# ---- block 1 ----
--- config.mk ---
export PLATFORM = sky130hd
export DESIGN_NAME = parity_stream_gen_check
export DESIGN_NICKNAME = d
export VERILOG_FILES = /design/src/rtl/parity_stream_gen_check.sv
export SDC_FILE = /design/constraint.sdc
export NUM_CORES = 1
export LEC_CHECK = 0
export ABC_CLOCK_PERIOD_IN_PS = 3050
export CORE_ASPECT_RATIO = 0.75
export CORE_MARGIN = 10
export CORE_UTILIZATION = 40
export DETAILED_ROUTE_END_ITERATION = 10
export PLACE_DENSITY = 0.85
export SYNTH_ARGS = -nofsm -noshare
export SYNTH_HDL_FRONTEND = slang
export SYNTH_SLANG_ARGS = --single-unit
--- constraint.sdc ---
create_clock -name clk -period 3.05 [get_ports clk]
set_input_delay 0.61 -clock clk [delete_from_list [all_inputs] [get_ports clk]]
set_output_delay 0.61 -clock clk [all_outputs]
set_load 0.02 [all_outputs]
--- src/rtl/parity_stream_gen_check.sv ---
// rtl/parity_stream_gen_check.sv - pipelined per-lane parity generator/checker with frame parity and error count
module parity_stream_gen_check #(
    parameter int DATA_W = 32,
    parameter int LANE_W = 8,
    parameter int CNT_W  = 8
) (
    input  logic                       clk,
    input  logic                       reset_n,
    input  logic                       odd_mode,
    input  logic                       in_valid,
    output logic                       in_ready,
    input  logic [DATA_W-1:0]          in_data,
    input  logic [DATA_W/LANE_W-1:0]   in_par,
    input  logic                       in_last,
    output logic                       out_valid,
    input  logic                       out_ready,
    output logic [DATA_W-1:0]          out_data,
    output logic [DATA_W/LANE_W-1:0]   out_par,
    output logic [DATA_W/LANE_W-1:0]   out_err,
    output logic                       out_last,
    output logic                       frame_par,
    input  logic                       err_clr,
    output logic [CNT_W-1:0]           err_cnt
);

    localparam int LANES = DATA_W / LANE_W;

    logic             accept;
    logic             transfer;
    logic [LANES-1:0] lane_par;
    logic [LANES-1:0] lane_err;
    logic             beat_xor;
    logic             acc;
    logic             cnt_max;

    // Ready depends only on the output register state and out_ready, so a
    // draining beat can be replaced in the same cycle.
    assign in_ready = !out_valid || out_ready;
    assign accept   = in_valid && in_ready;
    assign transfer = out_valid && out_ready;
    assign cnt_max  = &err_cnt;

    always_comb begin
        lane_par = '0;
        for (int k = 0; k < LANES; k++) begin
            lane_par[k] = (^in_data[k*LANE_W +: LANE_W]) ^ odd_mode;
        end
        lane_err = lane_par ^ in_par;
        beat_xor = ^in_data;
    end

    always_ff @(posedge clk or negedge reset_n) begin
        if (!reset_n) begin
            out_valid <= 1'b0;
            out_data  <= '0;
            out_par   <= '0;
            out_err   <= '0;
            out_last  <= 1'b0;
        end else if (accept) begin
            out_valid <= 1'b1;
            out_data  <= in_data;
            out_par   <= lane_par;
            out_err   <= lane_err;
            out_last  <= in_last;
        end else if (transfer) begin
            out_valid <= 1'b0;
        end
    end

    // odd_mode enters the frame result once, from the closing beat.
    always_ff @(posedge clk or negedge reset_n) begin
        if (!reset_n) begin
            acc       <= 1'b0;
            frame_par <= 1'b0;
        end else if (accept) begin
            if (in_last) begin
                frame_par <= acc ^ beat_xor ^ odd_mode;
                acc       <= 1'b0;
            end else begin
                acc       <= acc ^ beat_xor;
            end
        end
    end

    always_ff @(posedge clk or negedge reset_n) begin
        if (!reset_n) begin
            err_cnt <= '0;
        end else if (err_clr) begin
            err_cnt <= '0;
        end else if (accept && (|lane_err) && !cnt_max) begin
            err_cnt <= err_cnt + 1'b1;
        end
    end

endmodule

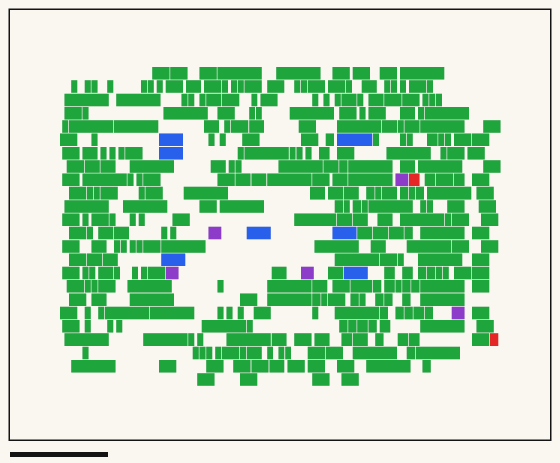
**Above:** block 1 (drive-strength map).
The bar under the picture is 20 um long.
| size | color | cells |
|---|---|---|
| drive 1 or less | green | 347 |
| drive 3 to 4 | purple | 5 |
| drive 2 | red | 2 |
| drive 6 and up | blue | 7 |

==> results.txt <==
run metrics: largest net degree at the start of global routing=53, postcts setup bufs=0, Hold Buf Count CTS=0, CTS clk-pin slew, worst paths=0.09 ns, Worst Skew=0.0101 ns, most numerous logic cell after layout=nand2_1, status=complete, no violations, Final Critical Period=2.70 ns, worst setup path startpoint=in_data[27], Slew @ Worst Pin=0.652 ns, floorplan row count=24, Main power group=registers, top routing layer used=met4, number of global-route vias before repair=2111, area leader, netlist=dfrtp_1, CP most frequent cell=xnor2_1, Clock Power=0.407 mW, Syn Area/Cell=9.20 sq um, max-slew violation count=0, PwrDens=600 mW/mm^2, CP Buf/Inv Count=1, worst path cell trace=clkdlybuf4s50_1 > xnor2_1 > xnor2_1 > xnor2_1 > xnor2_1 > a41o_1 > or3_1 > a21oi_1, Layout Cells excl Fill=439, CTS buffer count=5, CTS sink cnt=52, DR vias=2062, GP Congestion=0.750, first-pass GRT wire length=10200 um, critical path depth in cells=8, Core Area=0.00589 sq mm, area grow syn2layout=46.1%, Sequential Power=0.869 mW, Die X=110 um, r2r setup slk=1.01 ns, First DRT Iteration DRCs=62, Net Sw Frac=34.0%, power in combinational cells=0.867 mW, synthesis area per yosys=0.00245 sq mm
[cell families (layout without fill, tap and decap cells)]
group / after synthesis / in the layout / synth area share, %
and+or+nand+nor: 127 / 127 / 20.9
DFF: 52 / 52 / 53.2
AOI/OAI and AO/OA: 26 / 26 / 5.78
buffers and inverters: 14 / 109 / 2.46
xor gates and xnor gates: 45 / 45 / 16.7
muxes: 1 / 1 / 0.409
adders and majority gates: 1 / 1 / 0.511
[final cells by class]
cell class	instances	area share [%]
clock buffers	7	2.42
flip-flops and latches	52	36.4
repair buffers	99	27.6
well taps	78	2.73
multi-input cells	200	30.4
clock inverters	1	0.210
inverters	2	0.210

# ---- block 2 ----
**Block 2: register map, names as in the netlist**

The bar under the picture is 100 um long. Other sequential cells in the stronger gray, the rest of the logic in the fainter gray.
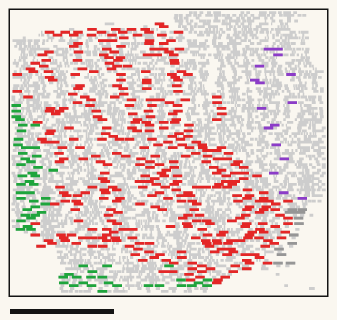
**Block 2: drive-strength map**

The bar under the picture is 100 um long.
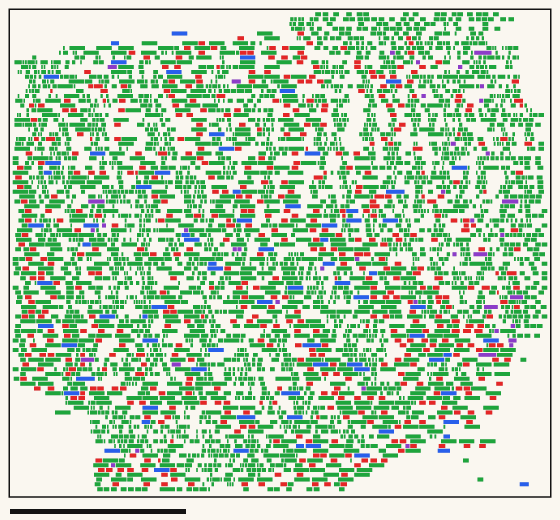
`config.mk`:
```
export PLATFORM = sky130hd
export DESIGN_NAME = pfxsum_stream_flat
export DESIGN_NICKNAME = d
export VERILOG_FILES = /design/src/rtl/pfxsum_pkg.sv /design/src/rtl/pfxsum_if.sv /design/src/rtl/pfxsum_stage.sv /design/src/rtl/pfxsum_stream.sv /design/src/flat_wrapper.sv
export SDC_FILE = /design/constraint.sdc
export NUM_CORES = 1
export LEC_CHECK = 0
export ABC_AREA = 0
export CORE_ASPECT_RATIO = 0.9
export CORE_UTILIZATION = 46
export DETAILED_ROUTE_END_ITERATION = 10
export PLACE_DENSITY = 0.62
export SETUP_SLACK_MARGIN = 0.15
export SLEW_MARGIN = 5
export SYNTH_ARGS = -nofsm -noshare
export SYNTH_HDL_FRONTEND = slang
export SYNTH_HIERARCHICAL = 1
export SYNTH_SLANG_ARGS = --single-unit
```
`constraint.sdc`:
```
create_clock -name clk -period 12.55 [get_ports clk]
set_input_delay 2.51 -clock clk [delete_from_list [all_inputs] [get_ports clk]]
set_output_delay 2.51 -clock clk [all_outputs]
set_load 0.02 [all_outputs]
```
`src/rtl/pfxsum_pkg.sv`:
```
// pfxsum_pkg: default widths, stage count and adder mode for the prefix-sum stream.
// Define PFXSUM_SAT_EN to make every addition saturate instead of wrapping.
package pfxsum_pkg;
    localparam int IWIDTH_D = 8;
    localparam int OWIDTH_D = 16;
    localparam int V_LEN_D = 8;
`ifdef PFXSUM_SAT_EN
    localparam bit SAT_EN = 1'b1;
`else
    localparam bit SAT_EN = 1'b0;
`endif
    function automatic int stage_count(input int v_len);
        return $clog2(v_len);
    endfunction
endpackage

```
`src/rtl/pfxsum_if.sv`:
```
// pfxsum_if: beat bundle of pfxsum_stream; slave is the block side, master the driving side.
interface pfxsum_if #(
    parameter int IWIDTH = pfxsum_pkg::IWIDTH_D,
    parameter int OWIDTH = pfxsum_pkg::OWIDTH_D,
    parameter int V_LEN = pfxsum_pkg::V_LEN_D
);
    logic valid_in;
    logic ready_in;
    logic [IWIDTH*V_LEN-1:0] ivec;
    logic first_in;
    logic excl_in;
    logic valid_out;
    logic ready_out;
    logic [OWIDTH*V_LEN-1:0] ovec;
    modport slave(input valid_in, ivec, first_in, excl_in, ready_out, output ready_in, valid_out, ovec);
    modport master(output valid_in, ivec, first_in, excl_in, ready_out, input ready_in, valid_out, ovec);
endinterface

```
`src/rtl/pfxsum_stage.sv`:
```
// pfxsum_stage: one Kogge-Stone doubling stage (element i += element i-SHIFT) with its valid/stall register.
module pfxsum_stage #(
    parameter int OWIDTH = pfxsum_pkg::OWIDTH_D,
    parameter int V_LEN = pfxsum_pkg::V_LEN_D,
    parameter int SHIFT = 1
) (
    input  logic clk,
    input  logic rst_n,
    input  logic en,
    input  logic prev_valid,
    input  logic prev_first,
    input  logic prev_excl,
    input  logic [V_LEN-1:0][OWIDTH-1:0] prev_data,
    output logic valid,
    output logic first,
    output logic excl,
    output logic [V_LEN-1:0][OWIDTH-1:0] data
);
    import pfxsum_pkg::*;
    function automatic logic [OWIDTH-1:0] add(input logic [OWIDTH-1:0] a, input logic [OWIDTH-1:0] b);
        logic [OWIDTH:0] s;
        s = a + b;
        return (SAT_EN && s[OWIDTH]) ? '1 : s[OWIDTH-1:0];
    endfunction
    logic [V_LEN-1:0][OWIDTH-1:0] sum;
    for (genvar i = 0; i < V_LEN; i++) begin : g_el
        if (i >= SHIFT) begin : g_add
            assign sum[i] = add(prev_data[i], prev_data[i-SHIFT]);
        end else begin : g_pass
            assign sum[i] = prev_data[i];
        end
    end
    always_ff @(posedge clk or negedge rst_n)
        if (!rst_n) begin
            valid <= 1'b0;
            first <= 1'b0;
            excl <= 1'b0;
            data <= '0;
        end else if (en) begin
            valid <= prev_valid;
            first <= prev_first;
            excl <= prev_excl;
            data <= sum;
        end
endmodule

```
`src/rtl/pfxsum_stream.sv`:
```
// pfxsum_stream: streaming V_LEN-wide inclusive/exclusive prefix sum with a carry chained across beats.
// PFXSUM_SAT_EN (resolved in pfxsum_pkg) switches every addition from wrap to saturate.
module pfxsum_stream #(
    parameter int IWIDTH = pfxsum_pkg::IWIDTH_D,
    parameter int OWIDTH = pfxsum_pkg::OWIDTH_D,
    parameter int V_LEN = pfxsum_pkg::V_LEN_D
) (
    input logic clk,
    input logic rst_n,
    pfxsum_if.slave bus
);
    import pfxsum_pkg::*;
    localparam int N = stage_count(V_LEN);
    function automatic logic [OWIDTH-1:0] add(input logic [OWIDTH-1:0] a, input logic [OWIDTH-1:0] b);
        logic [OWIDTH:0] s;
        s = a + b;
        return (SAT_EN && s[OWIDTH]) ? '1 : s[OWIDTH-1:0];
    endfunction
    logic [N:0] v, f, x;
    logic [N:0][V_LEN-1:0][OWIDTH-1:0] d;
    logic [V_LEN-1:0][OWIDTH-1:0] ext, d0, base, res;
    logic v0, f0, x0, en;
    logic [OWIDTH-1:0] c, ce;
    assign en = !(v[N] && !bus.ready_out);
    assign bus.ready_in = en;
    assign bus.valid_out = v[N];
    always_comb begin
        ext = '0;
        for (int i = 0; i < V_LEN; i++)
            ext[i] = OWIDTH'(bus.ivec[i*IWIDTH +: IWIDTH]);
    end
    always_ff @(posedge clk or negedge rst_n)
        if (!rst_n) begin
            v0 <= 1'b0;
            f0 <= 1'b0;
            x0 <= 1'b0;
            d0 <= '0;
        end else if (en) begin
            v0 <= bus.valid_in;
            f0 <= bus.first_in;
            x0 <= bus.excl_in;
            d0 <= ext;
        end
    assign v[0] = v0;
    assign f[0] = f0;
    assign x[0] = x0;
    assign d[0] = d0;
    for (genvar k = 1; k <= N; k++) begin : g_stage
        pfxsum_stage #(.OWIDTH(OWIDTH), .V_LEN(V_LEN), .SHIFT(1 << (k-1))) u_stage (
            .clk(clk),
            .rst_n(rst_n),
            .en(en),
            .prev_valid(v[k-1]),
            .prev_first(f[k-1]),
            .prev_excl(x[k-1]),
            .prev_data(d[k-1]),
            .valid(v[k]),
            .first(f[k]),
            .excl(x[k]),
            .data(d[k])
        );
    end
    // Exclusive mode reuses the inclusive scan shifted up one element.
    assign ce = f[N] ? '0 : c;
    assign base = x[N] ? {d[N][V_LEN-2:0], OWIDTH'(0)} : d[N];
    always_comb begin
        res = '0;
        for (int i = 0; i < V_LEN; i++)
            res[i] = add(ce, base[i]);
    end
    assign bus.ovec = res;
    always_ff @(posedge clk or negedge rst_n)
        if (!rst_n)
            c <= '0;
        else if (v[N] && bus.ready_out)
            c <= add(ce, d[N][V_LEN-1]);
endmodule
```
`src/flat_wrapper.sv`:
```
// flat-port wrapper written by rule: the top's interface ports become plain ports
module pfxsum_stream_flat import pfxsum_pkg::*;
#(
    parameter int IWIDTH = pfxsum_pkg::IWIDTH_D,
    parameter int OWIDTH = pfxsum_pkg::OWIDTH_D,
    parameter int V_LEN = pfxsum_pkg::V_LEN_D
)
  (clk, rst_n, bus_valid_in, bus_ivec, bus_first_in, bus_excl_in, bus_ready_out, bus_ready_in, bus_valid_out, bus_ovec);
  pfxsum_if #(.IWIDTH(IWIDTH), .OWIDTH(OWIDTH), .V_LEN(V_LEN)) bus_i ();
  input logic clk;
  input logic rst_n;
  input wire logic [$bits(bus_i.valid_in)-1:0] bus_valid_in;
  input wire logic [$bits(bus_i.ivec)-1:0] bus_ivec;
  input wire logic [$bits(bus_i.first_in)-1:0] bus_first_in;
  input wire logic [$bits(bus_i.excl_in)-1:0] bus_excl_in;
  input wire logic [$bits(bus_i.ready_out)-1:0] bus_ready_out;
  output wire logic [$bits(bus_i.ready_in)-1:0] bus_ready_in;
  output wire logic [$bits(bus_i.valid_out)-1:0] bus_valid_out;
  output wire logic [$bits(bus_i.ovec)-1:0] bus_ovec;
  assign bus_i.valid_in = bus_valid_in;
  assign bus_i.ivec = bus_ivec;
  assign bus_i.first_in = bus_first_in;
  assign bus_i.excl_in = bus_excl_in;
  assign bus_i.ready_out = bus_ready_out;
  assign bus_ready_in = bus_i.ready_in;
  assign bus_valid_out = bus_i.valid_out;
  assign bus_ovec = bus_i.ovec;
  pfxsum_stream #(.IWIDTH(IWIDTH), .OWIDTH(OWIDTH), .V_LEN(V_LEN)) u_core (.clk(clk), .rst_n(rst_n), .bus(bus_i));
endmodule
```
==> results.txt <==
run metrics: GRT busiest layer=met2, postcts setup bufs=0, Late-Pin Clk Latency=0.62 ns, Post-synth EDFFs=0, dpl cells=5205, diode count=1, area leader, netlist=dfrtp_1, MaxCap Viol Count=0, total die area=0.0845 sq mm, Max Freq=120 MHz, CP Buf/Inv Count=3, Repair and plain buffers=225, Main synth FF type=dfrtp_1, status=complete, no violations, Hold Violations, Final=0, hold_ws=0.477 ns, most numerous logic cell after layout=dfrtp_1, worst min path class=flip-flop to flip-flop, Worst setup SP type=flip-flop
About 'register map, names as in the netlist' of block 2:
| name in the netlist | color | flops |
|---|---|---|
| `u_core/g_stage.u_stage/data` | red | 384 |
| `u_core/d` | green | 64 |
| `u_core/c` | purple | 16 |
not colored: 12

About 'drive-strength map' of block 2:
| size | color | cells | most used |
|---|---|---|---|
| drive 1 or less | green | 3592 | dfrtp_1 |
| drive 6 and up | blue | 77 | clkbuf_16 |
| drive 2 | red | 525 | mux2_2 |
| drive 3 to 4 | purple | 40 | buf_4 |

## path summary, 6_finish.rpt
path,start,endpoint,slack (ns),depth (start not counted)
min in group asynchronous,rst_n,u_core/v0,1.92,1
min,u_core/c[13],u_core/c[13],0.48,2
min reg2reg,u_core/c[13],u_core/c[13],0.48,2
max reg2reg,u_core/g_stage[3].u_stage/first,u_core/c[14],8.31,13
max in group asynchronous,rst_n,u_core/g_stage[1].u_stage/data[125],8.40,3
max,u_core/g_stage[3].u_stage/excl,bus_ovec[94],4.18,12

# ---- block 3 ----
**Block 3: register map, names as in the netlist**

The bar under the picture is 20 um long. Other sequential cells in the stronger gray, the rest of the logic in the fainter gray.
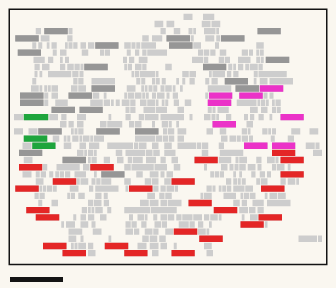
**Block 3: cells colored by class**

The bar under the picture is 20 um long.
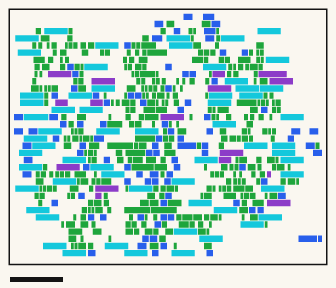
<file path="config.mk">
export PLATFORM = sky130hd
export DESIGN_NAME = dtmr_sched_flat
export DESIGN_NICKNAME = d
export VERILOG_FILES = /design/src/rtl/dtmr_sched_if.sv /design/src/rtl/dtmr_sched.sv /design/src/flat_wrapper.sv
export SDC_FILE = /design/constraint.sdc
export NUM_CORES = 1
export LEC_CHECK = 0
export ABC_CLOCK_PERIOD_IN_PS = 2700
export CAP_MARGIN = 25
export CORE_ASPECT_RATIO = 0.8
export CORE_MARGIN = 1
export CORE_UTILIZATION = 34
export DETAILED_ROUTE_END_ITERATION = 16
export PLACE_DENSITY = 0.52
export SYNTH_ARGS = -nofsm -noshare
export SYNTH_HDL_FRONTEND = slang
export SYNTH_SLANG_ARGS = --single-unit
</file>
<file path="constraint.sdc">
create_clock -name clk -period 2.7 [get_ports clk]
set_input_delay 0.81 -clock clk [delete_from_list [all_inputs] [get_ports clk]]
set_output_delay 0.81 -clock clk [all_outputs]
set_load 0.01 [all_outputs]
</file>
<file path="src/rtl/dtmr_sched_if.sv">
// Handshake bundle between the dynamic TMR scheduler and its surroundings:
// sensor/error inputs, voter fault feedback and the PMC/voter control outputs.
interface dtmr_sched_if;
    logic [3:0] err_rate;
    logic       f1;
    logic       f2;
    logic       b1;
    logic       b2;
    logic [2:0] fault;
    logic       clr_quar;
    logic [2:0] en;
    logic       state;
    logic [2:0] quar;
    logic       alarm;
    logic [1:0] fsm_o;

    modport master (
        output err_rate, f1, f2, b1, b2, fault, clr_quar,
        input  en, state, quar, alarm, fsm_o
    );

    modport slave (
        input  err_rate, f1, f2, b1, b2, fault, clr_quar,
        output en, state, quar, alarm, fsm_o
    );
endinterface

</file>
<file path="src/rtl/dtmr_sched.sv">
// Sequential scheduler for the dynamic TMR datapath: PMC enables and voter mode with
// enter/leave hysteresis, warm-up, per-module fault quarantine and simplex wear-levelling.
module dtmr_sched #(
    parameter logic [3:0]  ERR_HI     = 4'd8,
    parameter logic [3:0]  ERR_LO     = 4'd4,
    parameter int unsigned HOLD       = 8,
    parameter int unsigned WARM       = 4,
    parameter int unsigned FAULT_LIM  = 3,
    parameter int unsigned ROT_PERIOD = 16
) (
    input  logic        clk,
    input  logic        rst,
    dtmr_sched_if.slave bus
);

    localparam int CW = 8;
    localparam logic [CW-1:0] ZERO_C    = {CW{1'b0}};
    localparam logic [CW-1:0] ONE_C     = {{(CW-1){1'b0}}, 1'b1};
    localparam logic [CW-1:0] HOLD_LAST = CW'(HOLD - 1);
    localparam logic [CW-1:0] WARM_LAST = CW'(WARM - 1);
    localparam logic [CW-1:0] ROT_LAST  = CW'(ROT_PERIOD - 1);
    localparam logic [CW-1:0] FLIM_C    = CW'(FAULT_LIM);

    typedef enum logic [1:0] {
        ST_SIMPLEX  = 2'd0,
        ST_WARMUP   = 2'd1,
        ST_TMR      = 2'd2,
        ST_DEGRADED = 2'd3
    } fsm_t;

    fsm_t                 fsm_r, fsm_s;
    logic [1:0]           ptr_r, ptr_s;
    logic [2:0]           quar_r, quar_s;
    logic [CW-1:0]        rot_r, rot_s;
    logic [CW-1:0]        warm_r, warm_s;
    logic [CW-1:0]        calm_r, calm_s;
    logic [2:0][CW-1:0]   fcnt_r, fcnt_s;
    logic [2:0]           en_r, en_s;
    logic                 state_r, state_s;
    logic                 alarm_r, alarm_s;
    logic                 sens_s;
    logic                 trig_s;
    logic                 calm_in_s;

    function automatic logic [2:0] onehot(input logic [1:0] idx);
        logic [2:0] r;
        case (idx)
            2'd0:    r = 3'b001;
            2'd1:    r = 3'b010;
            2'd2:    r = 3'b100;
            default: r = 3'b000;
        endcase
        return r;
    endfunction

    // Index 0 is also returned when nothing is healthy; callers gate en separately.
    function automatic logic [1:0] lowest_healthy(input logic [2:0] q);
        logic [1:0] r;
        if (!q[0])      r = 2'd0;
        else if (!q[1]) r = 2'd1;
        else if (!q[2]) r = 2'd2;
        else            r = 2'd0;
        return r;
    endfunction

    function automatic logic [1:0] next_healthy(input logic [1:0] p, input logic [2:0] q);
        logic [1:0] p1;
        logic [1:0] p2;
        logic [1:0] r;
        p1 = (p == 2'd2) ? 2'd0 : p + 2'd1;
        p2 = (p1 == 2'd2) ? 2'd0 : p1 + 2'd1;
        if (!q[p1])      r = p1;
        else if (!q[p2]) r = p2;
        else             r = p;
        return r;
    endfunction

    assign sens_s    = bus.f1 | bus.f2 | bus.b1 | bus.b2;
    assign trig_s    = (bus.err_rate >= ERR_HI) | sens_s;
    assign calm_in_s = (bus.err_rate <= ERR_LO) & ~sens_s;

    // Mode sequencing, rotation, warm-up, hysteresis and quarantine bookkeeping
    always_comb begin
        fsm_s  = fsm_r;
        ptr_s  = ptr_r;
        quar_s = quar_r;
        rot_s  = rot_r;
        warm_s = warm_r;
        calm_s = calm_r;
        fcnt_s = fcnt_r;
        if (bus.clr_quar) begin
            fsm_s  = ST_SIMPLEX;
            ptr_s  = 2'd0;
            quar_s = 3'b000;
            rot_s  = ZERO_C;
            warm_s = ZERO_C;
            calm_s = ZERO_C;
            fcnt_s = {3{ZERO_C}};
        end else begin
            case (fsm_r)
                ST_SIMPLEX: begin
                    if (trig_s) begin
                        rot_s = ZERO_C;
                        if (quar_r == 3'b000) begin
                            fsm_s  = ST_WARMUP;
                            warm_s = ZERO_C;
                        end else begin
                            fsm_s = ST_DEGRADED;
                            ptr_s = lowest_healthy(quar_r);
                        end
                    end else if (rot_r == ROT_LAST) begin
                        rot_s = ZERO_C;
                        ptr_s = next_healthy(ptr_r, quar_r);
                    end else begin
                        rot_s = rot_r + ONE_C;
                        ptr_s = quar_r[ptr_r] ? lowest_healthy(quar_r) : ptr_r;
                    end
                end
                ST_WARMUP: begin
                    if (warm_r == WARM_LAST) begin
                        fsm_s  = ST_TMR;
                        warm_s = ZERO_C;
                        calm_s = ZERO_C;
                    end else begin
                        warm_s = warm_r + ONE_C;
                    end
                end
                ST_TMR: begin
                    for (int i = 0; i < 3; i++) begin
                        if (bus.fault[i] && (fcnt_r[i] != FLIM_C)) begin
                            fcnt_s[i] = fcnt_r[i] + ONE_C;
                        end else begin
                            fcnt_s[i] = fcnt_r[i];
                        end
                        quar_s[i] = quar_r[i] | (fcnt_s[i] == FLIM_C);
                    end
                    // A fresh quarantine outranks a calm exit on the same edge
                    if (quar_s != quar_r) begin
                        fsm_s  = ST_DEGRADED;
                        ptr_s  = lowest_healthy(quar_s);
                        calm_s = ZERO_C;
                    end else if (calm_in_s) begin
                        if (calm_r == HOLD_LAST) begin
                            fsm_s  = ST_SIMPLEX;
                            calm_s = ZERO_C;
                            rot_s  = ZERO_C;
                        end else begin
                            calm_s = calm_r + ONE_C;
                        end
                    end else begin
                        calm_s = ZERO_C;
                    end
                end
                ST_DEGRADED: begin
                    ptr_s = lowest_healthy(quar_r);
                end
                default: begin
                    fsm_s = ST_SIMPLEX;
                    ptr_s = 2'd0;
                end
            endcase
        end
    end

    // Output values for the next cycle, derived from the next mode
    always_comb begin
        en_s = 3'b001;
        case (fsm_s)
            ST_SIMPLEX:  en_s = onehot(ptr_s);
            ST_WARMUP:   en_s = ~quar_s;
            ST_TMR:      en_s = 3'b111;
            ST_DEGRADED: en_s = (quar_s == 3'b111) ? 3'b000 : onehot(lowest_healthy(quar_s));
            default:     en_s = 3'b001;
        endcase
    end

    assign state_s = (fsm_s == ST_TMR);
    assign alarm_s = (quar_s == 3'b111);

    // State, counters and registered outputs
    always_ff @(posedge clk or negedge rst) begin
        if (!rst) begin
            fsm_r   <= ST_SIMPLEX;
            ptr_r   <= 2'd0;
            quar_r  <= 3'b000;
            rot_r   <= ZERO_C;
            warm_r  <= ZERO_C;
            calm_r  <= ZERO_C;
            fcnt_r  <= {3{ZERO_C}};
            en_r    <= 3'b001;
            state_r <= 1'b0;
            alarm_r <= 1'b0;
        end else begin
            fsm_r   <= fsm_s;
            ptr_r   <= ptr_s;
            quar_r  <= quar_s;
            rot_r   <= rot_s;
            warm_r  <= warm_s;
            calm_r  <= calm_s;
            fcnt_r  <= fcnt_s;
            en_r    <= en_s;
            state_r <= state_s;
            alarm_r <= alarm_s;
        end
    end

    assign bus.en    = en_r;
    assign bus.state = state_r;
    assign bus.quar  = quar_r;
    assign bus.alarm = alarm_r;
    assign bus.fsm_o = fsm_r;

endmodule

</file>
<file path="src/flat_wrapper.sv">
// flat-port wrapper written by rule: the top's interface ports become plain ports
module dtmr_sched_flat 
#(
    parameter logic [3:0]  ERR_HI     = 4'd8,
    parameter logic [3:0]  ERR_LO     = 4'd4,
    parameter int unsigned HOLD       = 8,
    parameter int unsigned WARM       = 4,
    parameter int unsigned FAULT_LIM  = 3,
    parameter int unsigned ROT_PERIOD = 16
)
  (clk, rst, bus_err_rate, bus_f1, bus_f2, bus_b1, bus_b2, bus_fault, bus_clr_quar, bus_en, bus_state, bus_quar, bus_alarm, bus_fsm_o);
  dtmr_sched_if bus_i ();
  input  logic clk;
  input  logic rst;
  input wire logic [$bits(bus_i.err_rate)-1:0] bus_err_rate;
  input wire logic [$bits(bus_i.f1)-1:0] bus_f1;
  input wire logic [$bits(bus_i.f2)-1:0] bus_f2;
  input wire logic [$bits(bus_i.b1)-1:0] bus_b1;
  input wire logic [$bits(bus_i.b2)-1:0] bus_b2;
  input wire logic [$bits(bus_i.fault)-1:0] bus_fault;
  input wire logic [$bits(bus_i.clr_quar)-1:0] bus_clr_quar;
  output wire logic [$bits(bus_i.en)-1:0] bus_en;
  output wire logic [$bits(bus_i.state)-1:0] bus_state;
  output wire logic [$bits(bus_i.quar)-1:0] bus_quar;
  output wire logic [$bits(bus_i.alarm)-1:0] bus_alarm;
  output wire logic [$bits(bus_i.fsm_o)-1:0] bus_fsm_o;
  assign bus_i.err_rate = bus_err_rate;
  assign bus_i.f1 = bus_f1;
  assign bus_i.f2 = bus_f2;
  assign bus_i.b1 = bus_b1;
  assign bus_i.b2 = bus_b2;
  assign bus_i.fault = bus_fault;
  assign bus_i.clr_quar = bus_clr_quar;
  assign bus_en = bus_i.en;
  assign bus_state = bus_i.state;
  assign bus_quar = bus_i.quar;
  assign bus_alarm = bus_i.alarm;
  assign bus_fsm_o = bus_i.fsm_o;
  dtmr_sched #(.ERR_HI(ERR_HI), .ERR_LO(ERR_LO), .HOLD(HOLD), .WARM(WARM), .FAULT_LIM(FAULT_LIM), .ROT_PERIOD(ROT_PERIOD)) u_core (.clk(clk), .rst(rst), .bus(bus_i));
endmodule
</file>
==> results.txt <==
run metrics: status=complete, no violations, top post-synthesis cells by area=dfrtp_1 39%, nor2_1 5.4%, o21ai_0 5.1%, Syn Area/Cell=8.72 sq um, final worst-path cycle share=99.6%, WL met2=4530 um, Top Layout Cells=69 x buf_4, 59 x dfrtp_1, 54 x nor2_1, clock root cell=clkbuf_16, most numerous logic cell after layout=buf_4, Total Wirelength=10100 um, wl on met1=5110 um, NumNets Final=549, Core Area=0.0108 sq mm, CP most frequent cell=buf_4, Layout Cells excl Fill=678, Data buffer area share=15.5%, Clock Power=1.22 mW, Hold Buf Count CTS=0, # Taps=144, Die X=120 um, Repair and plain buffers=96, syn nets=455, multi-input gates=348, XOR/XNOR Area Share=4.85%, Peak VDD IR=0.000320 V, sequential cell area fraction in the yosys report=39.6%, GRT Total Usage=19.1%, max-slew violation count=0, crit path to=u_core.bus.en[2], area grow syn2layout=37.3%, global route total overflow=0, dpl cells=653, number of placed I/O pins=24, die height=96.4 um, CTS tree=done, Worst setup SP type=input port, Dominant cell area share=38.9%, top cells by count, synth=59 x dfrtp_1, 55 x nor2_1, 39 x o21ai_0, registers=60, largest net degree at the start of global routing=61, total die area=0.0116 sq mm, final setup vio count=0, worst min path class=input port to asynchronous set/reset pin, DP HPWL=6960 um, # Cells Yosys=435, Main synth FF type=dfrtp_1, top routing layer used=met4, critical-path maximum fanout=4, DP Area=0.00465 sq mm, antenna violations before repair=0, DRC=0, Hold Violations, Final=0, r2r setup slk=0.04 ns, Final Critical Period=2.69 ns, CP arrival=2.91 ns, Worst Skew=0.00715 ns, #FFs+latches synth=60, CP max stage cell=o32ai_4, Net Sw Frac=21.8%, Max Freq=372 MHz, Comb/total area=44.9%, Cell Int Power=1.79 mW
Notes on 'register map, names as in the netlist' of block 3 above:
| name in the netlist | color | flops |
|---|---|---|
| `u_core.fcnt_r` | red | 24 |
| `u_core.bus.en` | green | 3 |
| `u_core.calm_r` | magenta | 8 |
not colored: 25
Sequential Power: 0.910 mW
sequential cell area: 0.00150 sq mm
Util after Layout: 48.0%

Notes on 'cells colored by class' of block 3 above:
| class | color | cells | share of their area |
|---|---|---|---|
| clock drivers and dummy loads | purple | 16 | 6.4% |
| all other logic | green | 362 | 48% |
| flip-flops | cyan | 60 | 30% |
| other buffers and delay cells | blue | 96 | 16% |

registers in the layout, summed over array words and instances (netlist names):
name / flops
u_core.rot_r: 8
u_core.bus.en: 3
u_core.warm_r: 8
u_core.bus.alarm: 1
u_core.ptr_r: 2
u_core.calm_r: 8
u_core.bus.quar: 3
u_core.bus.fsm_o: 2
u_core.bus.state: 1
u_core.fcnt_r: 24
per-layer routing:
metal	track usage, %	vias to the layer above
met5	0	-
met4	6.15	0
met3	4.40	9
met2	29.9	66
met1	26.0	1711
li1	-	1779
critical path, delay by kind of cell:
family	cells	cell delay (ns)
buf+inv	3	0.53
compound gates	4	0.98
simple gates	4	0.58

# ---- block 4 ----
**Block 4: congestion heat map**

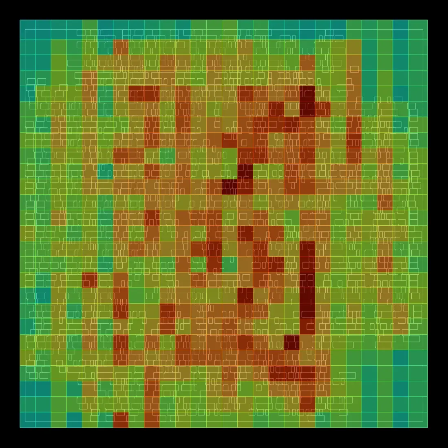
**Block 4: logic cells by family**

The bar under the picture is 50 um long.
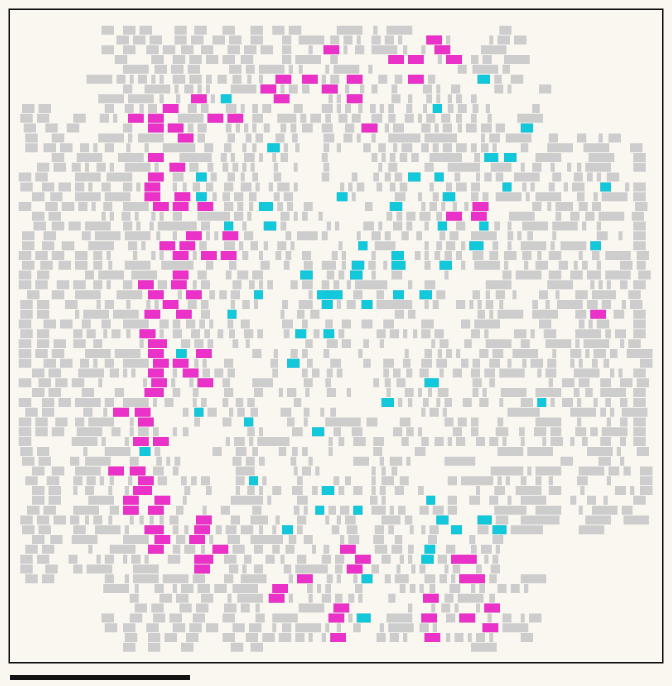
**Block 4: cells colored by class**

The bar under the picture is 50 um long.
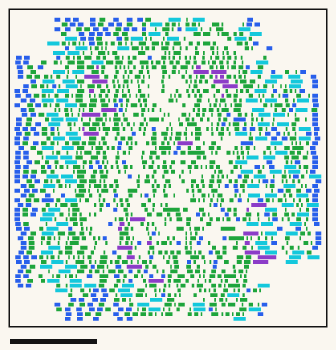
**src/rtl/alu_share_if.sv**
```systemverilog
// Request/response bundle between two ALU clients and the shared ALU arbiter.
interface alu_share_if #(
  parameter int WIDTH = 32,
  parameter int CNT_W = 16
);
  logic             req0_valid;
  logic             req0_ready;
  logic [3:0]       req0_op;
  logic [WIDTH-1:0] req0_a;
  logic [WIDTH-1:0] req0_b;
  logic             req1_valid;
  logic             req1_ready;
  logic [3:0]       req1_op;
  logic [WIDTH-1:0] req1_a;
  logic [WIDTH-1:0] req1_b;
  logic             rsp0_valid;
  logic             rsp0_ready;
  logic             rsp1_valid;
  logic             rsp1_ready;
  logic [WIDTH-1:0] rsp_data;
  logic             rsp_carry;
  logic             rsp_zero;
  logic             rsp_ovf;
  logic             rsp_err;
  logic [CNT_W-1:0] ops_done;
  logic             busy;

  modport master (
    output req0_valid, req0_op, req0_a, req0_b,
    output req1_valid, req1_op, req1_a, req1_b,
    output rsp0_ready, rsp1_ready,
    input  req0_ready, req1_ready,
    input  rsp0_valid, rsp1_valid,
    input  rsp_data, rsp_carry, rsp_zero,
    input  rsp_ovf, rsp_err, ops_done, busy
  );

  modport slave (
    input  req0_valid, req0_op, req0_a, req0_b,
    input  req1_valid, req1_op, req1_a, req1_b,
    input  rsp0_ready, rsp1_ready,
    output req0_ready, req1_ready,
    output rsp0_valid, rsp1_valid,
    output rsp_data, rsp_carry, rsp_zero,
    output rsp_ovf, rsp_err, ops_done, busy
  );
endinterface

```
**src/rtl/alu_share_arbiter.sv**
```systemverilog
// Round-robin sharing of one combinational ALU_32 between two clients,
// with registered operands, qualified flags and a completion counter.
module ALU_32 #(
  parameter int WIDTH = 32
) (
  input  logic [WIDTH-1:0] A_in,
  input  logic [WIDTH-1:0] B_in,
  input  logic [3:0]       ALU_ctrl,
  output logic [WIDTH-1:0] ALU_out,
  output logic             carry_out,
  output logic             zero,
  output logic             overflow
);
  logic [WIDTH:0] sum;
  logic [WIDTH:0] dif;
  logic           add_ovf;
  logic           sub_ovf;
  logic           slt;

  always_comb begin
    sum = {1'b0, A_in} + {1'b0, B_in};
    dif = {1'b0, A_in} - {1'b0, B_in};
    add_ovf = (A_in[WIDTH-1] == B_in[WIDTH-1]) &&
              (sum[WIDTH-1] != A_in[WIDTH-1]);
    sub_ovf = (A_in[WIDTH-1] != B_in[WIDTH-1]) &&
              (dif[WIDTH-1] != A_in[WIDTH-1]);
    slt = $signed(A_in) < $signed(B_in);
    ALU_out = '0;
    carry_out = 1'b0;
    overflow = 1'b0;
    case (ALU_ctrl)
      4'b0000: ALU_out = A_in & B_in;
      4'b0001: ALU_out = A_in | B_in;
      4'b0010: begin
        ALU_out = sum[WIDTH-1:0];
        carry_out = sum[WIDTH];
        overflow = add_ovf;
      end
      4'b0110: begin
        ALU_out = dif[WIDTH-1:0];
        carry_out = ~dif[WIDTH];
        overflow = sub_ovf;
      end
      4'b0111: ALU_out = {{(WIDTH-1){1'b0}}, slt};
      4'b1100: ALU_out = ~(A_in | B_in);
      4'b1111: ALU_out = {{(WIDTH-1){1'b0}}, A_in == B_in};
      default: ALU_out = '0;
    endcase
    zero = (ALU_out == '0);
  end
endmodule

module alu_share_arbiter #(
  parameter int WIDTH = 32,
  parameter int CNT_W = 16
) (
  input logic        clk,
  input logic        rst,
  alu_share_if.slave bus
);
  typedef enum logic [1:0] {
    IDLE = 2'd0,
    EXEC = 2'd1,
    RESP = 2'd2
  } state_e;

  localparam logic [3:0] OP_ADD = 4'b0010;
  localparam logic [3:0] OP_SUB = 4'b0110;

  state_e           state_q, state_d;
  logic             last_q, last_d;
  logic             gnt_q, gnt_d;
  logic [3:0]       op_q, op_d;
  logic [WIDTH-1:0] a_q, a_d;
  logic [WIDTH-1:0] b_q, b_d;
  logic [WIDTH-1:0] data_q, data_d;
  logic             carry_q, carry_d;
  logic             zero_q, zero_d;
  logic             ovf_q, ovf_d;
  logic             err_q, err_d;
  logic [1:0]       vld_q, vld_d;
  logic [CNT_W-1:0] cnt_q, cnt_d;

  logic [WIDTH-1:0] alu_out;
  logic             alu_carry;
  logic             alu_zero;
  logic             alu_ovf;
  logic             grant0;
  logic             grant1;
  logic             legal;
  logic             rsp_rdy;

  ALU_32 #(.WIDTH(WIDTH)) u_alu (
    .A_in     (a_q),
    .B_in     (b_q),
    .ALU_ctrl (op_q),
    .ALU_out  (alu_out),
    .carry_out(alu_carry),
    .zero     (alu_zero),
    .overflow (alu_ovf)
  );

  // last_q names the previous winner; the other side wins a tie
  assign grant0 = bus.req0_valid && (!bus.req1_valid || last_q);
  assign grant1 = bus.req1_valid && (!bus.req0_valid || !last_q);

  assign bus.req0_ready = !rst && state_q == IDLE && grant0;
  assign bus.req1_ready = !rst && state_q == IDLE && grant1;

  assign legal = op_q inside {4'b0000, 4'b0001, 4'b0010, 4'b0110,
                              4'b0111, 4'b1100, 4'b1111};
  assign rsp_rdy = gnt_q ? bus.rsp1_ready : bus.rsp0_ready;

  always_comb begin
    state_d = state_q;
    last_d  = last_q;
    gnt_d   = gnt_q;
    op_d    = op_q;
    a_d     = a_q;
    b_d     = b_q;
    data_d  = data_q;
    carry_d = carry_q;
    zero_d  = zero_q;
    ovf_d   = ovf_q;
    err_d   = err_q;
    vld_d   = vld_q;
    cnt_d   = cnt_q;
    case (state_q)
      IDLE: begin
        unique case (1'b1)
          grant0: begin
            op_d    = bus.req0_op;
            a_d     = bus.req0_a;
            b_d     = bus.req0_b;
            gnt_d   = 1'b0;
            last_d  = 1'b0;
            state_d = EXEC;
          end
          grant1: begin
            op_d    = bus.req1_op;
            a_d     = bus.req1_a;
            b_d     = bus.req1_b;
            gnt_d   = 1'b1;
            last_d  = 1'b1;
            state_d = EXEC;
          end
          default: ;
        endcase
      end
      EXEC: begin
        data_d  = legal ? alu_out : '0;
        zero_d  = legal ? alu_zero : 1'b1;
        carry_d = legal && op_q == OP_ADD && alu_carry;
        ovf_d   = legal && (op_q == OP_ADD || op_q == OP_SUB) && alu_ovf;
        err_d   = !legal;
        vld_d   = gnt_q ? 2'b10 : 2'b01;
        state_d = RESP;
      end
      RESP: begin
        if (rsp_rdy) begin
          vld_d   = 2'b00;
          cnt_d   = cnt_q + 1'b1;
          state_d = IDLE;
        end
      end
      default: state_d = IDLE;
    endcase
  end

  always_ff @(posedge clk) begin
    if (rst) begin
      state_q <= IDLE;
      last_q  <= 1'b1;
      gnt_q   <= 1'b0;
      op_q    <= '0;
      a_q     <= '0;
      b_q     <= '0;
      data_q  <= '0;
      carry_q <= 1'b0;
      zero_q  <= 1'b0;
      ovf_q   <= 1'b0;
      err_q   <= 1'b0;
      vld_q   <= 2'b00;
      cnt_q   <= '0;
    end else begin
      state_q <= state_d;
      last_q  <= last_d;
      gnt_q   <= gnt_d;
      op_q    <= op_d;
      a_q     <= a_d;
      b_q     <= b_d;
      data_q  <= data_d;
      carry_q <= carry_d;
      zero_q  <= zero_d;
      ovf_q   <= ovf_d;
      err_q   <= err_d;
      vld_q   <= vld_d;
      cnt_q   <= cnt_d;
    end
  end

  assign bus.rsp0_valid = vld_q[0];
  assign bus.rsp1_valid = vld_q[1];
  assign bus.rsp_data   = data_q;
  assign bus.rsp_carry  = carry_q;
  assign bus.rsp_zero   = zero_q;
  assign bus.rsp_ovf    = ovf_q;
  assign bus.rsp_err    = err_q;
  assign bus.ops_done   = cnt_q;
  assign bus.busy       = state_q != IDLE;
endmodule

```
**src/flat_wrapper.sv**
```systemverilog
// flat-port wrapper written by rule: the top's interface ports become plain ports
module alu_share_arbiter_flat 
#(
  parameter int WIDTH = 32,
  parameter int CNT_W = 16
)
  (clk, rst, bus_req0_valid, bus_req0_op, bus_req0_a, bus_req0_b, bus_req1_valid, bus_req1_op, bus_req1_a, bus_req1_b, bus_rsp0_ready, bus_rsp1_ready, bus_req0_ready, bus_req1_ready, bus_rsp0_valid, bus_rsp1_valid, bus_rsp_data, bus_rsp_carry, bus_rsp_zero, bus_rsp_ovf, bus_rsp_err, bus_ops_done, bus_busy);
  alu_share_if #(.WIDTH(WIDTH), .CNT_W(CNT_W)) bus_i ();
  input logic clk;
  input logic rst;
  input wire logic [$bits(bus_i.req0_valid)-1:0] bus_req0_valid;
  input wire logic [$bits(bus_i.req0_op)-1:0] bus_req0_op;
  input wire logic [$bits(bus_i.req0_a)-1:0] bus_req0_a;
  input wire logic [$bits(bus_i.req0_b)-1:0] bus_req0_b;
  input wire logic [$bits(bus_i.req1_valid)-1:0] bus_req1_valid;
  input wire logic [$bits(bus_i.req1_op)-1:0] bus_req1_op;
  input wire logic [$bits(bus_i.req1_a)-1:0] bus_req1_a;
  input wire logic [$bits(bus_i.req1_b)-1:0] bus_req1_b;
  input wire logic [$bits(bus_i.rsp0_ready)-1:0] bus_rsp0_ready;
  input wire logic [$bits(bus_i.rsp1_ready)-1:0] bus_rsp1_ready;
  output wire logic [$bits(bus_i.req0_ready)-1:0] bus_req0_ready;
  output wire logic [$bits(bus_i.req1_ready)-1:0] bus_req1_ready;
  output wire logic [$bits(bus_i.rsp0_valid)-1:0] bus_rsp0_valid;
  output wire logic [$bits(bus_i.rsp1_valid)-1:0] bus_rsp1_valid;
  output wire logic [$bits(bus_i.rsp_data)-1:0] bus_rsp_data;
  output wire logic [$bits(bus_i.rsp_carry)-1:0] bus_rsp_carry;
  output wire logic [$bits(bus_i.rsp_zero)-1:0] bus_rsp_zero;
  output wire logic [$bits(bus_i.rsp_ovf)-1:0] bus_rsp_ovf;
  output wire logic [$bits(bus_i.rsp_err)-1:0] bus_rsp_err;
  output wire logic [$bits(bus_i.ops_done)-1:0] bus_ops_done;
  output wire logic [$bits(bus_i.busy)-1:0] bus_busy;
  assign bus_i.req0_valid = bus_req0_valid;
  assign bus_i.req0_op = bus_req0_op;
  assign bus_i.req0_a = bus_req0_a;
  assign bus_i.req0_b = bus_req0_b;
  assign bus_i.req1_valid = bus_req1_valid;
  assign bus_i.req1_op = bus_req1_op;
  assign bus_i.req1_a = bus_req1_a;
  assign bus_i.req1_b = bus_req1_b;
  assign bus_i.rsp0_ready = bus_rsp0_ready;
  assign bus_i.rsp1_ready = bus_rsp1_ready;
  assign bus_req0_ready = bus_i.req0_ready;
  assign bus_req1_ready = bus_i.req1_ready;
  assign bus_rsp0_valid = bus_i.rsp0_valid;
  assign bus_rsp1_valid = bus_i.rsp1_valid;
  assign bus_rsp_data = bus_i.rsp_data;
  assign bus_rsp_carry = bus_i.rsp_carry;
  assign bus_rsp_zero = bus_i.rsp_zero;
  assign bus_rsp_ovf = bus_i.rsp_ovf;
  assign bus_rsp_err = bus_i.rsp_err;
  assign bus_ops_done = bus_i.ops_done;
  assign bus_busy = bus_i.busy;
  alu_share_arbiter #(.WIDTH(WIDTH), .CNT_W(CNT_W)) u_core (.clk(clk), .rst(rst), .bus(bus_i));
endmodule
```
**config.mk**
```make
export PLATFORM = sky130hd
export DESIGN_NAME = alu_share_arbiter_flat
export DESIGN_NICKNAME = d
export VERILOG_FILES = /design/src/rtl/alu_share_if.sv /design/src/rtl/alu_share_arbiter.sv /design/src/flat_wrapper.sv
export SDC_FILE = /design/constraint.sdc
export NUM_CORES = 1
export LEC_CHECK = 0
export CELL_PAD_IN_SITES_DETAIL_PLACEMENT = 1
export CELL_PAD_IN_SITES_GLOBAL_PLACEMENT = 1
export CORE_MARGIN = 2
export CORE_UTILIZATION = 35
export DETAILED_ROUTE_END_ITERATION = 10
export PLACE_DENSITY = 0.79
export SLEW_MARGIN = 10
export SYNTH_ARGS = -nofsm -noshare
export SYNTH_HDL_FRONTEND = slang
export SYNTH_SLANG_ARGS = --single-unit
```
**constraint.sdc**
```tcl
create_clock -name clk -period 4.14 [get_ports clk]
set_input_delay 0.828 -clock clk [delete_from_list [all_inputs] [get_ports clk]]
set_output_delay 0.828 -clock clk [all_outputs]
set_load 0.02 [all_outputs]
```
==> results.txt <==
run metrics: worst path cell trace=inv_1 > ha_1 > buf_4 > nor3_1 > nand2_1 > and2_1 > a221o_1 > a22oi_1 > o2111ai_1 > nor4_1 > nand4_1 > nor4_1 > nand4_1 > o41ai_2, area grow syn2layout=30.6%, clock network area share=4.06%, dpl cells=2001, Worst setup SP type=flip-flop, CTS buffer count=17, Clock H-tree levels=4, status=complete, no violations, Worst Skew=0.0109 ns, CP peak stage delay=0.45 ns, crit path to=u_core.bus.rsp_zero, first-pass GRT wire length=67900 um, Core Area=0.0307 sq mm, Syn Area/Cell=7.63 sq um, cells after synthesis=1438, CP arrival=4.35 ns, GRT Total Usage=26.1%, worst min path class=flip-flop to flip-flop, clock root cell=clkbuf_16, kind of critical path=flip-flop to flip-flop, # Cells Yosys=1438, clock tree buffer depth=2, XOR/XNOR Area Share=1.36%, drt first pass iters=5, Avg Vias per Cell=5.83, top cells by count, synth=194 x nor2_1, 126 x dfxtp_1, 102 x inv_1, global route total overflow=0, reg2reg end=u_core.bus.rsp_zero
Notes on 'congestion heat map' of block 4 above:
met1 usage: 38.0%
GR Layer Usage met2: 38.6%
WL per Instance: 21.1 um
M3 GR Usage: 5.50%

Notes on 'logic cells by family' of block 4 above:
| family | color | cells | most used |
|---|---|---|---|
| adder and majority cells | magenta | 102 | ha_1 |
| AND-OR and OR-AND gates | cyan | 62 | o21a_1 |

Notes on 'cells colored by class' of block 4 above:
| class | color | cells | share of their area |
|---|---|---|---|
| flip-flops | cyan | 126 | 18% |
| all other logic | green | 1208 | 59% |
| clock drivers and dummy loads | purple | 32 | 4.2% |
| other buffers and delay cells | blue | 272 | 19% |
flop share of the area: 17.6%
Util after Layout: 46.6%
floorplan row count: 64
finished layout cell area: 0.0143 sq mm

==> registers in the layout, indices dropped and copies added, names as in the netlist, 2 cells and up <==
signal,count
u_core.state_q,2
u_core.a_q,32
u_core.bus.rsp_data,32
u_core.op_q,4
u_core.b_q,32
u_core.vld_q,2
u_core.bus.ops_done,16
==> what timing repair did <==
action / 4_1_cts / 5_1_grt
hold endpoints to repair: 0 / 0
setup buffers: 0 / 1
endpoints found under the setup margin: 1 / 4
gates resized: 1 / 16
pin swaps: 0 / 1
==> power breakdown <==
part	switching [mW]	internal, mW
Sequential	0.137	1.34
Clock	0.626	0.903
Combinational	1.65	1.07

# ---- block 5 ----
**Block 5: register map, names as in the netlist**

The bar under the picture is 20 um long. Other sequential cells in the stronger gray, the rest of the logic in the fainter gray.
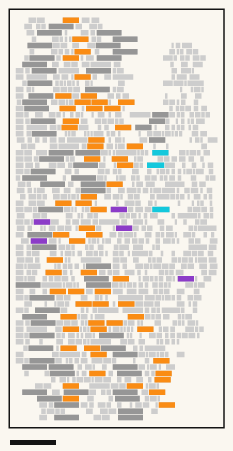
==> config.mk <==
export PLATFORM = sky130hd
export DESIGN_NAME = noc_rr_timeout_arbiter
export DESIGN_NICKNAME = d
export VERILOG_FILES = /design/src/rtl/noc_rr_timeout_arbiter.sv
export SDC_FILE = /design/constraint.sdc
export NUM_CORES = 1
export LEC_CHECK = 0
export CAP_MARGIN = 20
export CORE_ASPECT_RATIO = 2
export CORE_MARGIN = 2
export CORE_UTILIZATION = 51
export DETAILED_ROUTE_END_ITERATION = 7
export GPL_ROUTABILITY_DRIVEN = 0
export HOLD_SLACK_MARGIN = 0.1
export PLACE_DENSITY = 0.75
export SETUP_SLACK_MARGIN = 0.2
export SYNTH_ARGS = -nofsm -noshare
export SYNTH_HDL_FRONTEND = slang
export SYNTH_SLANG_ARGS = --single-unit
==> constraint.sdc <==
create_clock -name clk -period 4.3 [get_ports clk]
set_clock_uncertainty 0.2 [all_clocks]
set_input_delay 1.29 -clock clk [delete_from_list [all_inputs] [get_ports clk]]
set_output_delay 1.29 -clock clk [all_outputs]
set_load 0.02 [all_outputs]
==> src/rtl/noc_rr_timeout_arbiter.sv <==
// N-port router output arbiter: rotating priority out of idle, per-port packet timers
// that force a grant release after limit+1 cycles, registered grant and timeout outputs.
module noc_rr_timeout_arbiter #(
  parameter int NUM_PORTS = 5,
  parameter int LEN_W     = 12,
  parameter int FID_W     = 3,
  parameter int HEADER_ID = 1,
  parameter int IDX_W     = $clog2(NUM_PORTS)
) (
  input  logic                       clk,
  input  logic                       rst,
  input  logic [NUM_PORTS-1:0]       req,
  input  logic [NUM_PORTS*FID_W-1:0] flit_id,
  input  logic [NUM_PORTS*LEN_W-1:0] length,
  output logic [NUM_PORTS-1:0]       grant,
  output logic                       grant_valid,
  output logic [IDX_W-1:0]           grant_idx,
  output logic [NUM_PORTS-1:0]       timeout
);

  localparam logic [FID_W-1:0] HDR = FID_W'(HEADER_ID);

  typedef enum logic {S_IDLE, S_GRANT} state_t;

  state_t               state, state_nxt;
  logic [IDX_W-1:0]     cur, cur_nxt;
  logic [IDX_W-1:0]     ptr, ptr_nxt;
  logic [IDX_W-1:0]     pick;
  logic                 hit;
  int                   base, pos;
  logic [LEN_W-1:0]     limit [NUM_PORTS];
  logic [LEN_W-1:0]     count [NUM_PORTS];
  logic [NUM_PORTS-1:0] timesup, run, timeout_nxt;

  always_comb begin
    timesup = '0;
    for (int i = 0; i < NUM_PORTS; i++) timesup[i] = (count[i] == limit[i]);
  end

  always_comb begin
    state_nxt   = state;
    cur_nxt     = cur;
    ptr_nxt     = ptr;
    run         = '0;
    timeout_nxt = '0;
    hit         = 1'b0;
    pick        = '0;
    base        = 0;
    pos         = 0;
    case (state)
      S_IDLE: begin
        base = int'(ptr);
        for (int k = 0; k < NUM_PORTS; k++) begin
          pos = base + k;
          if (pos >= NUM_PORTS) pos = pos - NUM_PORTS;
          if (!hit && req[IDX_W'(pos)]) begin
            hit  = 1'b1;
            pick = IDX_W'(pos);
          end
        end
        if (hit) begin
          state_nxt = S_GRANT;
          cur_nxt   = pick;
        end
      end
      S_GRANT: begin
        if (int'(cur) >= NUM_PORTS) begin
          state_nxt = S_IDLE;
        end else if (req[cur] && !timesup[cur]) begin
          run[cur] = 1'b1;
        end else begin
          // Release: a still-requesting owner was cut off by its timer.
          timeout_nxt[cur] = req[cur];
          base    = int'(cur);
          ptr_nxt = (base == NUM_PORTS - 1) ? '0 : IDX_W'(base + 1);
          for (int k = 1; k < NUM_PORTS; k++) begin
            pos = base + k;
            if (pos >= NUM_PORTS) pos = pos - NUM_PORTS;
            if (!hit && req[IDX_W'(pos)]) begin
              hit  = 1'b1;
              pick = IDX_W'(pos);
            end
          end
          state_nxt = hit ? S_GRANT : S_IDLE;
          cur_nxt   = hit ? pick : cur;
        end
      end
      default: state_nxt = S_IDLE;
    endcase
  end

  always_ff @(posedge clk) begin
    if (rst) begin
      state   <= S_IDLE;
      cur     <= '0;
      ptr     <= '0;
      timeout <= '0;
      for (int i = 0; i < NUM_PORTS; i++) begin
        count[i] <= '0;
        limit[i] <= '1;
      end
    end else begin
      state   <= state_nxt;
      cur     <= cur_nxt;
      ptr     <= ptr_nxt;
      timeout <= timeout_nxt;
      for (int i = 0; i < NUM_PORTS; i++) begin
        count[i] <= run[i] ? count[i] + 1'b1 : '0;
        // Header reloads the limit regardless of grant; compare sees it next cycle.
        if (flit_id[i*FID_W +: FID_W] == HDR) limit[i] <= length[i*LEN_W +: LEN_W];
      end
    end
  end

  always_comb begin
    grant = '0;
    if (state == S_GRANT) grant[cur] = 1'b1;
  end

  assign grant_valid = |grant;
  assign grant_idx   = (state == S_GRANT) ? cur : '0;

endmodule

==> results.txt <==
run metrics: status=complete, no violations, CP Capture Type=flip-flop, setup total negative slack=0 ns, sequential cell area fraction in the yosys report=41.1%, Yosys warnings=0, CTS buffer count=17, cells after synthesis=848, reg2reg end=cur[2], critical-path maximum fanout=5, dpl cells=1141, area grow syn2layout=24.8%, most numerous logic cell after layout=nor2_1, clock root cell=clkbuf_16, antenna viol nets, final=0, CP arrival=4.09 ns, antenna violations before repair=0, number of global-route vias before repair=6757, pre-CTS setup slack=-0.0653 ns, hold worst-path end=count[0][36], hold path depth=1, Leak=3.55 nW, asr flop ratio synth=0%, Die X=91.9 um, crit path to=cur[0], DP HPWL=15400 um, Dominant cell area share=22.8%, Cell Int Power=3.45 mW, Slew @ Worst Pin=0.646 ns, Syn Area/Cell=9.30 sq um, Post-synth EDFFs=60, tool warnings=40, final worst slack=0.349 ns, Gate power share=48.3%, number of placed I/O pins=96, top routing layer used=met4, WL met2=10900 um, PwrDens=572 mW/mm^2, Hold Buf Count CTS=0, CP most frequent cell=nor4b_4, total power=5.62 mW, Sequential Power Share=26.8%, CTS clk-pin slew, worst paths=0.05 ns, DP Area=0.00924 sq mm, Core Area=0.0152 sq mm, # Cells Yosys=848
## Picture notes: 'register map, names as in the netlist' of block 5
| name in the netlist | color | flops |
|---|---|---|
| `timeout` | purple | 5 |
| `cur` | cyan | 3 |
| `count` | orange | 60 |

## flip-flops by register name, indices dropped and copies added, names as in the netlist
name / cells
limit: 60
ptr: 3
timeout: 5
state: 1
cur: 3
count: 60
## repair_timing
action | 4_1_cts | 5_1_grt
endpoints found under the setup margin | 0 | 6
gates resized | 0 | 6
setup buffers | 0 | 2
## cell type report
type	instances	area (sq um)	share of cell area (%)
multi-input cells	649	4410	44.8
flip-flops and latches	132	3250	33.0
repair buffers	135	1250	12.7
clock buffers	28	529	5.38
well taps	198	248	2.52
inverters	29	113	1.14
clock inverters	4	45.0	0.458

# ---- block 6 ----
===== src/rtl/ex_mem_register_pkg.sv =====
// Shared constants and types for the EX/MEM pipeline register and its CCR unit.
// Optional feature macro used by this slice: CCR_SHADOW_EN (interrupt shadow CCR).
package ex_mem_register_pkg;

    localparam int DATA_W_DEF = 16;
    localparam int REG_AW_DEF = 3;
    localparam int CCR_W      = 4;

    localparam int FLAG_Z = 0;
    localparam int FLAG_N = 1;
    localparam int FLAG_C = 2;
    localparam int FLAG_V = 3;

    typedef struct packed {
        logic valid;
        logic reg_we;
        logic mem_read;
        logic mem_write;
    } mem_ctrl_t;

    // Bits selected by mask take the new value, the rest keep the old one.
    function automatic logic [CCR_W-1:0] ccr_merge(input logic [CCR_W-1:0] old_v,
                                                   input logic [CCR_W-1:0] new_v,
                                                   input logic [CCR_W-1:0] mask);
        return (old_v & ~mask) | (new_v & mask);
    endfunction

endpackage


===== src/rtl/ex_mem_register_ccr_unit.sv =====
// Condition code register with per-flag write mask and, under CCR_SHADOW_EN,
// a one-deep shadow copy used for interrupt save/restore.
module ccr_unit
    import ex_mem_register_pkg::*;
(
    input  logic             clk,
    input  logic             rst,
    input  logic             upd_en,
    input  logic [CCR_W-1:0] flag_we,
    input  logic [CCR_W-1:0] flags_in,
    input  logic             int_save,
    input  logic             int_restore,
    output logic [CCR_W-1:0] ccr
);

    logic [CCR_W-1:0] ccr_q, ccr_d, ccr_upd;

    always_comb begin
        ccr_upd = ccr_q;
        if (upd_en) ccr_upd = ccr_merge(ccr_q, flags_in, flag_we);
    end

`ifdef CCR_SHADOW_EN
    logic [CCR_W-1:0] shadow_q, shadow_d;
    logic             shadow_valid_q, shadow_valid_d;

    // Restore beats save; save snapshots the post-update value of this edge.
    always_comb begin
        ccr_d          = ccr_upd;
        shadow_d       = shadow_q;
        shadow_valid_d = shadow_valid_q;
        if (int_restore) begin
            if (shadow_valid_q) ccr_d = shadow_q;
            shadow_valid_d = 1'b0;
        end else if (int_save) begin
            shadow_d       = ccr_upd;
            shadow_valid_d = 1'b1;
        end
    end

    always_ff @(posedge clk or posedge rst) begin
        if (rst) begin
            shadow_q       <= '0;
            shadow_valid_q <= 1'b0;
        end else begin
            shadow_q       <= shadow_d;
            shadow_valid_q <= shadow_valid_d;
        end
    end
`else
    logic unused_int;

    always_comb ccr_d = ccr_upd;
    assign unused_int = int_save | int_restore;
`endif

    always_ff @(posedge clk or posedge rst) begin
        if (rst) ccr_q <= '0;
        else     ccr_q <= ccr_d;
    end

    assign ccr = ccr_q;

endmodule


===== src/rtl/ex_mem_register.sv =====
// EX/MEM pipeline register with stall/flush and an attached condition code register.
// Define CCR_SHADOW_EN to add the interrupt shadow CCR inside ccr_unit.
module ex_mem_register
    import ex_mem_register_pkg::*;
#(
    parameter int DATA_W = DATA_W_DEF,
    parameter int REG_AW = REG_AW_DEF
) (
    input  logic              clk,
    input  logic              rst,
    input  logic              stall,
    input  logic              flush,
    input  logic              in_valid,
    input  logic [DATA_W-1:0] alu_result,
    input  logic              zero_in,
    input  logic              neg_in,
    input  logic              carry_in,
    input  logic              ovf_in,
    input  logic [CCR_W-1:0]  flag_we,
    input  logic [REG_AW-1:0] rdst,
    input  logic              reg_we,
    input  logic              mem_read,
    input  logic              mem_write,
    input  logic [DATA_W-1:0] store_data,
    input  logic              int_save,
    input  logic              int_restore,
    output logic              out_valid,
    output logic [DATA_W-1:0] out_result,
    output logic [REG_AW-1:0] out_rdst,
    output logic              out_reg_we,
    output logic              out_mem_read,
    output logic              out_mem_write,
    output logic [DATA_W-1:0] out_store_data,
    output logic [CCR_W-1:0]  ccr
);

    mem_ctrl_t         ctrl_q, ctrl_d;
    logic [DATA_W-1:0] result_q, result_d;
    logic [DATA_W-1:0] store_q, store_d;
    logic [REG_AW-1:0] rdst_q, rdst_d;
    logic              upd_en;
    logic [CCR_W-1:0]  flags_in;

    // Flush only kills control; data fields keep their last values.
    always_comb begin
        ctrl_d   = ctrl_q;
        result_d = result_q;
        store_d  = store_q;
        rdst_d   = rdst_q;
        if (flush) begin
            ctrl_d = '0;
        end else if (!stall) begin
            ctrl_d.valid     = in_valid;
            ctrl_d.reg_we    = in_valid & reg_we;
            ctrl_d.mem_read  = in_valid & mem_read;
            ctrl_d.mem_write = in_valid & mem_write;
            result_d         = alu_result;
            store_d          = store_data;
            rdst_d           = rdst;
        end
    end

    always_ff @(posedge clk or posedge rst) begin
        if (rst) begin
            ctrl_q   <= '0;
            result_q <= '0;
            store_q  <= '0;
            rdst_q   <= '0;
        end else begin
            ctrl_q   <= ctrl_d;
            result_q <= result_d;
            store_q  <= store_d;
            rdst_q   <= rdst_d;
        end
    end

    always_comb begin
        upd_en           = in_valid & ~stall & ~flush;
        flags_in         = '0;
        flags_in[FLAG_Z] = zero_in;
        flags_in[FLAG_N] = neg_in;
        flags_in[FLAG_C] = carry_in;
        flags_in[FLAG_V] = ovf_in;
    end

    ccr_unit u_ccr (
        .clk         (clk),
        .rst         (rst),
        .upd_en      (upd_en),
        .flag_we     (flag_we),
        .flags_in    (flags_in),
        .int_save    (int_save),
        .int_restore (int_restore),
        .ccr         (ccr)
    );

    assign out_valid      = ctrl_q.valid;
    assign out_reg_we     = ctrl_q.reg_we;
    assign out_mem_read   = ctrl_q.mem_read;
    assign out_mem_write  = ctrl_q.mem_write;
    assign out_result     = result_q;
    assign out_store_data = store_q;
    assign out_rdst       = rdst_q;

endmodule


===== config.mk =====
export PLATFORM = sky130hd
export DESIGN_NAME = ex_mem_register
export DESIGN_NICKNAME = d
export VERILOG_FILES = /design/src/rtl/ex_mem_register_pkg.sv /design/src/rtl/ex_mem_register_ccr_unit.sv /design/src/rtl/ex_mem_register.sv
export SDC_FILE = /design/constraint.sdc
export NUM_CORES = 1
export LEC_CHECK = 0
export ABC_AREA = 1
export CORE_UTILIZATION = 41
export DETAILED_ROUTE_END_ITERATION = 16
export PLACE_DENSITY = 0.84
export SYNTH_ARGS = -nofsm -noshare
export SYNTH_HDL_FRONTEND = slang
export SYNTH_SLANG_ARGS = --single-unit

===== constraint.sdc =====
create_clock -name clk -period 3.77 [get_ports clk]
set_clock_uncertainty 0.1 [all_clocks]
set_input_delay 0.754 -clock clk [delete_from_list [all_inputs] [get_ports clk]]
set_output_delay 0.754 -clock clk [all_outputs]
set_load 0.02 [all_outputs]

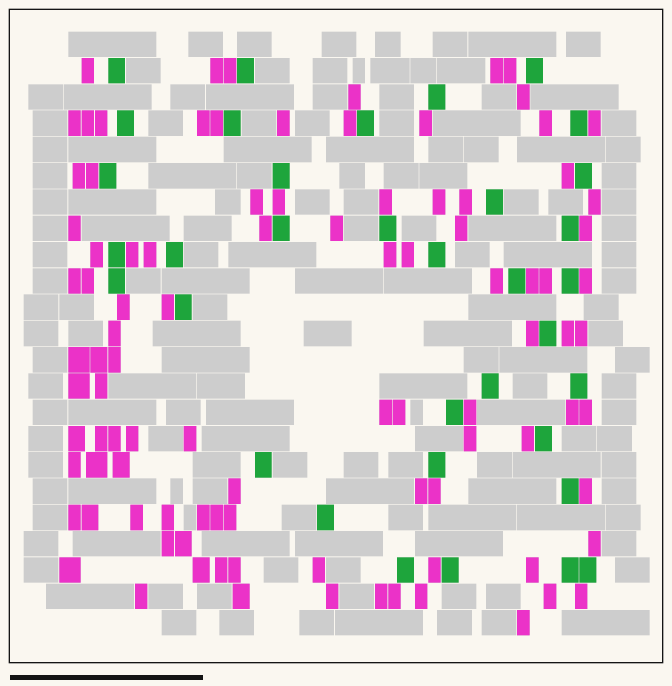
**Above:** block 6 (logic cells by family).
The bar under the picture is 20 um long.
| family | color | cells | most used | where |
|---|---|---|---|---|
| inverting AOI/OAI gates | green | 35 | o21ai_0 | spread over the die |
| NAND gates | magenta | 98 | nand2_1 | spread over the die |
Comb/total area: 20.7%
most numerous logic cell after layout: clkdlybuf4s50_1
Layout Cells excl Fill: 335

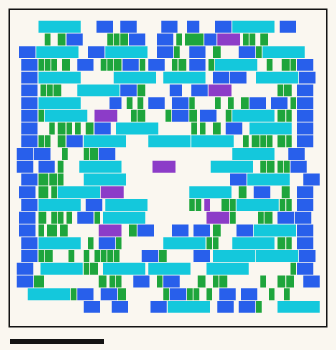
**Above:** block 6 (cells colored by class).
The bar under the picture is 20 um long.
| class | color | cells | share of their area |
|---|---|---|---|
| clock drivers and dummy loads | purple | 8 | 3.7% |
| all other logic | green | 137 | 21% |
| flip-flops | cyan | 43 | 40% |
| other buffers and delay cells | blue | 97 | 35% |

==> results.txt <==
run metrics: synthesis area per yosys=0.00176 sq mm, top routing layer used=met4, cells resized by post-CTS repair=0, kind of critical path=flip-flop to primary output, top cells by count, synth=87 x nand2_1, 43 x dfrtp_1, 35 x o21ai_0, reg2reg end=out_store_data[8], GP Congestion=0.694, drt first pass iters=4, antenna viol nets, final=0, Final Critical Period=2.11 ns, asr flop ratio synth=100%, Hold Violations, Final=0, WL met3=275 um, Peak VDD IR=0.000247 V, CP max stage cell=clkdlybuf4s50_1, status=complete, no violations, top post-synthesis cells by area=dfrtp_1 61%, nand2_1 19%, o21ai_0 10%, final worst-path cycle share=56.1%, sequential cell area fraction in the yosys report=61.2%, first-pass GRT wire length=6710 um
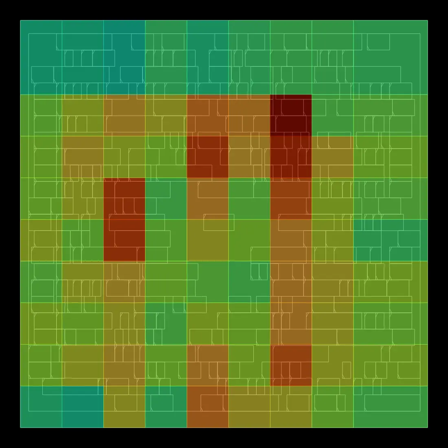
**Above:** block 6 (congestion heat map).
WL per Instance: 12.4 um
GR Layer Usage met2: 35.5%
GRT busiest layer: met2
GRT Total Usage: 20.1%
Util after Layout: 68.6%

==> area by class of cell <==
type	instances	area share (%)
Clock buffer	8	3.60
Timing Repair Buffer	97	34.5
Sequential cell	43	38.7
Multi-Input combinational cell	135	20.7
Inverter	2	0.270
Tap cell	50	2.25
==> placed cells by master (no fill, tap or decap) <==
cell type        count
nand4_1              4
o21ai_0             35
buf_4                4
clkdlybuf4s50_1     93
clkbuf_1             1
nand3_1              7
inv_1                1
inv_2                1
nor2_1               1
dfrtp_1             43
clkbuf_8             7
nand2_1             87
nor2_4               1

# ---- block 7 ----
**Block 7: logic cells by family**

The bar under the picture is 50 um long.
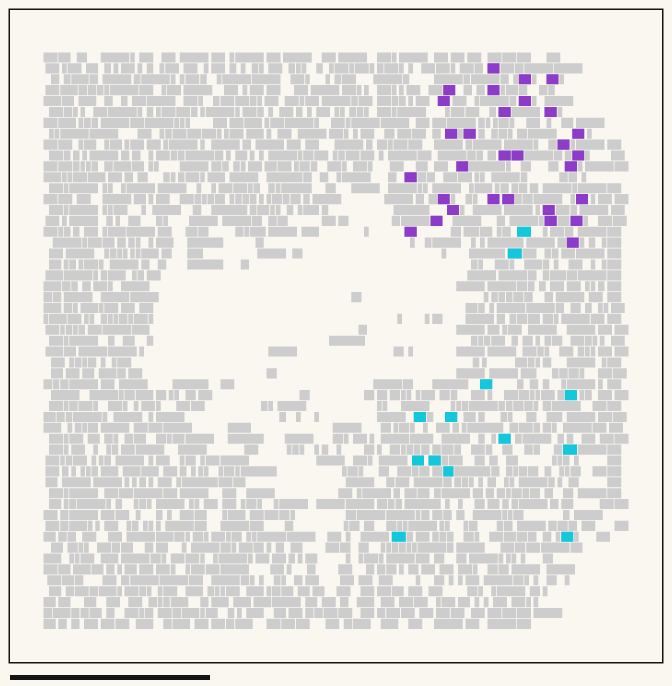
$ cat src/rtl/multicycle_ctrl_if.sv
// rtl/multicycle_ctrl_if.sv - instruction and data memory request/ack bundle
interface multicycle_ctrl_if;
    logic        imem_req;
    logic [31:0] imem_addr;
    logic        imem_ack;
    logic [31:0] imem_rdata;
    logic        dmem_req;
    logic        dmem_we;
    logic [31:0] dmem_addr;
    logic [31:0] dmem_wdata;
    logic        dmem_ack;
    logic [31:0] dmem_rdata;

    modport master (
        output imem_req, imem_addr,
        input  imem_ack, imem_rdata,
        output dmem_req, dmem_we, dmem_addr, dmem_wdata,
        input  dmem_ack, dmem_rdata
    );

    modport slave (
        input  imem_req, imem_addr,
        output imem_ack, imem_rdata,
        input  dmem_req, dmem_we, dmem_addr, dmem_wdata,
        output dmem_ack, dmem_rdata
    );
endinterface

$ cat src/rtl/multicycle_ctrl.sv
// rtl/multicycle_ctrl.sv - RV32I multi-cycle sequencer owning pc, ir and memory handshakes
module multicycle_ctrl #(
    parameter logic [31:0] RESET_PC = 32'h0000_0000
) (
    input  logic                     clk,
    input  logic                     rst_n,
    multicycle_ctrl_if.master        mem,
    output logic [31:0]              ir,
    input  logic                     dec_rf_we,
    input  logic                     dec_is_load,
    input  logic                     dec_is_store,
    input  logic                     dec_illegal,
    input  logic [31:0]              alu_result,
    input  logic                     br_taken,
    input  logic [31:0]              br_target,
    input  logic [31:0]              store_data,
    output logic                     rf_we,
    output logic [31:0]              rf_wdata,
    output logic [31:0]              pc,
    output logic                     halt,
    output logic [31:0]              instret
);

    typedef enum logic [2:0] {
        S_FETCH,
        S_DECODE,
        S_EXEC,
        S_MEM,
        S_WB,
        S_HALT
    } state_t;

    state_t      state_q, state_d;
    logic [31:0] pc_q, pc_d;
    logic [31:0] ir_q, ir_d;
    logic [31:0] instret_q, instret_d;
    logic [31:0] ex_result_q, ex_result_d;
    logic        take_q, take_d;
    logic [31:0] target_q, target_d;
    logic [31:0] mem_data_q, mem_data_d;

    always_comb begin
        state_d     = state_q;
        pc_d        = pc_q;
        ir_d        = ir_q;
        instret_d   = instret_q;
        ex_result_d = ex_result_q;
        take_d      = take_q;
        target_d    = target_q;
        mem_data_d  = mem_data_q;
        unique case (state_q)
            S_FETCH: begin
                if (mem.imem_ack) begin
                    ir_d    = mem.imem_rdata;
                    state_d = S_DECODE;
                end
            end
            S_DECODE: begin
                state_d = dec_illegal ? S_HALT : S_EXEC;
            end
            S_EXEC: begin
                ex_result_d = alu_result;
                take_d      = br_taken;
                target_d    = br_target;
                // A misaligned taken target traps before pc is touched.
                if (br_taken && (br_target[1:0] != 2'b00)) begin
                    state_d = S_HALT;
                end else if (dec_is_load || dec_is_store) begin
                    state_d = S_MEM;
                end else begin
                    state_d = S_WB;
                end
            end
            S_MEM: begin
                if (mem.dmem_ack) begin
                    if (dec_is_load) begin
                        mem_data_d = mem.dmem_rdata;
                    end
                    state_d = S_WB;
                end
            end
            S_WB: begin
                pc_d      = take_q ? target_q : pc_q + 32'd4;
                instret_d = instret_q + 32'd1;
                state_d   = S_FETCH;
            end
            S_HALT: begin
                state_d = S_HALT;
            end
            default: begin
                state_d = S_HALT;
            end
        endcase
    end

    always_ff @(posedge clk) begin
        if (!rst_n) begin
            state_q     <= S_FETCH;
            pc_q        <= RESET_PC;
            ir_q        <= '0;
            instret_q   <= '0;
            ex_result_q <= '0;
            take_q      <= 1'b0;
            target_q    <= '0;
            mem_data_q  <= '0;
        end else begin
            state_q     <= state_d;
            pc_q        <= pc_d;
            ir_q        <= ir_d;
            instret_q   <= instret_d;
            ex_result_q <= ex_result_d;
            take_q      <= take_d;
            target_q    <= target_d;
            mem_data_q  <= mem_data_d;
        end
    end

    // Strobes are qualified by rst_n so a reset cycle never issues a request or a write.
    assign mem.imem_req   = rst_n && (state_q == S_FETCH);
    assign mem.imem_addr  = pc_q;
    assign mem.dmem_req   = rst_n && (state_q == S_MEM);
    assign mem.dmem_we    = mem.dmem_req && dec_is_store;
    assign mem.dmem_addr  = (state_q == S_MEM) ? ex_result_q : '0;
    assign mem.dmem_wdata = (state_q == S_MEM) ? store_data : '0;

    assign rf_we    = rst_n && (state_q == S_WB) && dec_rf_we && !dec_is_store;
    assign rf_wdata = (state_q == S_WB) ? (dec_is_load ? mem_data_q : ex_result_q) : '0;
    assign ir       = ir_q;
    assign pc       = pc_q;
    assign halt     = (state_q == S_HALT);
    assign instret  = instret_q;

endmodule

$ cat src/flat_wrapper.sv
// flat-port wrapper written by rule: the top's interface ports become plain ports
module multicycle_ctrl_flat 
#(
    parameter logic [31:0] RESET_PC = 32'h0000_0000
)
  (clk, rst_n, ir, dec_rf_we, dec_is_load, dec_is_store, dec_illegal, alu_result, br_taken, br_target, store_data, rf_we, rf_wdata, pc, halt, instret, mem_imem_req, mem_imem_addr, mem_imem_ack, mem_imem_rdata, mem_dmem_req, mem_dmem_we, mem_dmem_addr, mem_dmem_wdata, mem_dmem_ack, mem_dmem_rdata);
  multicycle_ctrl_if mem_i ();
  input  logic clk;
  input  logic rst_n;
  output logic [31:0] ir;
  input  logic dec_rf_we;
  input  logic dec_is_load;
  input  logic dec_is_store;
  input  logic dec_illegal;
  input  logic [31:0] alu_result;
  input  logic br_taken;
  input  logic [31:0] br_target;
  input  logic [31:0] store_data;
  output logic rf_we;
  output logic [31:0] rf_wdata;
  output logic [31:0] pc;
  output logic halt;
  output logic [31:0] instret;
  output wire logic [$bits(mem_i.imem_req)-1:0] mem_imem_req;
  output wire logic [$bits(mem_i.imem_addr)-1:0] mem_imem_addr;
  input wire logic [$bits(mem_i.imem_ack)-1:0] mem_imem_ack;
  input wire logic [$bits(mem_i.imem_rdata)-1:0] mem_imem_rdata;
  output wire logic [$bits(mem_i.dmem_req)-1:0] mem_dmem_req;
  output wire logic [$bits(mem_i.dmem_we)-1:0] mem_dmem_we;
  output wire logic [$bits(mem_i.dmem_addr)-1:0] mem_dmem_addr;
  output wire logic [$bits(mem_i.dmem_wdata)-1:0] mem_dmem_wdata;
  input wire logic [$bits(mem_i.dmem_ack)-1:0] mem_dmem_ack;
  input wire logic [$bits(mem_i.dmem_rdata)-1:0] mem_dmem_rdata;
  assign mem_imem_req = mem_i.imem_req;
  assign mem_imem_addr = mem_i.imem_addr;
  assign mem_i.imem_ack = mem_imem_ack;
  assign mem_i.imem_rdata = mem_imem_rdata;
  assign mem_dmem_req = mem_i.dmem_req;
  assign mem_dmem_we = mem_i.dmem_we;
  assign mem_dmem_addr = mem_i.dmem_addr;
  assign mem_dmem_wdata = mem_i.dmem_wdata;
  assign mem_i.dmem_ack = mem_dmem_ack;
  assign mem_i.dmem_rdata = mem_dmem_rdata;
  multicycle_ctrl #(.RESET_PC(RESET_PC)) u_core (.clk(clk), .rst_n(rst_n), .mem(mem_i), .ir(ir), .dec_rf_we(dec_rf_we), .dec_is_load(dec_is_load), .dec_is_store(dec_is_store), .dec_illegal(dec_illegal), .alu_result(alu_result), .br_taken(br_taken), .br_target(br_target), .store_data(store_data), .rf_we(rf_we), .rf_wdata(rf_wdata), .pc(pc), .halt(halt), .instret(instret));
endmodule
$ cat config.mk
export PLATFORM = sky130hd
export DESIGN_NAME = multicycle_ctrl_flat
export DESIGN_NICKNAME = d
export VERILOG_FILES = /design/src/rtl/multicycle_ctrl_if.sv /design/src/rtl/multicycle_ctrl.sv /design/src/flat_wrapper.sv
export SDC_FILE = /design/constraint.sdc
export NUM_CORES = 1
export LEC_CHECK = 0
export ABC_AREA = 0
export CAP_MARGIN = 10
export CORE_MARGIN = 8
export CORE_UTILIZATION = 43
export CTS_BUF_LIST = sky130_fd_sc_hd__clkbuf_4 sky130_fd_sc_hd__clkbuf_8 sky130_fd_sc_hd__clkbuf_16
export DETAILED_ROUTE_END_ITERATION = 8
export MAX_ROUTING_LAYER = met4
export PLACE_DENSITY = 0.89
export SLEW_MARGIN = 20
export SYNTH_ARGS = -nofsm -noshare
export SYNTH_HDL_FRONTEND = slang
export SYNTH_SLANG_ARGS = --single-unit
export TNS_END_PERCENT = 100
$ cat constraint.sdc
create_clock -name clk -period 2.7 [get_ports clk]
set_input_delay 0.405 -clock clk [delete_from_list [all_inputs] [get_ports clk]]
set_output_delay 0.405 -clock clk [all_outputs]
set_load 0.03 [all_outputs]
==> results.txt <==
run metrics: status=complete, no violations, GRT Total Usage=25.6%, First DRT Iteration DRCs=788, Cell Int Power=4.80 mW, Yosys warnings=0, fillers=1660, Die X=163 um, final worst-path cycle share=98.4%, antenna violations before repair=5, asr flop ratio synth=0%, sequential cell area fraction in the yosys report=42.3%, crit path to=rf_wdata[6], Max Freq=376 MHz, floorplan row count=53, area grow syn2layout=50.9%, CP Data Required Time=2.30 ns, Synth top cell by count=nand2_1, hold_ws=0.390 ns, CTS sink cnt=196, CP max stage cell=clkdlybuf4s50_1, final worst slack=0.0421 ns, clock tree buffer depth=2, max-slew violation count=0, Synth mux share=4.67%, global route total overflow=0, Top Layout Cells=310 x nand2_1, 297 x clkdlybuf4s50_1, 195 x dfxtp_1, and+or+nand+nor area frac=28.5%, Critical R2R Launch=u_core.mem.imem_addr[7], Core Area=0.0211 sq mm
About 'logic cells by family' of block 7:
| family | color | cells | most used |
|---|---|---|---|
| XOR/XNOR gates | purple | 30 | xor2_1 |
| AND-OR and OR-AND gates | cyan | 13 | a22o_1 |

-- final cells by class --
class	instances	share of cell area [%]
tap	275	2.46
multi-input combinational	881	34.0
timing repair buffer	432	31.0
clock inverter	14	0.993
inverter	9	0.259
antenna	5	0.0895
sequential	196	28.1
clock buffer	18	3.10
-- repair_timing --
action	in CTS	in global routing
resized	46	50
hold buffers	0	0
pin swaps	0	0
endpoints found under the setup margin	96	50
-- routing by layer --
layer / vias to the layer above / GRT usage (%)
met5: - / -
met4: 0 / 12.3
met3: 66 / 6.55
met2: 460 / 42.1
met1: 4522 / 28.5
li1: 4694 / -

# ---- block 8 ----
File: config.mk
export PLATFORM = sky130hd
export DESIGN_NAME = key_event_debouncer
export DESIGN_NICKNAME = d
export VERILOG_FILES = /design/src/rtl/key_event_pkg.sv /design/src/rtl/key_event_fifo.sv /design/src/rtl/key_event_debouncer.sv
export SDC_FILE = /design/constraint.sdc
export NUM_CORES = 1
export LEC_CHECK = 0
export ABC_AREA = 1
export ABC_CLOCK_PERIOD_IN_PS = 2590
export CAP_MARGIN = 10
export CORE_MARGIN = 4
export CORE_UTILIZATION = 40
export DETAILED_ROUTE_END_ITERATION = 6
export PLACE_DENSITY = 0.64
export SLEW_MARGIN = 0
export SYNTH_ARGS = -nofsm -noshare
export SYNTH_HDL_FRONTEND = slang
export SYNTH_SLANG_ARGS = --single-unit
File: constraint.sdc
create_clock -name clk -period 2.59 [get_ports clk]
set_input_delay 0.3885 -clock clk [delete_from_list [all_inputs] [get_ports clk]]
set_output_delay 0.3885 -clock clk [all_outputs]
set_load 0.02 [all_outputs]
File: src/rtl/key_event_pkg.sv
// Shared types and constants for the keypad event debouncer and its event FIFO.
// Events are {is_release, code[3:0]}; raw key words are {valid, code[3:0]}.
package key_event_pkg;

  localparam int KEY_W         = 5;
  localparam int CODE_W        = 4;
  localparam int KEY_VALID_BIT = 4;
  localparam int FIFO_DEPTH    = 4;
  localparam int FIFO_PTR_W    = $clog2(FIFO_DEPTH);
  localparam int FIFO_CNT_W    = $clog2(FIFO_DEPTH + 1);

  localparam logic EV_PRESS   = 1'b0;
  localparam logic EV_RELEASE = 1'b1;

  typedef enum logic [1:0] {
    IDLE      = 2'd0,
    DEB_PRESS = 2'd1,
    HELD      = 2'd2,
    DEB_REL   = 2'd3
  } key_state_e;

  typedef struct packed {
    key_state_e              state;
    logic [FIFO_CNT_W-1:0]   fifo_count;
  } key_event_dbg_t;

  function automatic logic [KEY_W-1:0] make_event(input logic is_release,
                                                  input logic [CODE_W-1:0] code);
    return {is_release, code};
  endfunction

endpackage

File: src/rtl/key_event_fifo.sv
// Four-entry show-ahead event FIFO; head is driven combinationally from storage.
// A push into a full FIFO succeeds only when the same cycle pops, otherwise it is dropped.
module key_event_fifo
  import key_event_pkg::*;
(
  input  logic                  clk_i,
  input  logic                  rst_ni,
  input  logic                  push_i,
  input  logic [KEY_W-1:0]      wdata_i,
  input  logic                  pop_i,
  output logic [KEY_W-1:0]      rdata_o,
  output logic                  empty_o,
  output logic                  full_o,
  output logic [FIFO_CNT_W-1:0] count_o,
  output logic                  drop_o
);

  logic [KEY_W-1:0]      mem_q [FIFO_DEPTH];
  logic [FIFO_PTR_W-1:0] wr_ptr_q;
  logic [FIFO_PTR_W-1:0] rd_ptr_q;
  logic [FIFO_CNT_W-1:0] count_q;
  logic                  do_push;
  logic                  do_pop;

  assign empty_o = (count_q == '0);
  assign full_o  = (count_q == FIFO_CNT_W'(FIFO_DEPTH));
  assign count_o = count_q;
  assign rdata_o = mem_q[rd_ptr_q];

  assign do_pop  = pop_i && !empty_o;
  assign do_push = push_i && (!full_o || do_pop);
  assign drop_o  = push_i && full_o && !do_pop;

  always_ff @(posedge clk_i or negedge rst_ni) begin
    if (!rst_ni) begin
      for (int i = 0; i < FIFO_DEPTH; i++) mem_q[i] <= '0;
      wr_ptr_q <= '0;
      rd_ptr_q <= '0;
      count_q  <= '0;
    end else begin
      if (do_push) begin
        mem_q[wr_ptr_q] <= wdata_i;
        wr_ptr_q        <= wr_ptr_q + FIFO_PTR_W'(1);
      end
      if (do_pop) rd_ptr_q <= rd_ptr_q + FIFO_PTR_W'(1);
      case ({do_push, do_pop})
        2'b10:   count_q <= count_q + FIFO_CNT_W'(1);
        2'b01:   count_q <= count_q - FIFO_CNT_W'(1);
        default: count_q <= count_q;
      endcase
    end
  end

endmodule

File: src/rtl/key_event_debouncer.sv
// Debounces the keypad scanner word against a slow tick and queues press (and
// optionally release) events. Handshake: ev_valid=1 means ev_data holds the oldest
// event; ev_rd pops it at the clock edge and is ignored while ev_valid=0.
module key_event_debouncer
  import key_event_pkg::*;
#(
  parameter int TICK_DIV       = 50000,
  parameter int STABLE_CNT     = 20,
  parameter bit REPORT_RELEASE = 1'b0
) (
  input  logic             clk,
  input  logic             reset_n,
  input  logic [KEY_W-1:0] key_in,
  output logic             ev_valid,
  output logic [KEY_W-1:0] ev_data,
  input  logic             ev_rd,
  output logic             fifo_full,
  output logic             overflow,
  input  logic             clr_overflow,
  output key_event_dbg_t   dbg
);

  localparam int TCNT_W = $clog2(TICK_DIV);
  localparam int DCNT_W = $clog2(STABLE_CNT);
  localparam logic [TCNT_W-1:0] TCNT_LAST = TCNT_W'(TICK_DIV - 1);
  localparam logic [DCNT_W-1:0] DCNT_LAST = DCNT_W'(STABLE_CNT - 1);

  logic [KEY_W-1:0]      key_q;
  logic [TCNT_W-1:0]     tcnt_q;
  logic [DCNT_W-1:0]     dcnt_q;
  logic [CODE_W-1:0]     cand_q;
  key_state_e            state_q;
  logic                  overflow_q;

  logic                  tick;
  logic                  cand_match;
  logic                  window_done;
  logic                  ev_push;
  logic [KEY_W-1:0]      ev_push_data;
  logic                  fifo_empty;
  logic                  fifo_drop;
  logic [FIFO_CNT_W-1:0] fifo_count;

  // key_in is unrelated to the debounce window, so it is sampled once here.
  always_ff @(posedge clk or negedge reset_n) begin
    if (!reset_n) key_q <= '0;
    else          key_q <= key_in;
  end

  always_ff @(posedge clk or negedge reset_n) begin
    if (!reset_n)              tcnt_q <= '0;
    else if (tcnt_q == TCNT_LAST) tcnt_q <= '0;
    else                       tcnt_q <= tcnt_q + TCNT_W'(1);
  end

  assign tick        = (tcnt_q == TCNT_LAST);
  assign cand_match  = (key_q == {1'b1, cand_q});
  assign window_done = tick && (dcnt_q == DCNT_LAST);

  // Event pushes are decoded from the current state so an accepted key reaches
  // the FIFO in the same cycle the FSM commits to HELD or IDLE.
  always_comb begin
    ev_push      = 1'b0;
    ev_push_data = make_event(EV_PRESS, cand_q);
    case (state_q)
      DEB_PRESS: ev_push = cand_match && window_done;
      DEB_REL: begin
        ev_push      = REPORT_RELEASE && !cand_match && window_done;
        ev_push_data = make_event(EV_RELEASE, cand_q);
      end
      default: ev_push = 1'b0;
    endcase
  end

  always_ff @(posedge clk or negedge reset_n) begin
    if (!reset_n) begin
      state_q <= IDLE;
      dcnt_q  <= '0;
      cand_q  <= '0;
    end else begin
      case (state_q)
        IDLE: begin
          if (key_q[KEY_VALID_BIT]) begin
            state_q <= DEB_PRESS;
            cand_q  <= key_q[CODE_W-1:0];
            dcnt_q  <= '0;
          end
        end
        DEB_PRESS: begin
          if (!cand_match) begin
            state_q <= IDLE;
            dcnt_q  <= '0;
          end else if (tick) begin
            if (dcnt_q == DCNT_LAST) begin
              state_q <= HELD;
              dcnt_q  <= '0;
            end else begin
              dcnt_q <= dcnt_q + DCNT_W'(1);
            end
          end
        end
        HELD: begin
          // A different key counts as a release; it must debounce out first.
          if (!cand_match) begin
            state_q <= DEB_REL;
            dcnt_q  <= '0;
          end
        end
        DEB_REL: begin
          if (cand_match) begin
            state_q <= HELD;
            dcnt_q  <= '0;
          end else if (tick) begin
            if (dcnt_q == DCNT_LAST) begin
              state_q <= IDLE;
              dcnt_q  <= '0;
            end else begin
              dcnt_q <= dcnt_q + DCNT_W'(1);
            end
          end
        end
        default: begin
          state_q <= IDLE;
          dcnt_q  <= '0;
        end
      endcase
    end
  end

  key_event_fifo u_fifo (
    .clk_i   (clk),
    .rst_ni  (reset_n),
    .push_i  (ev_push),
    .wdata_i (ev_push_data),
    .pop_i   (ev_rd),
    .rdata_o (ev_data),
    .empty_o (fifo_empty),
    .full_o  (fifo_full),
    .count_o (fifo_count),
    .drop_o  (fifo_drop)
  );

  // A drop in the same cycle as a clear must stay visible to software.
  always_ff @(posedge clk or negedge reset_n) begin
    if (!reset_n)          overflow_q <= 1'b0;
    else if (fifo_drop)    overflow_q <= 1'b1;
    else if (clr_overflow) overflow_q <= 1'b0;
  end

  assign overflow       = overflow_q;
  assign ev_valid       = !fifo_empty;
  assign dbg.state      = state_q;
  assign dbg.fifo_count = fifo_count;

endmodule

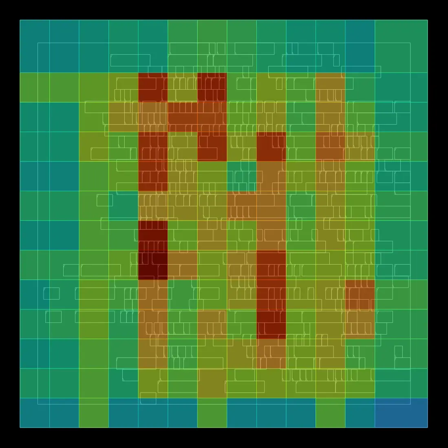
**Above:** block 8 (congestion heat map).
GRT Total Usage: 15.7%
GR Layer Usage met2: 24.1%

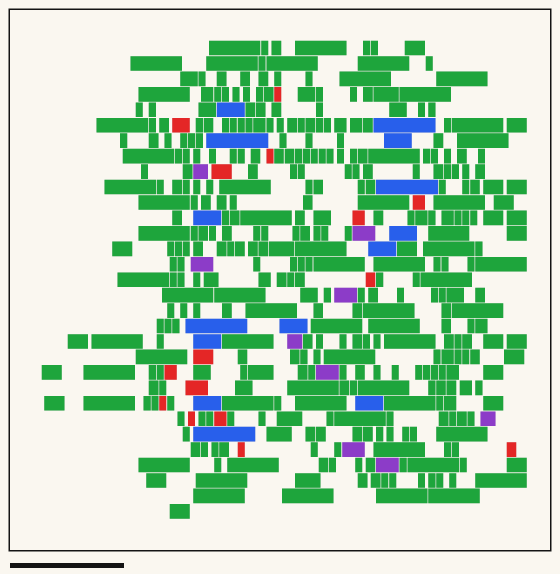
**Above:** block 8 (drive-strength map).
The bar under the picture is 20 um long.
| size | color | cells | most used |
|---|---|---|---|
| drive 2 | red | 15 | inv_2 |
| drive 6 and up | blue | 14 | clkbuf_8 |
| drive 3 to 4 | purple | 9 | nand2_4 |
| drive 1 or less | green | 373 | nand2_1 |
final worst slack: 0.238 ns
finished layout cell area: 0.00364 sq mm
area grow syn2layout: 19.8%

==> results.txt <==
run metrics: Clock H-tree levels=3, final setup vio count=0, CP Buf/Inv Count=2, dpl cells=493, met1 usage=21.0%, GRT busiest layer=met2, M3 GR Usage=3.16%, final worst-path cycle share=90.8%, top routing layer used=met4, clock tree buffer depth=2, total die area=0.00904 sq mm, DP Area=0.00334 sq mm, Repair and plain buffers=24, Yosys warnings=0, multi-input gates=263, drt first pass iters=5, Post-synth EDFFs=0, CP Capture Type=primary output, area leader, netlist=dfrtp_1, comb area leader=simple AND/OR/NAND/NOR gates, status=complete, no violations, most numerous logic cell after layout=nand2_1, WL met2=2840 um, power in combinational cells=0.862 mW, top post-synthesis cells by area=dfrtp_1 49%, nand2_1 12%, nand3_1 6.1%, Sequential Power Share=36.3%, Main power group=the clock network, diode count=0, Unique cell types=30, Total Wirelength=6290 um, cells after synthesis=376, # Taps=99, inverters=48, Main synth FF type=dfrtp_1
[worst paths after layout]
kind	slack (ns)	startpoint	cells after the start	endpoint
worst max register to register	0.52	tcnt_q[0]	11	u_fifo.count_o[1]
worst min-delay path	0.46	tcnt_q[0]	1	tcnt_q[0]
worst max-delay path	0.24	u_fifo.rd_ptr_q[0]	4	ev_data[1]
min in group asynchronous	0.54	reset_n	2	u_fifo.mem_q[1]
max in group asynchronous	1.37	reset_n	3	dcnt_q[0]
worst min register to register	0.46	tcnt_q[0]	1	tcnt_q[0]

# ---- block 9 ----
===== src/rtl/fetch_pkg.sv =====
// Shared constants and the queue entry type for the instruction-fetch front end.
package fetch_pkg;
  localparam int XLEN_DEFAULT = 32;
  localparam int INSTR_W = 32;
  localparam logic [INSTR_W-1:0] NOP_INSTR = 32'h0000_0013;

  typedef struct packed {
    logic [XLEN_DEFAULT-1:0] pc;
    logic [INSTR_W-1:0]      instr;
  } fetch_entry_t;
endpackage


===== src/rtl/fetch_prefetch_queue_if.sv =====
// Instruction-memory request/response bus plus the decode hand-off and redirect inputs.
interface fetch_prefetch_queue_if #(parameter int XLEN = 32);
  import fetch_pkg::*;

  logic               imem_req;
  logic [XLEN-1:0]    imem_addr;
  logic               imem_gnt;
  logic               imem_rvalid;
  logic [INSTR_W-1:0] imem_rdata;
  logic               redirect_valid;
  logic [XLEN-1:0]    redirect_pc;
  logic               dec_valid;
  logic [INSTR_W-1:0] dec_instr;
  logic [XLEN-1:0]    dec_pc;
  logic               dec_ready;

  modport master (
    output imem_req, imem_addr, dec_valid, dec_instr, dec_pc,
    input  imem_gnt, imem_rvalid, imem_rdata, redirect_valid, redirect_pc, dec_ready
  );

  modport slave (
    input  imem_req, imem_addr, dec_valid, dec_instr, dec_pc,
    output imem_gnt, imem_rvalid, imem_rdata, redirect_valid, redirect_pc, dec_ready
  );
endinterface


===== src/rtl/fetch_fifo.sv =====
// Synchronous FIFO of fetched {pc, instr} pairs; clear empties it in one cycle.
module fetch_fifo
  import fetch_pkg::*;
#(
  parameter int  DEPTH   = 4,
  parameter type entry_t = fetch_entry_t
) (
  input  logic                   clk,
  input  logic                   reset,
  input  logic                   push,
  input  logic                   pop,
  input  logic                   clear,
  input  entry_t                 push_data,
  output entry_t                 head,
  output logic [$clog2(DEPTH):0] count
);
  localparam int AW = $clog2(DEPTH);
  localparam int CW = AW + 1;

  entry_t         mem_q [DEPTH];
  logic [AW-1:0]  wr_ptr_q, wr_ptr_d;
  logic [AW-1:0]  rd_ptr_q, rd_ptr_d;
  logic [CW-1:0]  count_q, count_d;

  always_comb begin
    // NOTE: every _d starts from its held value so no path leaves it unassigned and no latch is inferred.
    wr_ptr_d = wr_ptr_q;
    rd_ptr_d = rd_ptr_q;
    count_d  = count_q;
    if (clear) begin
      wr_ptr_d = '0;
      rd_ptr_d = '0;
      count_d  = '0;
    end else begin
      if (push) wr_ptr_d = wr_ptr_q + 1'b1;
      if (pop)  rd_ptr_d = rd_ptr_q + 1'b1;
      case ({push, pop})
        2'b10:   count_d = count_q + 1'b1;
        2'b01:   count_d = count_q - 1'b1;
        default: count_d = count_q;
      endcase
    end
  end

  always_ff @(posedge clk or posedge reset) begin
    // NOTE: non-blocking assignments so every flop samples pre-edge values regardless of statement order.
    if (reset) begin
      wr_ptr_q <= '0;
      rd_ptr_q <= '0;
      count_q  <= '0;
    end else begin
      wr_ptr_q <= wr_ptr_d;
      rd_ptr_q <= rd_ptr_d;
      count_q  <= count_d;
    end
  end

  // NOTE: storage is not reset; a slot is only observed once count marks it valid.
  always_ff @(posedge clk) begin
    if (push && !clear) mem_q[wr_ptr_q] <= push_data;
  end

  assign head  = mem_q[rd_ptr_q];
  assign count = count_q;
endmodule


===== src/rtl/fetch_prefetch_queue.sv =====
// Prefetching fetch stage: credit-limited in-order requests, response tagging, redirect flush.
module fetch_prefetch_queue
  import fetch_pkg::*;
#(
  parameter int              XLEN     = XLEN_DEFAULT,
  parameter int              DEPTH    = 4,
  parameter logic [XLEN-1:0] RESET_PC = '0
) (
  input logic                    clk,
  input logic                    reset,
  fetch_prefetch_queue_if.master bus
);
  localparam int CW = $clog2(DEPTH) + 1;
  localparam logic [CW:0] DEPTH_W = (CW + 1)'(DEPTH);

  typedef struct packed {
    logic [XLEN-1:0]    pc;
    logic [INSTR_W-1:0] instr;
  } entry_t;

  logic [XLEN-1:0] fetch_pc_q, fetch_pc_d;
  logic [XLEN-1:0] resp_pc_q, resp_pc_d;
  logic [CW-1:0]   outstanding_q, outstanding_d;
  logic [CW-1:0]   discard_q, discard_d;
  logic [CW-1:0]   count;
  logic [CW:0]     credit_used;
  logic            req, fire, rsp, push, pop, head_valid;
  entry_t          head, push_data;
  logic [1:0]      unused_redirect_lsb;

  assign unused_redirect_lsb = bus.redirect_pc[1:0];

  // Discarded responses are still outstanding, so they keep consuming credit.
  assign credit_used = {1'b0, count} + {1'b0, outstanding_q};
  assign req         = !reset && !bus.redirect_valid && (credit_used < DEPTH_W);
  assign fire        = req && bus.imem_gnt;
  assign rsp         = bus.imem_rvalid && (outstanding_q != '0);
  assign head_valid  = (count != '0);
  assign pop         = head_valid && bus.dec_ready;
  assign push_data   = '{pc: resp_pc_q, instr: bus.imem_rdata};

  always_comb begin
    fetch_pc_d    = fetch_pc_q;
    resp_pc_d     = resp_pc_q;
    outstanding_d = outstanding_q;
    discard_d     = discard_q;
    push          = 1'b0;
    if (bus.redirect_valid) begin
      fetch_pc_d    = {bus.redirect_pc[XLEN-1:2], 2'b00};
      resp_pc_d     = {bus.redirect_pc[XLEN-1:2], 2'b00};
      outstanding_d = outstanding_q - CW'(rsp);
      // Every response still in flight is stale: pending discards plus the rest.
      discard_d     = outstanding_q - CW'(rsp);
    end else begin
      if (fire) fetch_pc_d = fetch_pc_q + XLEN'(4);
      outstanding_d = outstanding_q + CW'(fire) - CW'(rsp);
      if (rsp) begin
        if (discard_q != '0) begin
          discard_d = discard_q - 1'b1;
        end else begin
          push      = 1'b1;
          resp_pc_d = resp_pc_q + XLEN'(4);
        end
      end
    end
  end

  always_ff @(posedge clk or posedge reset) begin
    if (reset) begin
      fetch_pc_q    <= RESET_PC;
      resp_pc_q     <= RESET_PC;
      outstanding_q <= '0;
      discard_q     <= '0;
    end else begin
      fetch_pc_q    <= fetch_pc_d;
      resp_pc_q     <= resp_pc_d;
      outstanding_q <= outstanding_d;
      discard_q     <= discard_d;
    end
  end

  fetch_fifo #(
    .DEPTH   (DEPTH),
    .entry_t (entry_t)
  ) u_fifo (
    .clk       (clk),
    .reset     (reset),
    .push      (push),
    .pop       (pop),
    .clear     (bus.redirect_valid),
    .push_data (push_data),
    .head      (head),
    .count     (count)
  );

  assign bus.imem_req  = req;
  assign bus.imem_addr = fetch_pc_q;
  assign bus.dec_valid = head_valid;
  assign bus.dec_instr = head_valid ? head.instr : NOP_INSTR;
  assign bus.dec_pc    = head_valid ? head.pc : '0;
endmodule

===== src/flat_wrapper.sv =====
// flat-port wrapper written by rule: the top's interface ports become plain ports
module fetch_prefetch_queue_flat import fetch_pkg::*;
#(
  parameter int              XLEN     = XLEN_DEFAULT,
  parameter int              DEPTH    = 4,
  parameter logic [XLEN-1:0] RESET_PC = '0
)
  (clk, reset, bus_imem_req, bus_imem_addr, bus_dec_valid, bus_dec_instr, bus_dec_pc, bus_imem_gnt, bus_imem_rvalid, bus_imem_rdata, bus_redirect_valid, bus_redirect_pc, bus_dec_ready);
  fetch_prefetch_queue_if #(.XLEN(XLEN)) bus_i ();
  input logic clk;
  input logic reset;
  output wire logic [$bits(bus_i.imem_req)-1:0] bus_imem_req;
  output wire logic [$bits(bus_i.imem_addr)-1:0] bus_imem_addr;
  output wire logic [$bits(bus_i.dec_valid)-1:0] bus_dec_valid;
  output wire logic [$bits(bus_i.dec_instr)-1:0] bus_dec_instr;
  output wire logic [$bits(bus_i.dec_pc)-1:0] bus_dec_pc;
  input wire logic [$bits(bus_i.imem_gnt)-1:0] bus_imem_gnt;
  input wire logic [$bits(bus_i.imem_rvalid)-1:0] bus_imem_rvalid;
  input wire logic [$bits(bus_i.imem_rdata)-1:0] bus_imem_rdata;
  input wire logic [$bits(bus_i.redirect_valid)-1:0] bus_redirect_valid;
  input wire logic [$bits(bus_i.redirect_pc)-1:0] bus_redirect_pc;
  input wire logic [$bits(bus_i.dec_ready)-1:0] bus_dec_ready;
  assign bus_imem_req = bus_i.imem_req;
  assign bus_imem_addr = bus_i.imem_addr;
  assign bus_dec_valid = bus_i.dec_valid;
  assign bus_dec_instr = bus_i.dec_instr;
  assign bus_dec_pc = bus_i.dec_pc;
  assign bus_i.imem_gnt = bus_imem_gnt;
  assign bus_i.imem_rvalid = bus_imem_rvalid;
  assign bus_i.imem_rdata = bus_imem_rdata;
  assign bus_i.redirect_valid = bus_redirect_valid;
  assign bus_i.redirect_pc = bus_redirect_pc;
  assign bus_i.dec_ready = bus_dec_ready;
  fetch_prefetch_queue #(.XLEN(XLEN), .DEPTH(DEPTH), .RESET_PC(RESET_PC)) u_core (.clk(clk), .reset(reset), .bus(bus_i));
endmodule

===== config.mk =====
export PLATFORM = sky130hd
export DESIGN_NAME = fetch_prefetch_queue_flat
export DESIGN_NICKNAME = d
export VERILOG_FILES = /design/src/rtl/fetch_pkg.sv /design/src/rtl/fetch_prefetch_queue_if.sv /design/src/rtl/fetch_fifo.sv /design/src/rtl/fetch_prefetch_queue.sv /design/src/flat_wrapper.sv
export SDC_FILE = /design/constraint.sdc
export NUM_CORES = 1
export LEC_CHECK = 0
export CAP_MARGIN = 20
export CORE_MARGIN = 2
export CORE_UTILIZATION = 45
export DETAILED_ROUTE_END_ITERATION = 10
export PLACE_DENSITY_LB_ADDON = 0.15
export SLEW_MARGIN = 20
export SYNTH_ARGS = -nofsm -noshare
export SYNTH_HDL_FRONTEND = slang
export SYNTH_SLANG_ARGS = --single-unit

===== constraint.sdc =====
create_clock -name clk -period 4.1 [get_ports clk]
set_input_delay 0.615 -clock clk [delete_from_list [all_inputs] [get_ports clk]]
set_output_delay 0.615 -clock clk [all_outputs]
set_load 0.02 [all_outputs]

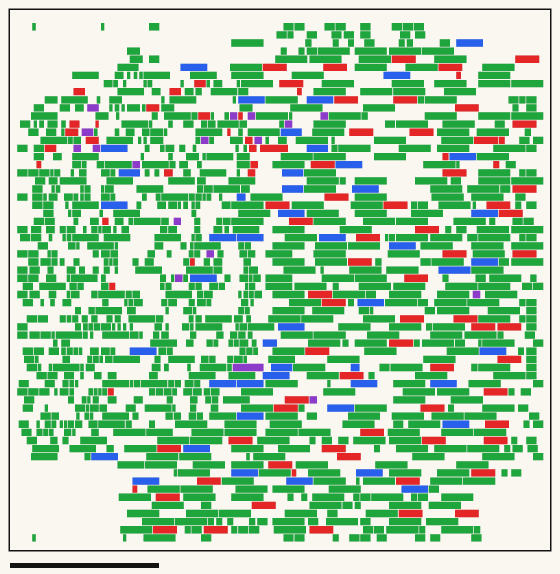
**Above:** block 9 (drive-strength map).
The bar under the picture is 50 um long.
| size | color | cells | most used |
|---|---|---|---|
| drive 1 or less | green | 971 | edfxtp_1 |
| drive 6 and up | blue | 47 | clkbuf_16 |
| drive 2 | red | 92 | mux4_2 |
| drive 3 to 4 | purple | 17 | buf_4 |

==> results.txt <==
run metrics: finished layout cell area=0.0173 sq mm, Clock Power=2.93 mW, DP Area=0.0162 sq mm, final worst slack=0.318 ns, Die X=181 um, total power=10.1 mW, Comb/total area=26.2%, Layout Cells excl Fill=1523, P_sw=3.10 mW, Critical R2R Launch=u_core.outstanding_q[1], Gate power share=31.2%, die height=181 um, WL met3=1890 um, top routing layer used=met4, clock root cell=clkbuf_16, most numerous logic cell after layout=edfxtp_1, # Taps=396, worst path cell trace=nor3_1 > inv_1 > buf_4 > and2_1 > clkdlybuf4s50_1, kind of critical path=flip-flop to primary output, floorplan row count=64, Data buffer area share=10.6%, Repair and plain buffers=181, CTS sink cnt=321, Unique cell types=56, Yosys warnings=0, status=complete, no violations, layout cells sized above 1=13.8%, Comb area=0.00453 sq mm, WL met2=14600 um, synthesis area per yosys=0.0141 sq mm, CP Capture Type=primary output, fraction of the mapped netlist area in compound gates=5.49%, Main synth FF type=edfxtp_1, Final Critical Period=3.78 ns, hold_ws=0.518 ns, Post-synth EDFFs=248, top cell category=flip-flops and latches, CP peak stage delay=0.66 ns, CP arrival=3.17 ns, diode count=0, DR vias=8867, unrepaired setup endpoints after global routing=no, top cells by count, synth=248 x edfxtp_1, 73 x dfrtp_1, 62 x and2_1, 62 x mux4_2, 49 x nor2_1, number of placed I/O pins=168, CP Data Required Time=3.48 ns, Cell Int Power=7.01 mW, largest net degree at the start of global routing=83, inverters=21, r2r setup slk=0.92 ns, Syn Area/Cell=15.0 sq um
==> registers in the layout, indices dropped and copies added, names as in the netlist <==
register                cells
u_core.u_fifo.count         3
u_core.resp_pc_q           30
u_core.u_fifo.mem_q       248
u_core.u_fifo.rd_ptr_q      2
u_core.u_fifo.wr_ptr_q      2
u_core.discard_q            3
u_core.bus.imem_addr       30
u_core.outstanding_q        3
==> per-layer routing <==
metal  up-vias  track usage (%)
li1       4030                -
met2       350             30.9
met4         0             4.98
met3        38             3.23
met5         -                0
met1      4449             28.6

# ---- block 10 ----
[config.mk]
export PLATFORM = sky130hd
export DESIGN_NAME = red_send
export DESIGN_NICKNAME = d
export VERILOG_FILES = /design/src/rtl/red_send.sv
export SDC_FILE = /design/constraint.sdc
export NUM_CORES = 1
export LEC_CHECK = 0
export CAP_MARGIN = 20
export CORE_UTILIZATION = 57
export DETAILED_ROUTE_END_ITERATION = 6
export PLACE_DENSITY_LB_ADDON = 0.05
export SKIP_LAST_GASP = 1
export SYNTH_ARGS = -nofsm -noshare
export SYNTH_HDL_FRONTEND = slang
export SYNTH_SLANG_ARGS = --single-unit
[constraint.sdc]
create_clock -name i_clk_1us -period 2.9 [get_ports i_clk_1us]
set_input_delay 0.29 -clock i_clk_1us [delete_from_list [all_inputs] [get_ports i_clk_1us]]
set_output_delay 0.29 -clock i_clk_1us [all_outputs]
set_load 0.02 [all_outputs]
[src/rtl/red_send.sv]
// NEC-format infrared transmitter: serialises a 32-bit word (or a repeat code)
// into mark/space envelope o_red plus a carrier-modulated LED drive o_ir_led.
module red_send #(
  parameter int unsigned LEAD_MARK_US  = 9000,
  parameter int unsigned LEAD_SPACE_US = 4500,
  parameter int unsigned RPT_SPACE_US  = 2250,
  parameter int unsigned BIT_MARK_US   = 560,
  parameter int unsigned ZERO_SPACE_US = 560,
  parameter int unsigned ONE_SPACE_US  = 1690,
  parameter int unsigned GAP_US        = 10000,
  parameter int unsigned CARR_PERIOD   = 26,
  parameter int unsigned CARR_HIGH     = 9
) (
  input  logic        i_clk_1us,
  input  logic        i_rst_n,
  input  logic        i_start,
  input  logic        i_start_rpt,
  input  logic [31:0] i_data,
  output logic        o_red,
  output logic        o_ir_led,
  output logic        o_busy,
  output logic        o_done
);

  localparam int unsigned CNT_W  = 16;
  localparam int unsigned BIT_W  = 5;
  localparam int unsigned CCNT_W = (CARR_PERIOD > 1) ? $clog2(CARR_PERIOD) : 1;

  typedef enum logic [2:0] {
    S_IDLE,
    S_LEAD_MARK,
    S_LEAD_SPACE,
    S_BIT_MARK,
    S_BIT_SPACE,
    S_STOP_MARK,
    S_GAP
  } state_t;

  state_t            state;
  logic [CNT_W-1:0]  cnt;
  logic [CNT_W-1:0]  dur;
  logic [BIT_W-1:0]  bit_idx;
  logic [31:0]       shreg;
  logic              rpt;
  logic [CCNT_W-1:0] ccnt;
  logic              in_mark;
  logic              phase_end;

  // Length of the current phase and whether the line is in a mark
  always_comb begin
    dur     = CNT_W'(1);
    in_mark = 1'b0;
    case (state)
      S_LEAD_MARK: begin
        dur     = CNT_W'(LEAD_MARK_US);
        in_mark = 1'b1;
      end
      S_LEAD_SPACE: dur = rpt ? CNT_W'(RPT_SPACE_US) : CNT_W'(LEAD_SPACE_US);
      S_BIT_MARK: begin
        dur     = CNT_W'(BIT_MARK_US);
        in_mark = 1'b1;
      end
      S_BIT_SPACE: dur = shreg[0] ? CNT_W'(ONE_SPACE_US) : CNT_W'(ZERO_SPACE_US);
      S_STOP_MARK: begin
        dur     = CNT_W'(BIT_MARK_US);
        in_mark = 1'b1;
      end
      S_GAP: dur = CNT_W'(GAP_US);
      default: ;
    endcase
    phase_end = (cnt == dur - CNT_W'(1));
  end

  // Frame sequencer, datapath and registered line outputs
  always_ff @(posedge i_clk_1us or negedge i_rst_n) begin
    if (!i_rst_n) begin
      state    <= S_IDLE;
      cnt      <= '0;
      bit_idx  <= '0;
      shreg    <= '0;
      rpt      <= 1'b0;
      ccnt     <= '0;
      o_red    <= 1'b1;
      o_ir_led <= 1'b0;
      o_busy   <= 1'b0;
      o_done   <= 1'b0;
    end else begin
      o_done   <= 1'b0;
      // Outputs follow the registered state one cycle later, keeping them aligned
      o_red    <= ~in_mark;
      o_ir_led <= in_mark && (ccnt < CCNT_W'(CARR_HIGH));
      if (in_mark) begin
        ccnt <= (ccnt == CCNT_W'(CARR_PERIOD - 1)) ? '0 : ccnt + CCNT_W'(1);
      end else begin
        ccnt <= '0;
      end

      if (state == S_IDLE) begin
        if (i_start) begin
          shreg <= i_data;
          rpt   <= 1'b0;
        end else if (i_start_rpt) begin
          rpt   <= 1'b1;
        end
        if (i_start || i_start_rpt) begin
          state   <= S_LEAD_MARK;
          cnt     <= '0;
          bit_idx <= '0;
          o_busy  <= 1'b1;
        end
      end else if (!phase_end) begin
        cnt <= cnt + CNT_W'(1);
      end else begin
        cnt <= '0;
        case (state)
          S_LEAD_MARK:  state <= S_LEAD_SPACE;
          S_LEAD_SPACE: state <= rpt ? S_STOP_MARK : S_BIT_MARK;
          S_BIT_MARK:   state <= S_BIT_SPACE;
          S_BIT_SPACE: begin
            shreg   <= shreg >> 1;
            bit_idx <= bit_idx + BIT_W'(1);
            state   <= (bit_idx == BIT_W'(31)) ? S_STOP_MARK : S_BIT_MARK;
          end
          S_STOP_MARK:  state <= S_GAP;
          S_GAP: begin
            state  <= S_IDLE;
            o_done <= 1'b1;
            o_busy <= 1'b0;
          end
          default:      state <= S_IDLE;
        endcase
      end
    end
  end

endmodule

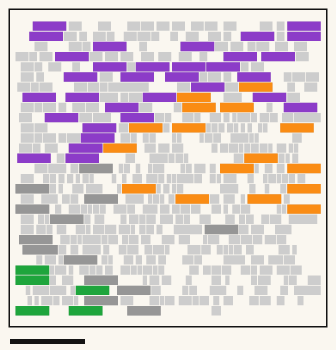
**Above:** block 10 (register map, names as in the netlist).
The bar under the picture is 20 um long. Other sequential cells in the stronger gray, the rest of the logic in the fainter gray.
| name in the netlist | color | flops |
|---|---|---|
| `ccnt` | green | 5 |
| `shreg` | purple | 32 |
| `cnt` | orange | 16 |
not colored: 13

==> results.txt <==
run metrics: CP Capture Type=flip-flop, Yosys warnings=0, Hold Violations, Final=0, crit path to=shreg[8], max reg flops=32, setup total negative slack=0 ns, DRC=2, status=complete, but fails checks, M3 GR Usage=4.13%, comb area leader=simple AND/OR/NAND/NOR gates, failing checks=design-rule violations, post-synthesis cell area=0.00389 sq mm, Synth mux share=0.258%, max-slew violation count=0, drt first pass iters=7, final worst-path cycle share=94.2%, cells after synthesis=419, NumNets Final=502, Cell Int Power=1.95 mW
placed cells by master, fill, tap and decap left out, types with 6 or more instances in the layout:
cell type and count:
buf_4 26, nor3_1 12, o21ai_0 15, inv_1 16, a21oi_1 19, and3_1 37
nand3_1 25, clkdlybuf4s50_1 38, dfrtp_1 65, nor2_1 20, nand2_1 32, clkbuf_8 10
a221o_1 33, a31oi_1 6
cell type report:
class,count,area [sq um]
multi-input cells,300,2020
fillers,510,1790
flip-flops and latches,66,1650
repair buffers,68,631
clock buffers,10,138
well taps,77,96.3
clock inverters,6,70.1
inverters,16,60.1

# ---- block 11 ----
## config.mk

```make
export PLATFORM = sky130hd
export DESIGN_NAME = sb_config_ctrl
export DESIGN_NICKNAME = d
export VERILOG_FILES = /design/src/rtl/sb_config_ctrl.sv
export SDC_FILE = /design/constraint.sdc
export NUM_CORES = 1
export LEC_CHECK = 0
export CORE_UTILIZATION = 60
export DETAILED_ROUTE_END_ITERATION = 8
export DONT_BUFFER_PORTS = 1
export PLACE_DENSITY = 0.76
export SYNTH_ARGS = -nofsm -noshare
export SYNTH_HDL_FRONTEND = slang
export SYNTH_SLANG_ARGS = --single-unit
```

## constraint.sdc

```tcl
create_clock -name clk -period 16.2 [get_ports clk]
set_clock_uncertainty 0.1 [all_clocks]
set_input_delay 3.24 -clock clk [delete_from_list [all_inputs] [get_ports clk]]
set_output_delay 3.24 -clock clk [all_outputs]
set_load 0.05 [all_outputs]
```

## src/rtl/sb_config_ctrl.sv

```systemverilog
// Serial configuration loader for the 5x4 switchbox: assembles 18 route entries,
// validates each one, then commits the whole image to cfg_active in a single edge.
//
// state  | meaning
// IDLE   | waiting for cfg_start; committed image held on cfg_active
// LOAD   | shifting frame bits into the shadow image
// CHECK  | validating one shadow entry per cycle
// COMMIT | copying shadow to cfg_active, pulsing cfg_done
module sb_config_ctrl #(
   parameter int N_TB  = 5,
   parameter int N_LR  = 4,
   parameter int ENT_W = 6,
   parameter int N_ENT = 2*N_TB + 2*N_LR
) (
   input  logic                     clk,
   input  logic                     rst,
   input  logic                     cfg_start,
   input  logic                     cfg_bit_valid,
   input  logic                     cfg_bit,
   output logic                     cfg_busy,
   output logic                     cfg_done,
   output logic                     cfg_err,
   output logic [4:0]               cfg_err_ent,
   output logic [N_ENT*ENT_W-1:0]   cfg_active
);

   localparam int FRAME_W = N_ENT*ENT_W;
   localparam int PW      = 7;

   localparam logic [2:0] SEL_OFF   = 3'd0;
   localparam logic [2:0] SEL_TOP   = 3'd1;
   localparam logic [2:0] SEL_RIGHT = 3'd2;
   localparam logic [2:0] SEL_BOT   = 3'd3;
   localparam logic [2:0] SEL_LEFT  = 3'd4;
   localparam logic [2:0] TB_LIM    = 3'(N_TB);
   localparam logic [2:0] LR_LIM    = 3'(N_LR);
   localparam logic [4:0] B_BOT     = 5'(N_TB);
   localparam logic [4:0] B_LEFT    = 5'(2*N_TB);
   localparam logic [4:0] B_RIGHT   = 5'(2*N_TB + N_LR);

   typedef enum logic [1:0] {IDLE, LOAD, CHECK, COMMIT} state_t;

   state_t               state_q, state_d;
   logic [PW-1:0]        bit_cnt_q, bit_cnt_d;
   logic [4:0]           ptr_q, ptr_d;
   logic [2:0]           sub_q, sub_d;
   logic [FRAME_W-1:0]   shadow_q, shadow_d;
   logic [FRAME_W-1:0]   active_q, active_d;
   logic                 busy_q, busy_d;
   logic                 done_q, done_d;
   logic                 err_q, err_d;
   logic [4:0]           err_ent_q, err_ent_d;

   logic [PW-1:0]        wr_pos;
   logic [ENT_W-1:0]     chk_ent;
   logic [2:0]           chk_sel, chk_idx;
   logic [2:0]           own_side;
   logic [4:0]           own_idx;
   logic                 chk_fail;

   // ptr_q doubles as the entry being loaded (LOAD) and the entry being checked (CHECK)
   always_comb begin
      wr_pos  = PW'(int'(ptr_q)*ENT_W + (ENT_W-1) - int'(sub_q));
      chk_ent = shadow_q[int'(ptr_q)*ENT_W +: ENT_W];
      chk_sel = chk_ent[2:0];
      chk_idx = chk_ent[5:3];

      own_side = SEL_TOP;
      own_idx  = ptr_q;
      if (ptr_q >= B_RIGHT) begin
         own_side = SEL_RIGHT;
         own_idx  = ptr_q - B_RIGHT;
      end else if (ptr_q >= B_LEFT) begin
         own_side = SEL_LEFT;
         own_idx  = ptr_q - B_LEFT;
      end else if (ptr_q >= B_BOT) begin
         own_side = SEL_BOT;
         own_idx  = ptr_q - B_BOT;
      end

      chk_fail = (chk_sel > SEL_LEFT)
              || (((chk_sel == SEL_TOP) || (chk_sel == SEL_BOT)) && (chk_idx >= TB_LIM))
              || (((chk_sel == SEL_RIGHT) || (chk_sel == SEL_LEFT)) && (chk_idx >= LR_LIM))
              || ((chk_sel != SEL_OFF) && (chk_sel == own_side) && ({2'b00, chk_idx} == own_idx));
   end

   always_comb begin
      state_d   = state_q;
      bit_cnt_d = bit_cnt_q;
      ptr_d     = ptr_q;
      sub_d     = sub_q;
      shadow_d  = shadow_q;
      active_d  = active_q;
      done_d    = 1'b0;
      err_d     = err_q;
      err_ent_d = err_ent_q;

      case (state_q)
         IDLE: begin
            if (cfg_start) begin
               state_d   = LOAD;
               bit_cnt_d = '0;
               ptr_d     = '0;
               sub_d     = '0;
               err_d     = 1'b0;
               err_ent_d = '0;
            end
         end
         LOAD: begin
            if (cfg_bit_valid) begin
               shadow_d[wr_pos] = cfg_bit;
               if (bit_cnt_q == PW'(FRAME_W-1)) begin
                  state_d = CHECK;
                  ptr_d   = '0;
                  sub_d   = '0;
               end else begin
                  bit_cnt_d = bit_cnt_q + 1'b1;
                  if (sub_q == 3'(ENT_W-1)) begin
                     sub_d = '0;
                     ptr_d = ptr_q + 1'b1;
                  end else begin
                     sub_d = sub_q + 1'b1;
                  end
               end
            end
         end
         CHECK: begin
            if (chk_fail) begin
               err_d     = 1'b1;
               err_ent_d = ptr_q;
               done_d    = 1'b1;
               state_d   = IDLE;
            end else if (ptr_q == 5'(N_ENT-1)) begin
               state_d = COMMIT;
            end else begin
               ptr_d = ptr_q + 1'b1;
            end
         end
         COMMIT: begin
            active_d = shadow_q;
            done_d   = 1'b1;
            state_d  = IDLE;
         end
         default: state_d = IDLE;
      endcase

      busy_d = (state_d != IDLE);
   end

   always_ff @(posedge clk or posedge rst) begin
      if (rst) begin
         state_q   <= IDLE;
         bit_cnt_q <= '0;
         ptr_q     <= '0;
         sub_q     <= '0;
         shadow_q  <= '0;
         active_q  <= '0;
         busy_q    <= 1'b0;
         done_q    <= 1'b0;
         err_q     <= 1'b0;
         err_ent_q <= '0;
      end else begin
         state_q   <= state_d;
         bit_cnt_q <= bit_cnt_d;
         ptr_q     <= ptr_d;
         sub_q     <= sub_d;
         shadow_q  <= shadow_d;
         active_q  <= active_d;
         busy_q    <= busy_d;
         done_q    <= done_d;
         err_q     <= err_d;
         err_ent_q <= err_ent_d;
      end
   end

   assign cfg_busy    = busy_q;
   assign cfg_done    = done_q;
   assign cfg_err     = err_q;
   assign cfg_err_ent = err_ent_q;
   assign cfg_active  = active_q;

endmodule

```

==> results.txt <==
run metrics: status=complete, no violations, Comb/total area=42.9%, postcts setup bufs=0, synthesis area per yosys=0.0119 sq mm, PwrDens=136 mW/mm^2, R2R cell count=14, max-slew violation count=0, Final Critical Period=4.80 ns, registers=241, cells resized by post-CTS repair=0, Unique cell types=76, top cells by count, synth=241 x dfrtp_1, 211 x mux2_2, 90 x nand2_1, antenna viol nets, final=0, final worst-path cycle share=29.7%, Core Area=0.0195 sq mm, unrepaired setup endpoints after global routing=no, Layout Cells excl Fill=1243, critical-path maximum fanout=44, number of global-route vias before repair=7599, Worst setup SP type=flip-flop, die height=143 um, top post-synthesis cells by area=dfrtp_1 51%, mux2_2 20%, mux2i_1 3.0%, total power=1.76 mW, floorplan row count=51, Top Layout Cells=240 x dfrtp_1, 211 x mux2_2, 90 x nand2_1, kind of critical path=flip-flop to flip-flop, area leader, netlist=dfrtp_1, WL met2=13000 um, CP max stage cell=xor2_1, multi-input gates=663, CP most frequent cell=inv_1, DR vias=7591, hold worst-path end=shadow_q[47], Leak=6.03 nW, layout cells sized above 1=30.5%, dpl cells=1197, Avg Vias per Cell=6.11, DP HPWL=18300 um, fp_density=61.0%, largest net degree at the start of global routing=109, CTS sink cnt=241, #FFs+latches synth=241, post-synthesis cell area=0.0119 sq mm, global route total overflow=0, pre-CTS setup slack=11.30 ns, Clock H-tree levels=1, # Taps=265, MaxCap Viol Count=0, hold_ws=0.433 ns, Crit path max-delay family=adder cells, Post-synth EDFFs=0, tool warnings=41, worst min path class=flip-flop to flip-flop, worst path cell trace=buf_4 > inv_1 > ha_1 > inv_1 > ha_1 > inv_1 > ha_1 > inv_1 > fa_1 > xor2_1 > nand2b_1 > or3_1 > nor2_1 > mux2_2, CP Buf/Inv Count=5, worst setup path startpoint=ptr_q[0], Dominant cell area share=50.8%, CLK BUF=34, CTS clk-pin slew, worst paths=0.06 ns, r2r setup slk=11.40 ns, CP peak stage delay=0.60 ns, first-pass GRT wire length=43000 um, final worst slack=11.40 ns
[kinds of logic after synthesis]
kind of cell               Yosys count  synth area share [%]
adders and majority gates           27                  2.97
buffers and inverters               71                  2.58
xor gates and xnor gates            16                  1.52
muxes                              266                  25.9
and+or+nand+nor                    245                  9.54
AOI/OAI and AO/OA                  109                  6.76
DFF                                241                  50.8
[where the power goes]
group	total, mW	switching, mW	internal, mW	leakage, nW
Clock	0.622	0.240	0.381	0.444
Combinational	0.429	0.274	0.155	2.26
Sequential	0.710	0.0564	0.654	3.33
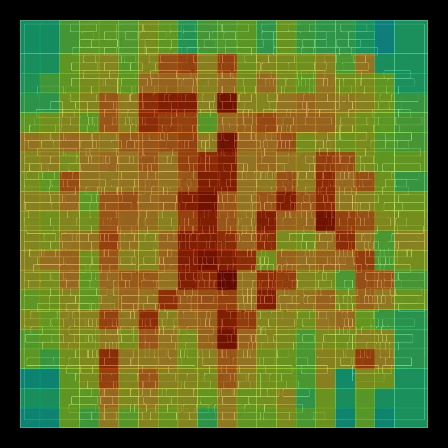
**Above:** block 11 (congestion heat map).
WL per Instance: 22.0 um
GRT Total Usage: 27.7%
M3 GR Usage: 4.90%
GR Layer Usage met2: 43.6%
GRT busiest layer: met2

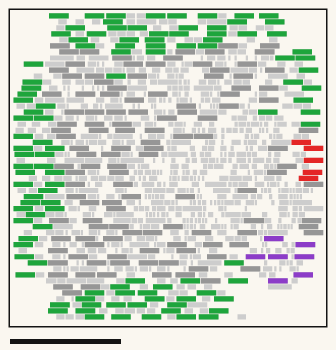
**Above:** block 11 (register map, names as in the netlist).
The bar under the picture is 50 um long. Other sequential cells in the stronger gray, the rest of the logic in the fainter gray.
| name in the netlist | color | flops | where |
|---|---|---|---|
| `cfg_err_ent` | red | 5 | middle right |
| `bit_cnt_q` | purple | 7 | lower right |
| `cfg_active` | green | 108 | spread over the die |
Util after Layout: 66.6%
flop share of the area: 46.5%
sequential cell area: 0.00603 sq mm
Sequential Power: 0.710 mW

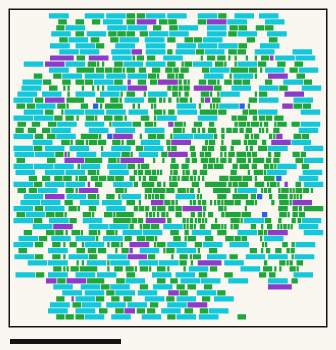
**Above:** block 11 (cells colored by class).
The bar under the picture is 50 um long.
| class | color | cells | share of their area |
|---|---|---|---|
| clock drivers and dummy loads | purple | 46 | 7.2% |
| flip-flops | cyan | 241 | 48% |
| all other logic | green | 685 | 45% |
| other buffers and delay cells | blue | 6 | 0.36% |



==> notes/layouts.md <==
Pictures saved along the way, in no particular order.

Congestion heat map.
image #1
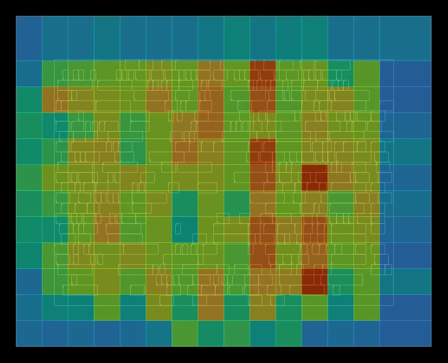
image #2
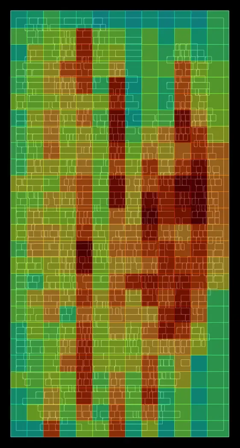
image #3
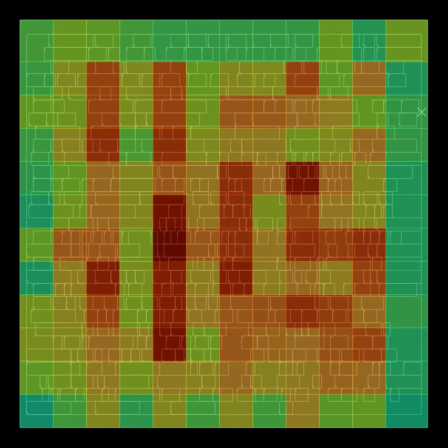
image #4
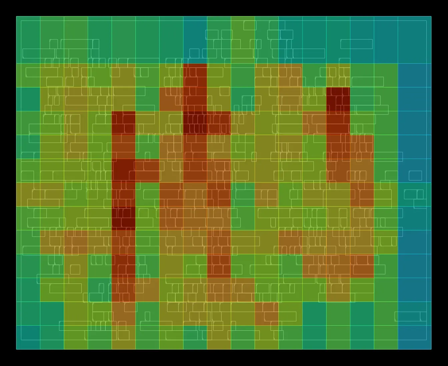
image #5
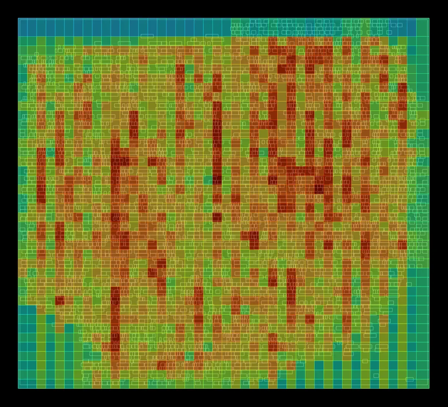
image #6
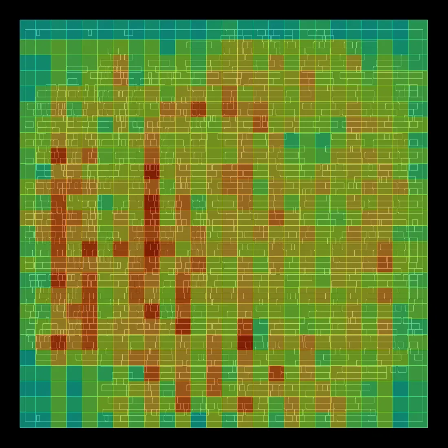
Image #4 comes from block 3.
Image #5 comes from block 2.
Image #3 comes from block 10.
Image #1 comes from block 1.
Image #6 comes from block 9.
Image #2 comes from block 5.


==> notes/layouts.md <==
Pictures saved along the way, in no particular order.

Register map, names as in the netlist.
picture 1
The bar under the picture is 50 um long. Other sequential cells in the stronger gray, the rest of the logic in the fainter gray.
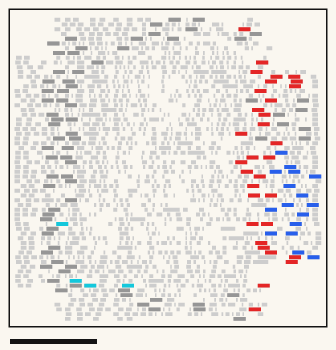
picture 2
The bar under the picture is 50 um long. Other sequential cells in the stronger gray, the rest of the logic in the fainter gray.
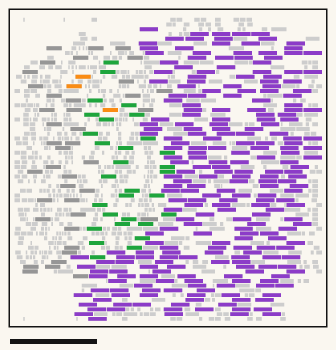
picture 3
The bar under the picture is 20 um long. Other sequential cells in the stronger gray, the rest of the logic in the fainter gray.
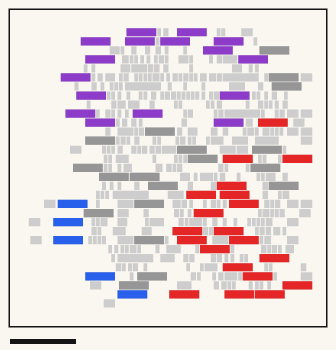
picture 4
The bar under the picture is 20 um long. Other sequential cells in the stronger gray, the rest of the logic in the fainter gray.
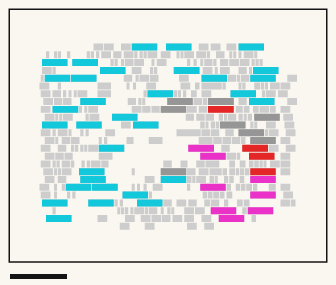
picture 5
The bar under the picture is 20 um long. Other sequential cells in the stronger gray, the rest of the logic in the fainter gray.
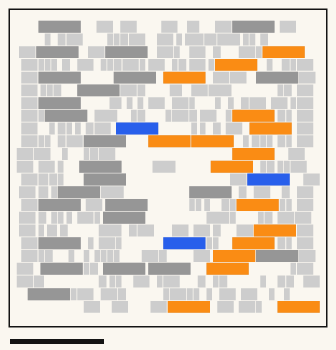
block 4: picture 1
block 9: picture 2
block 1: picture 4
block 8: picture 3
block 6: picture 5
- fewest cells: picture 5
- smallest die: picture 5

Power and IR drop assume default switching activity.
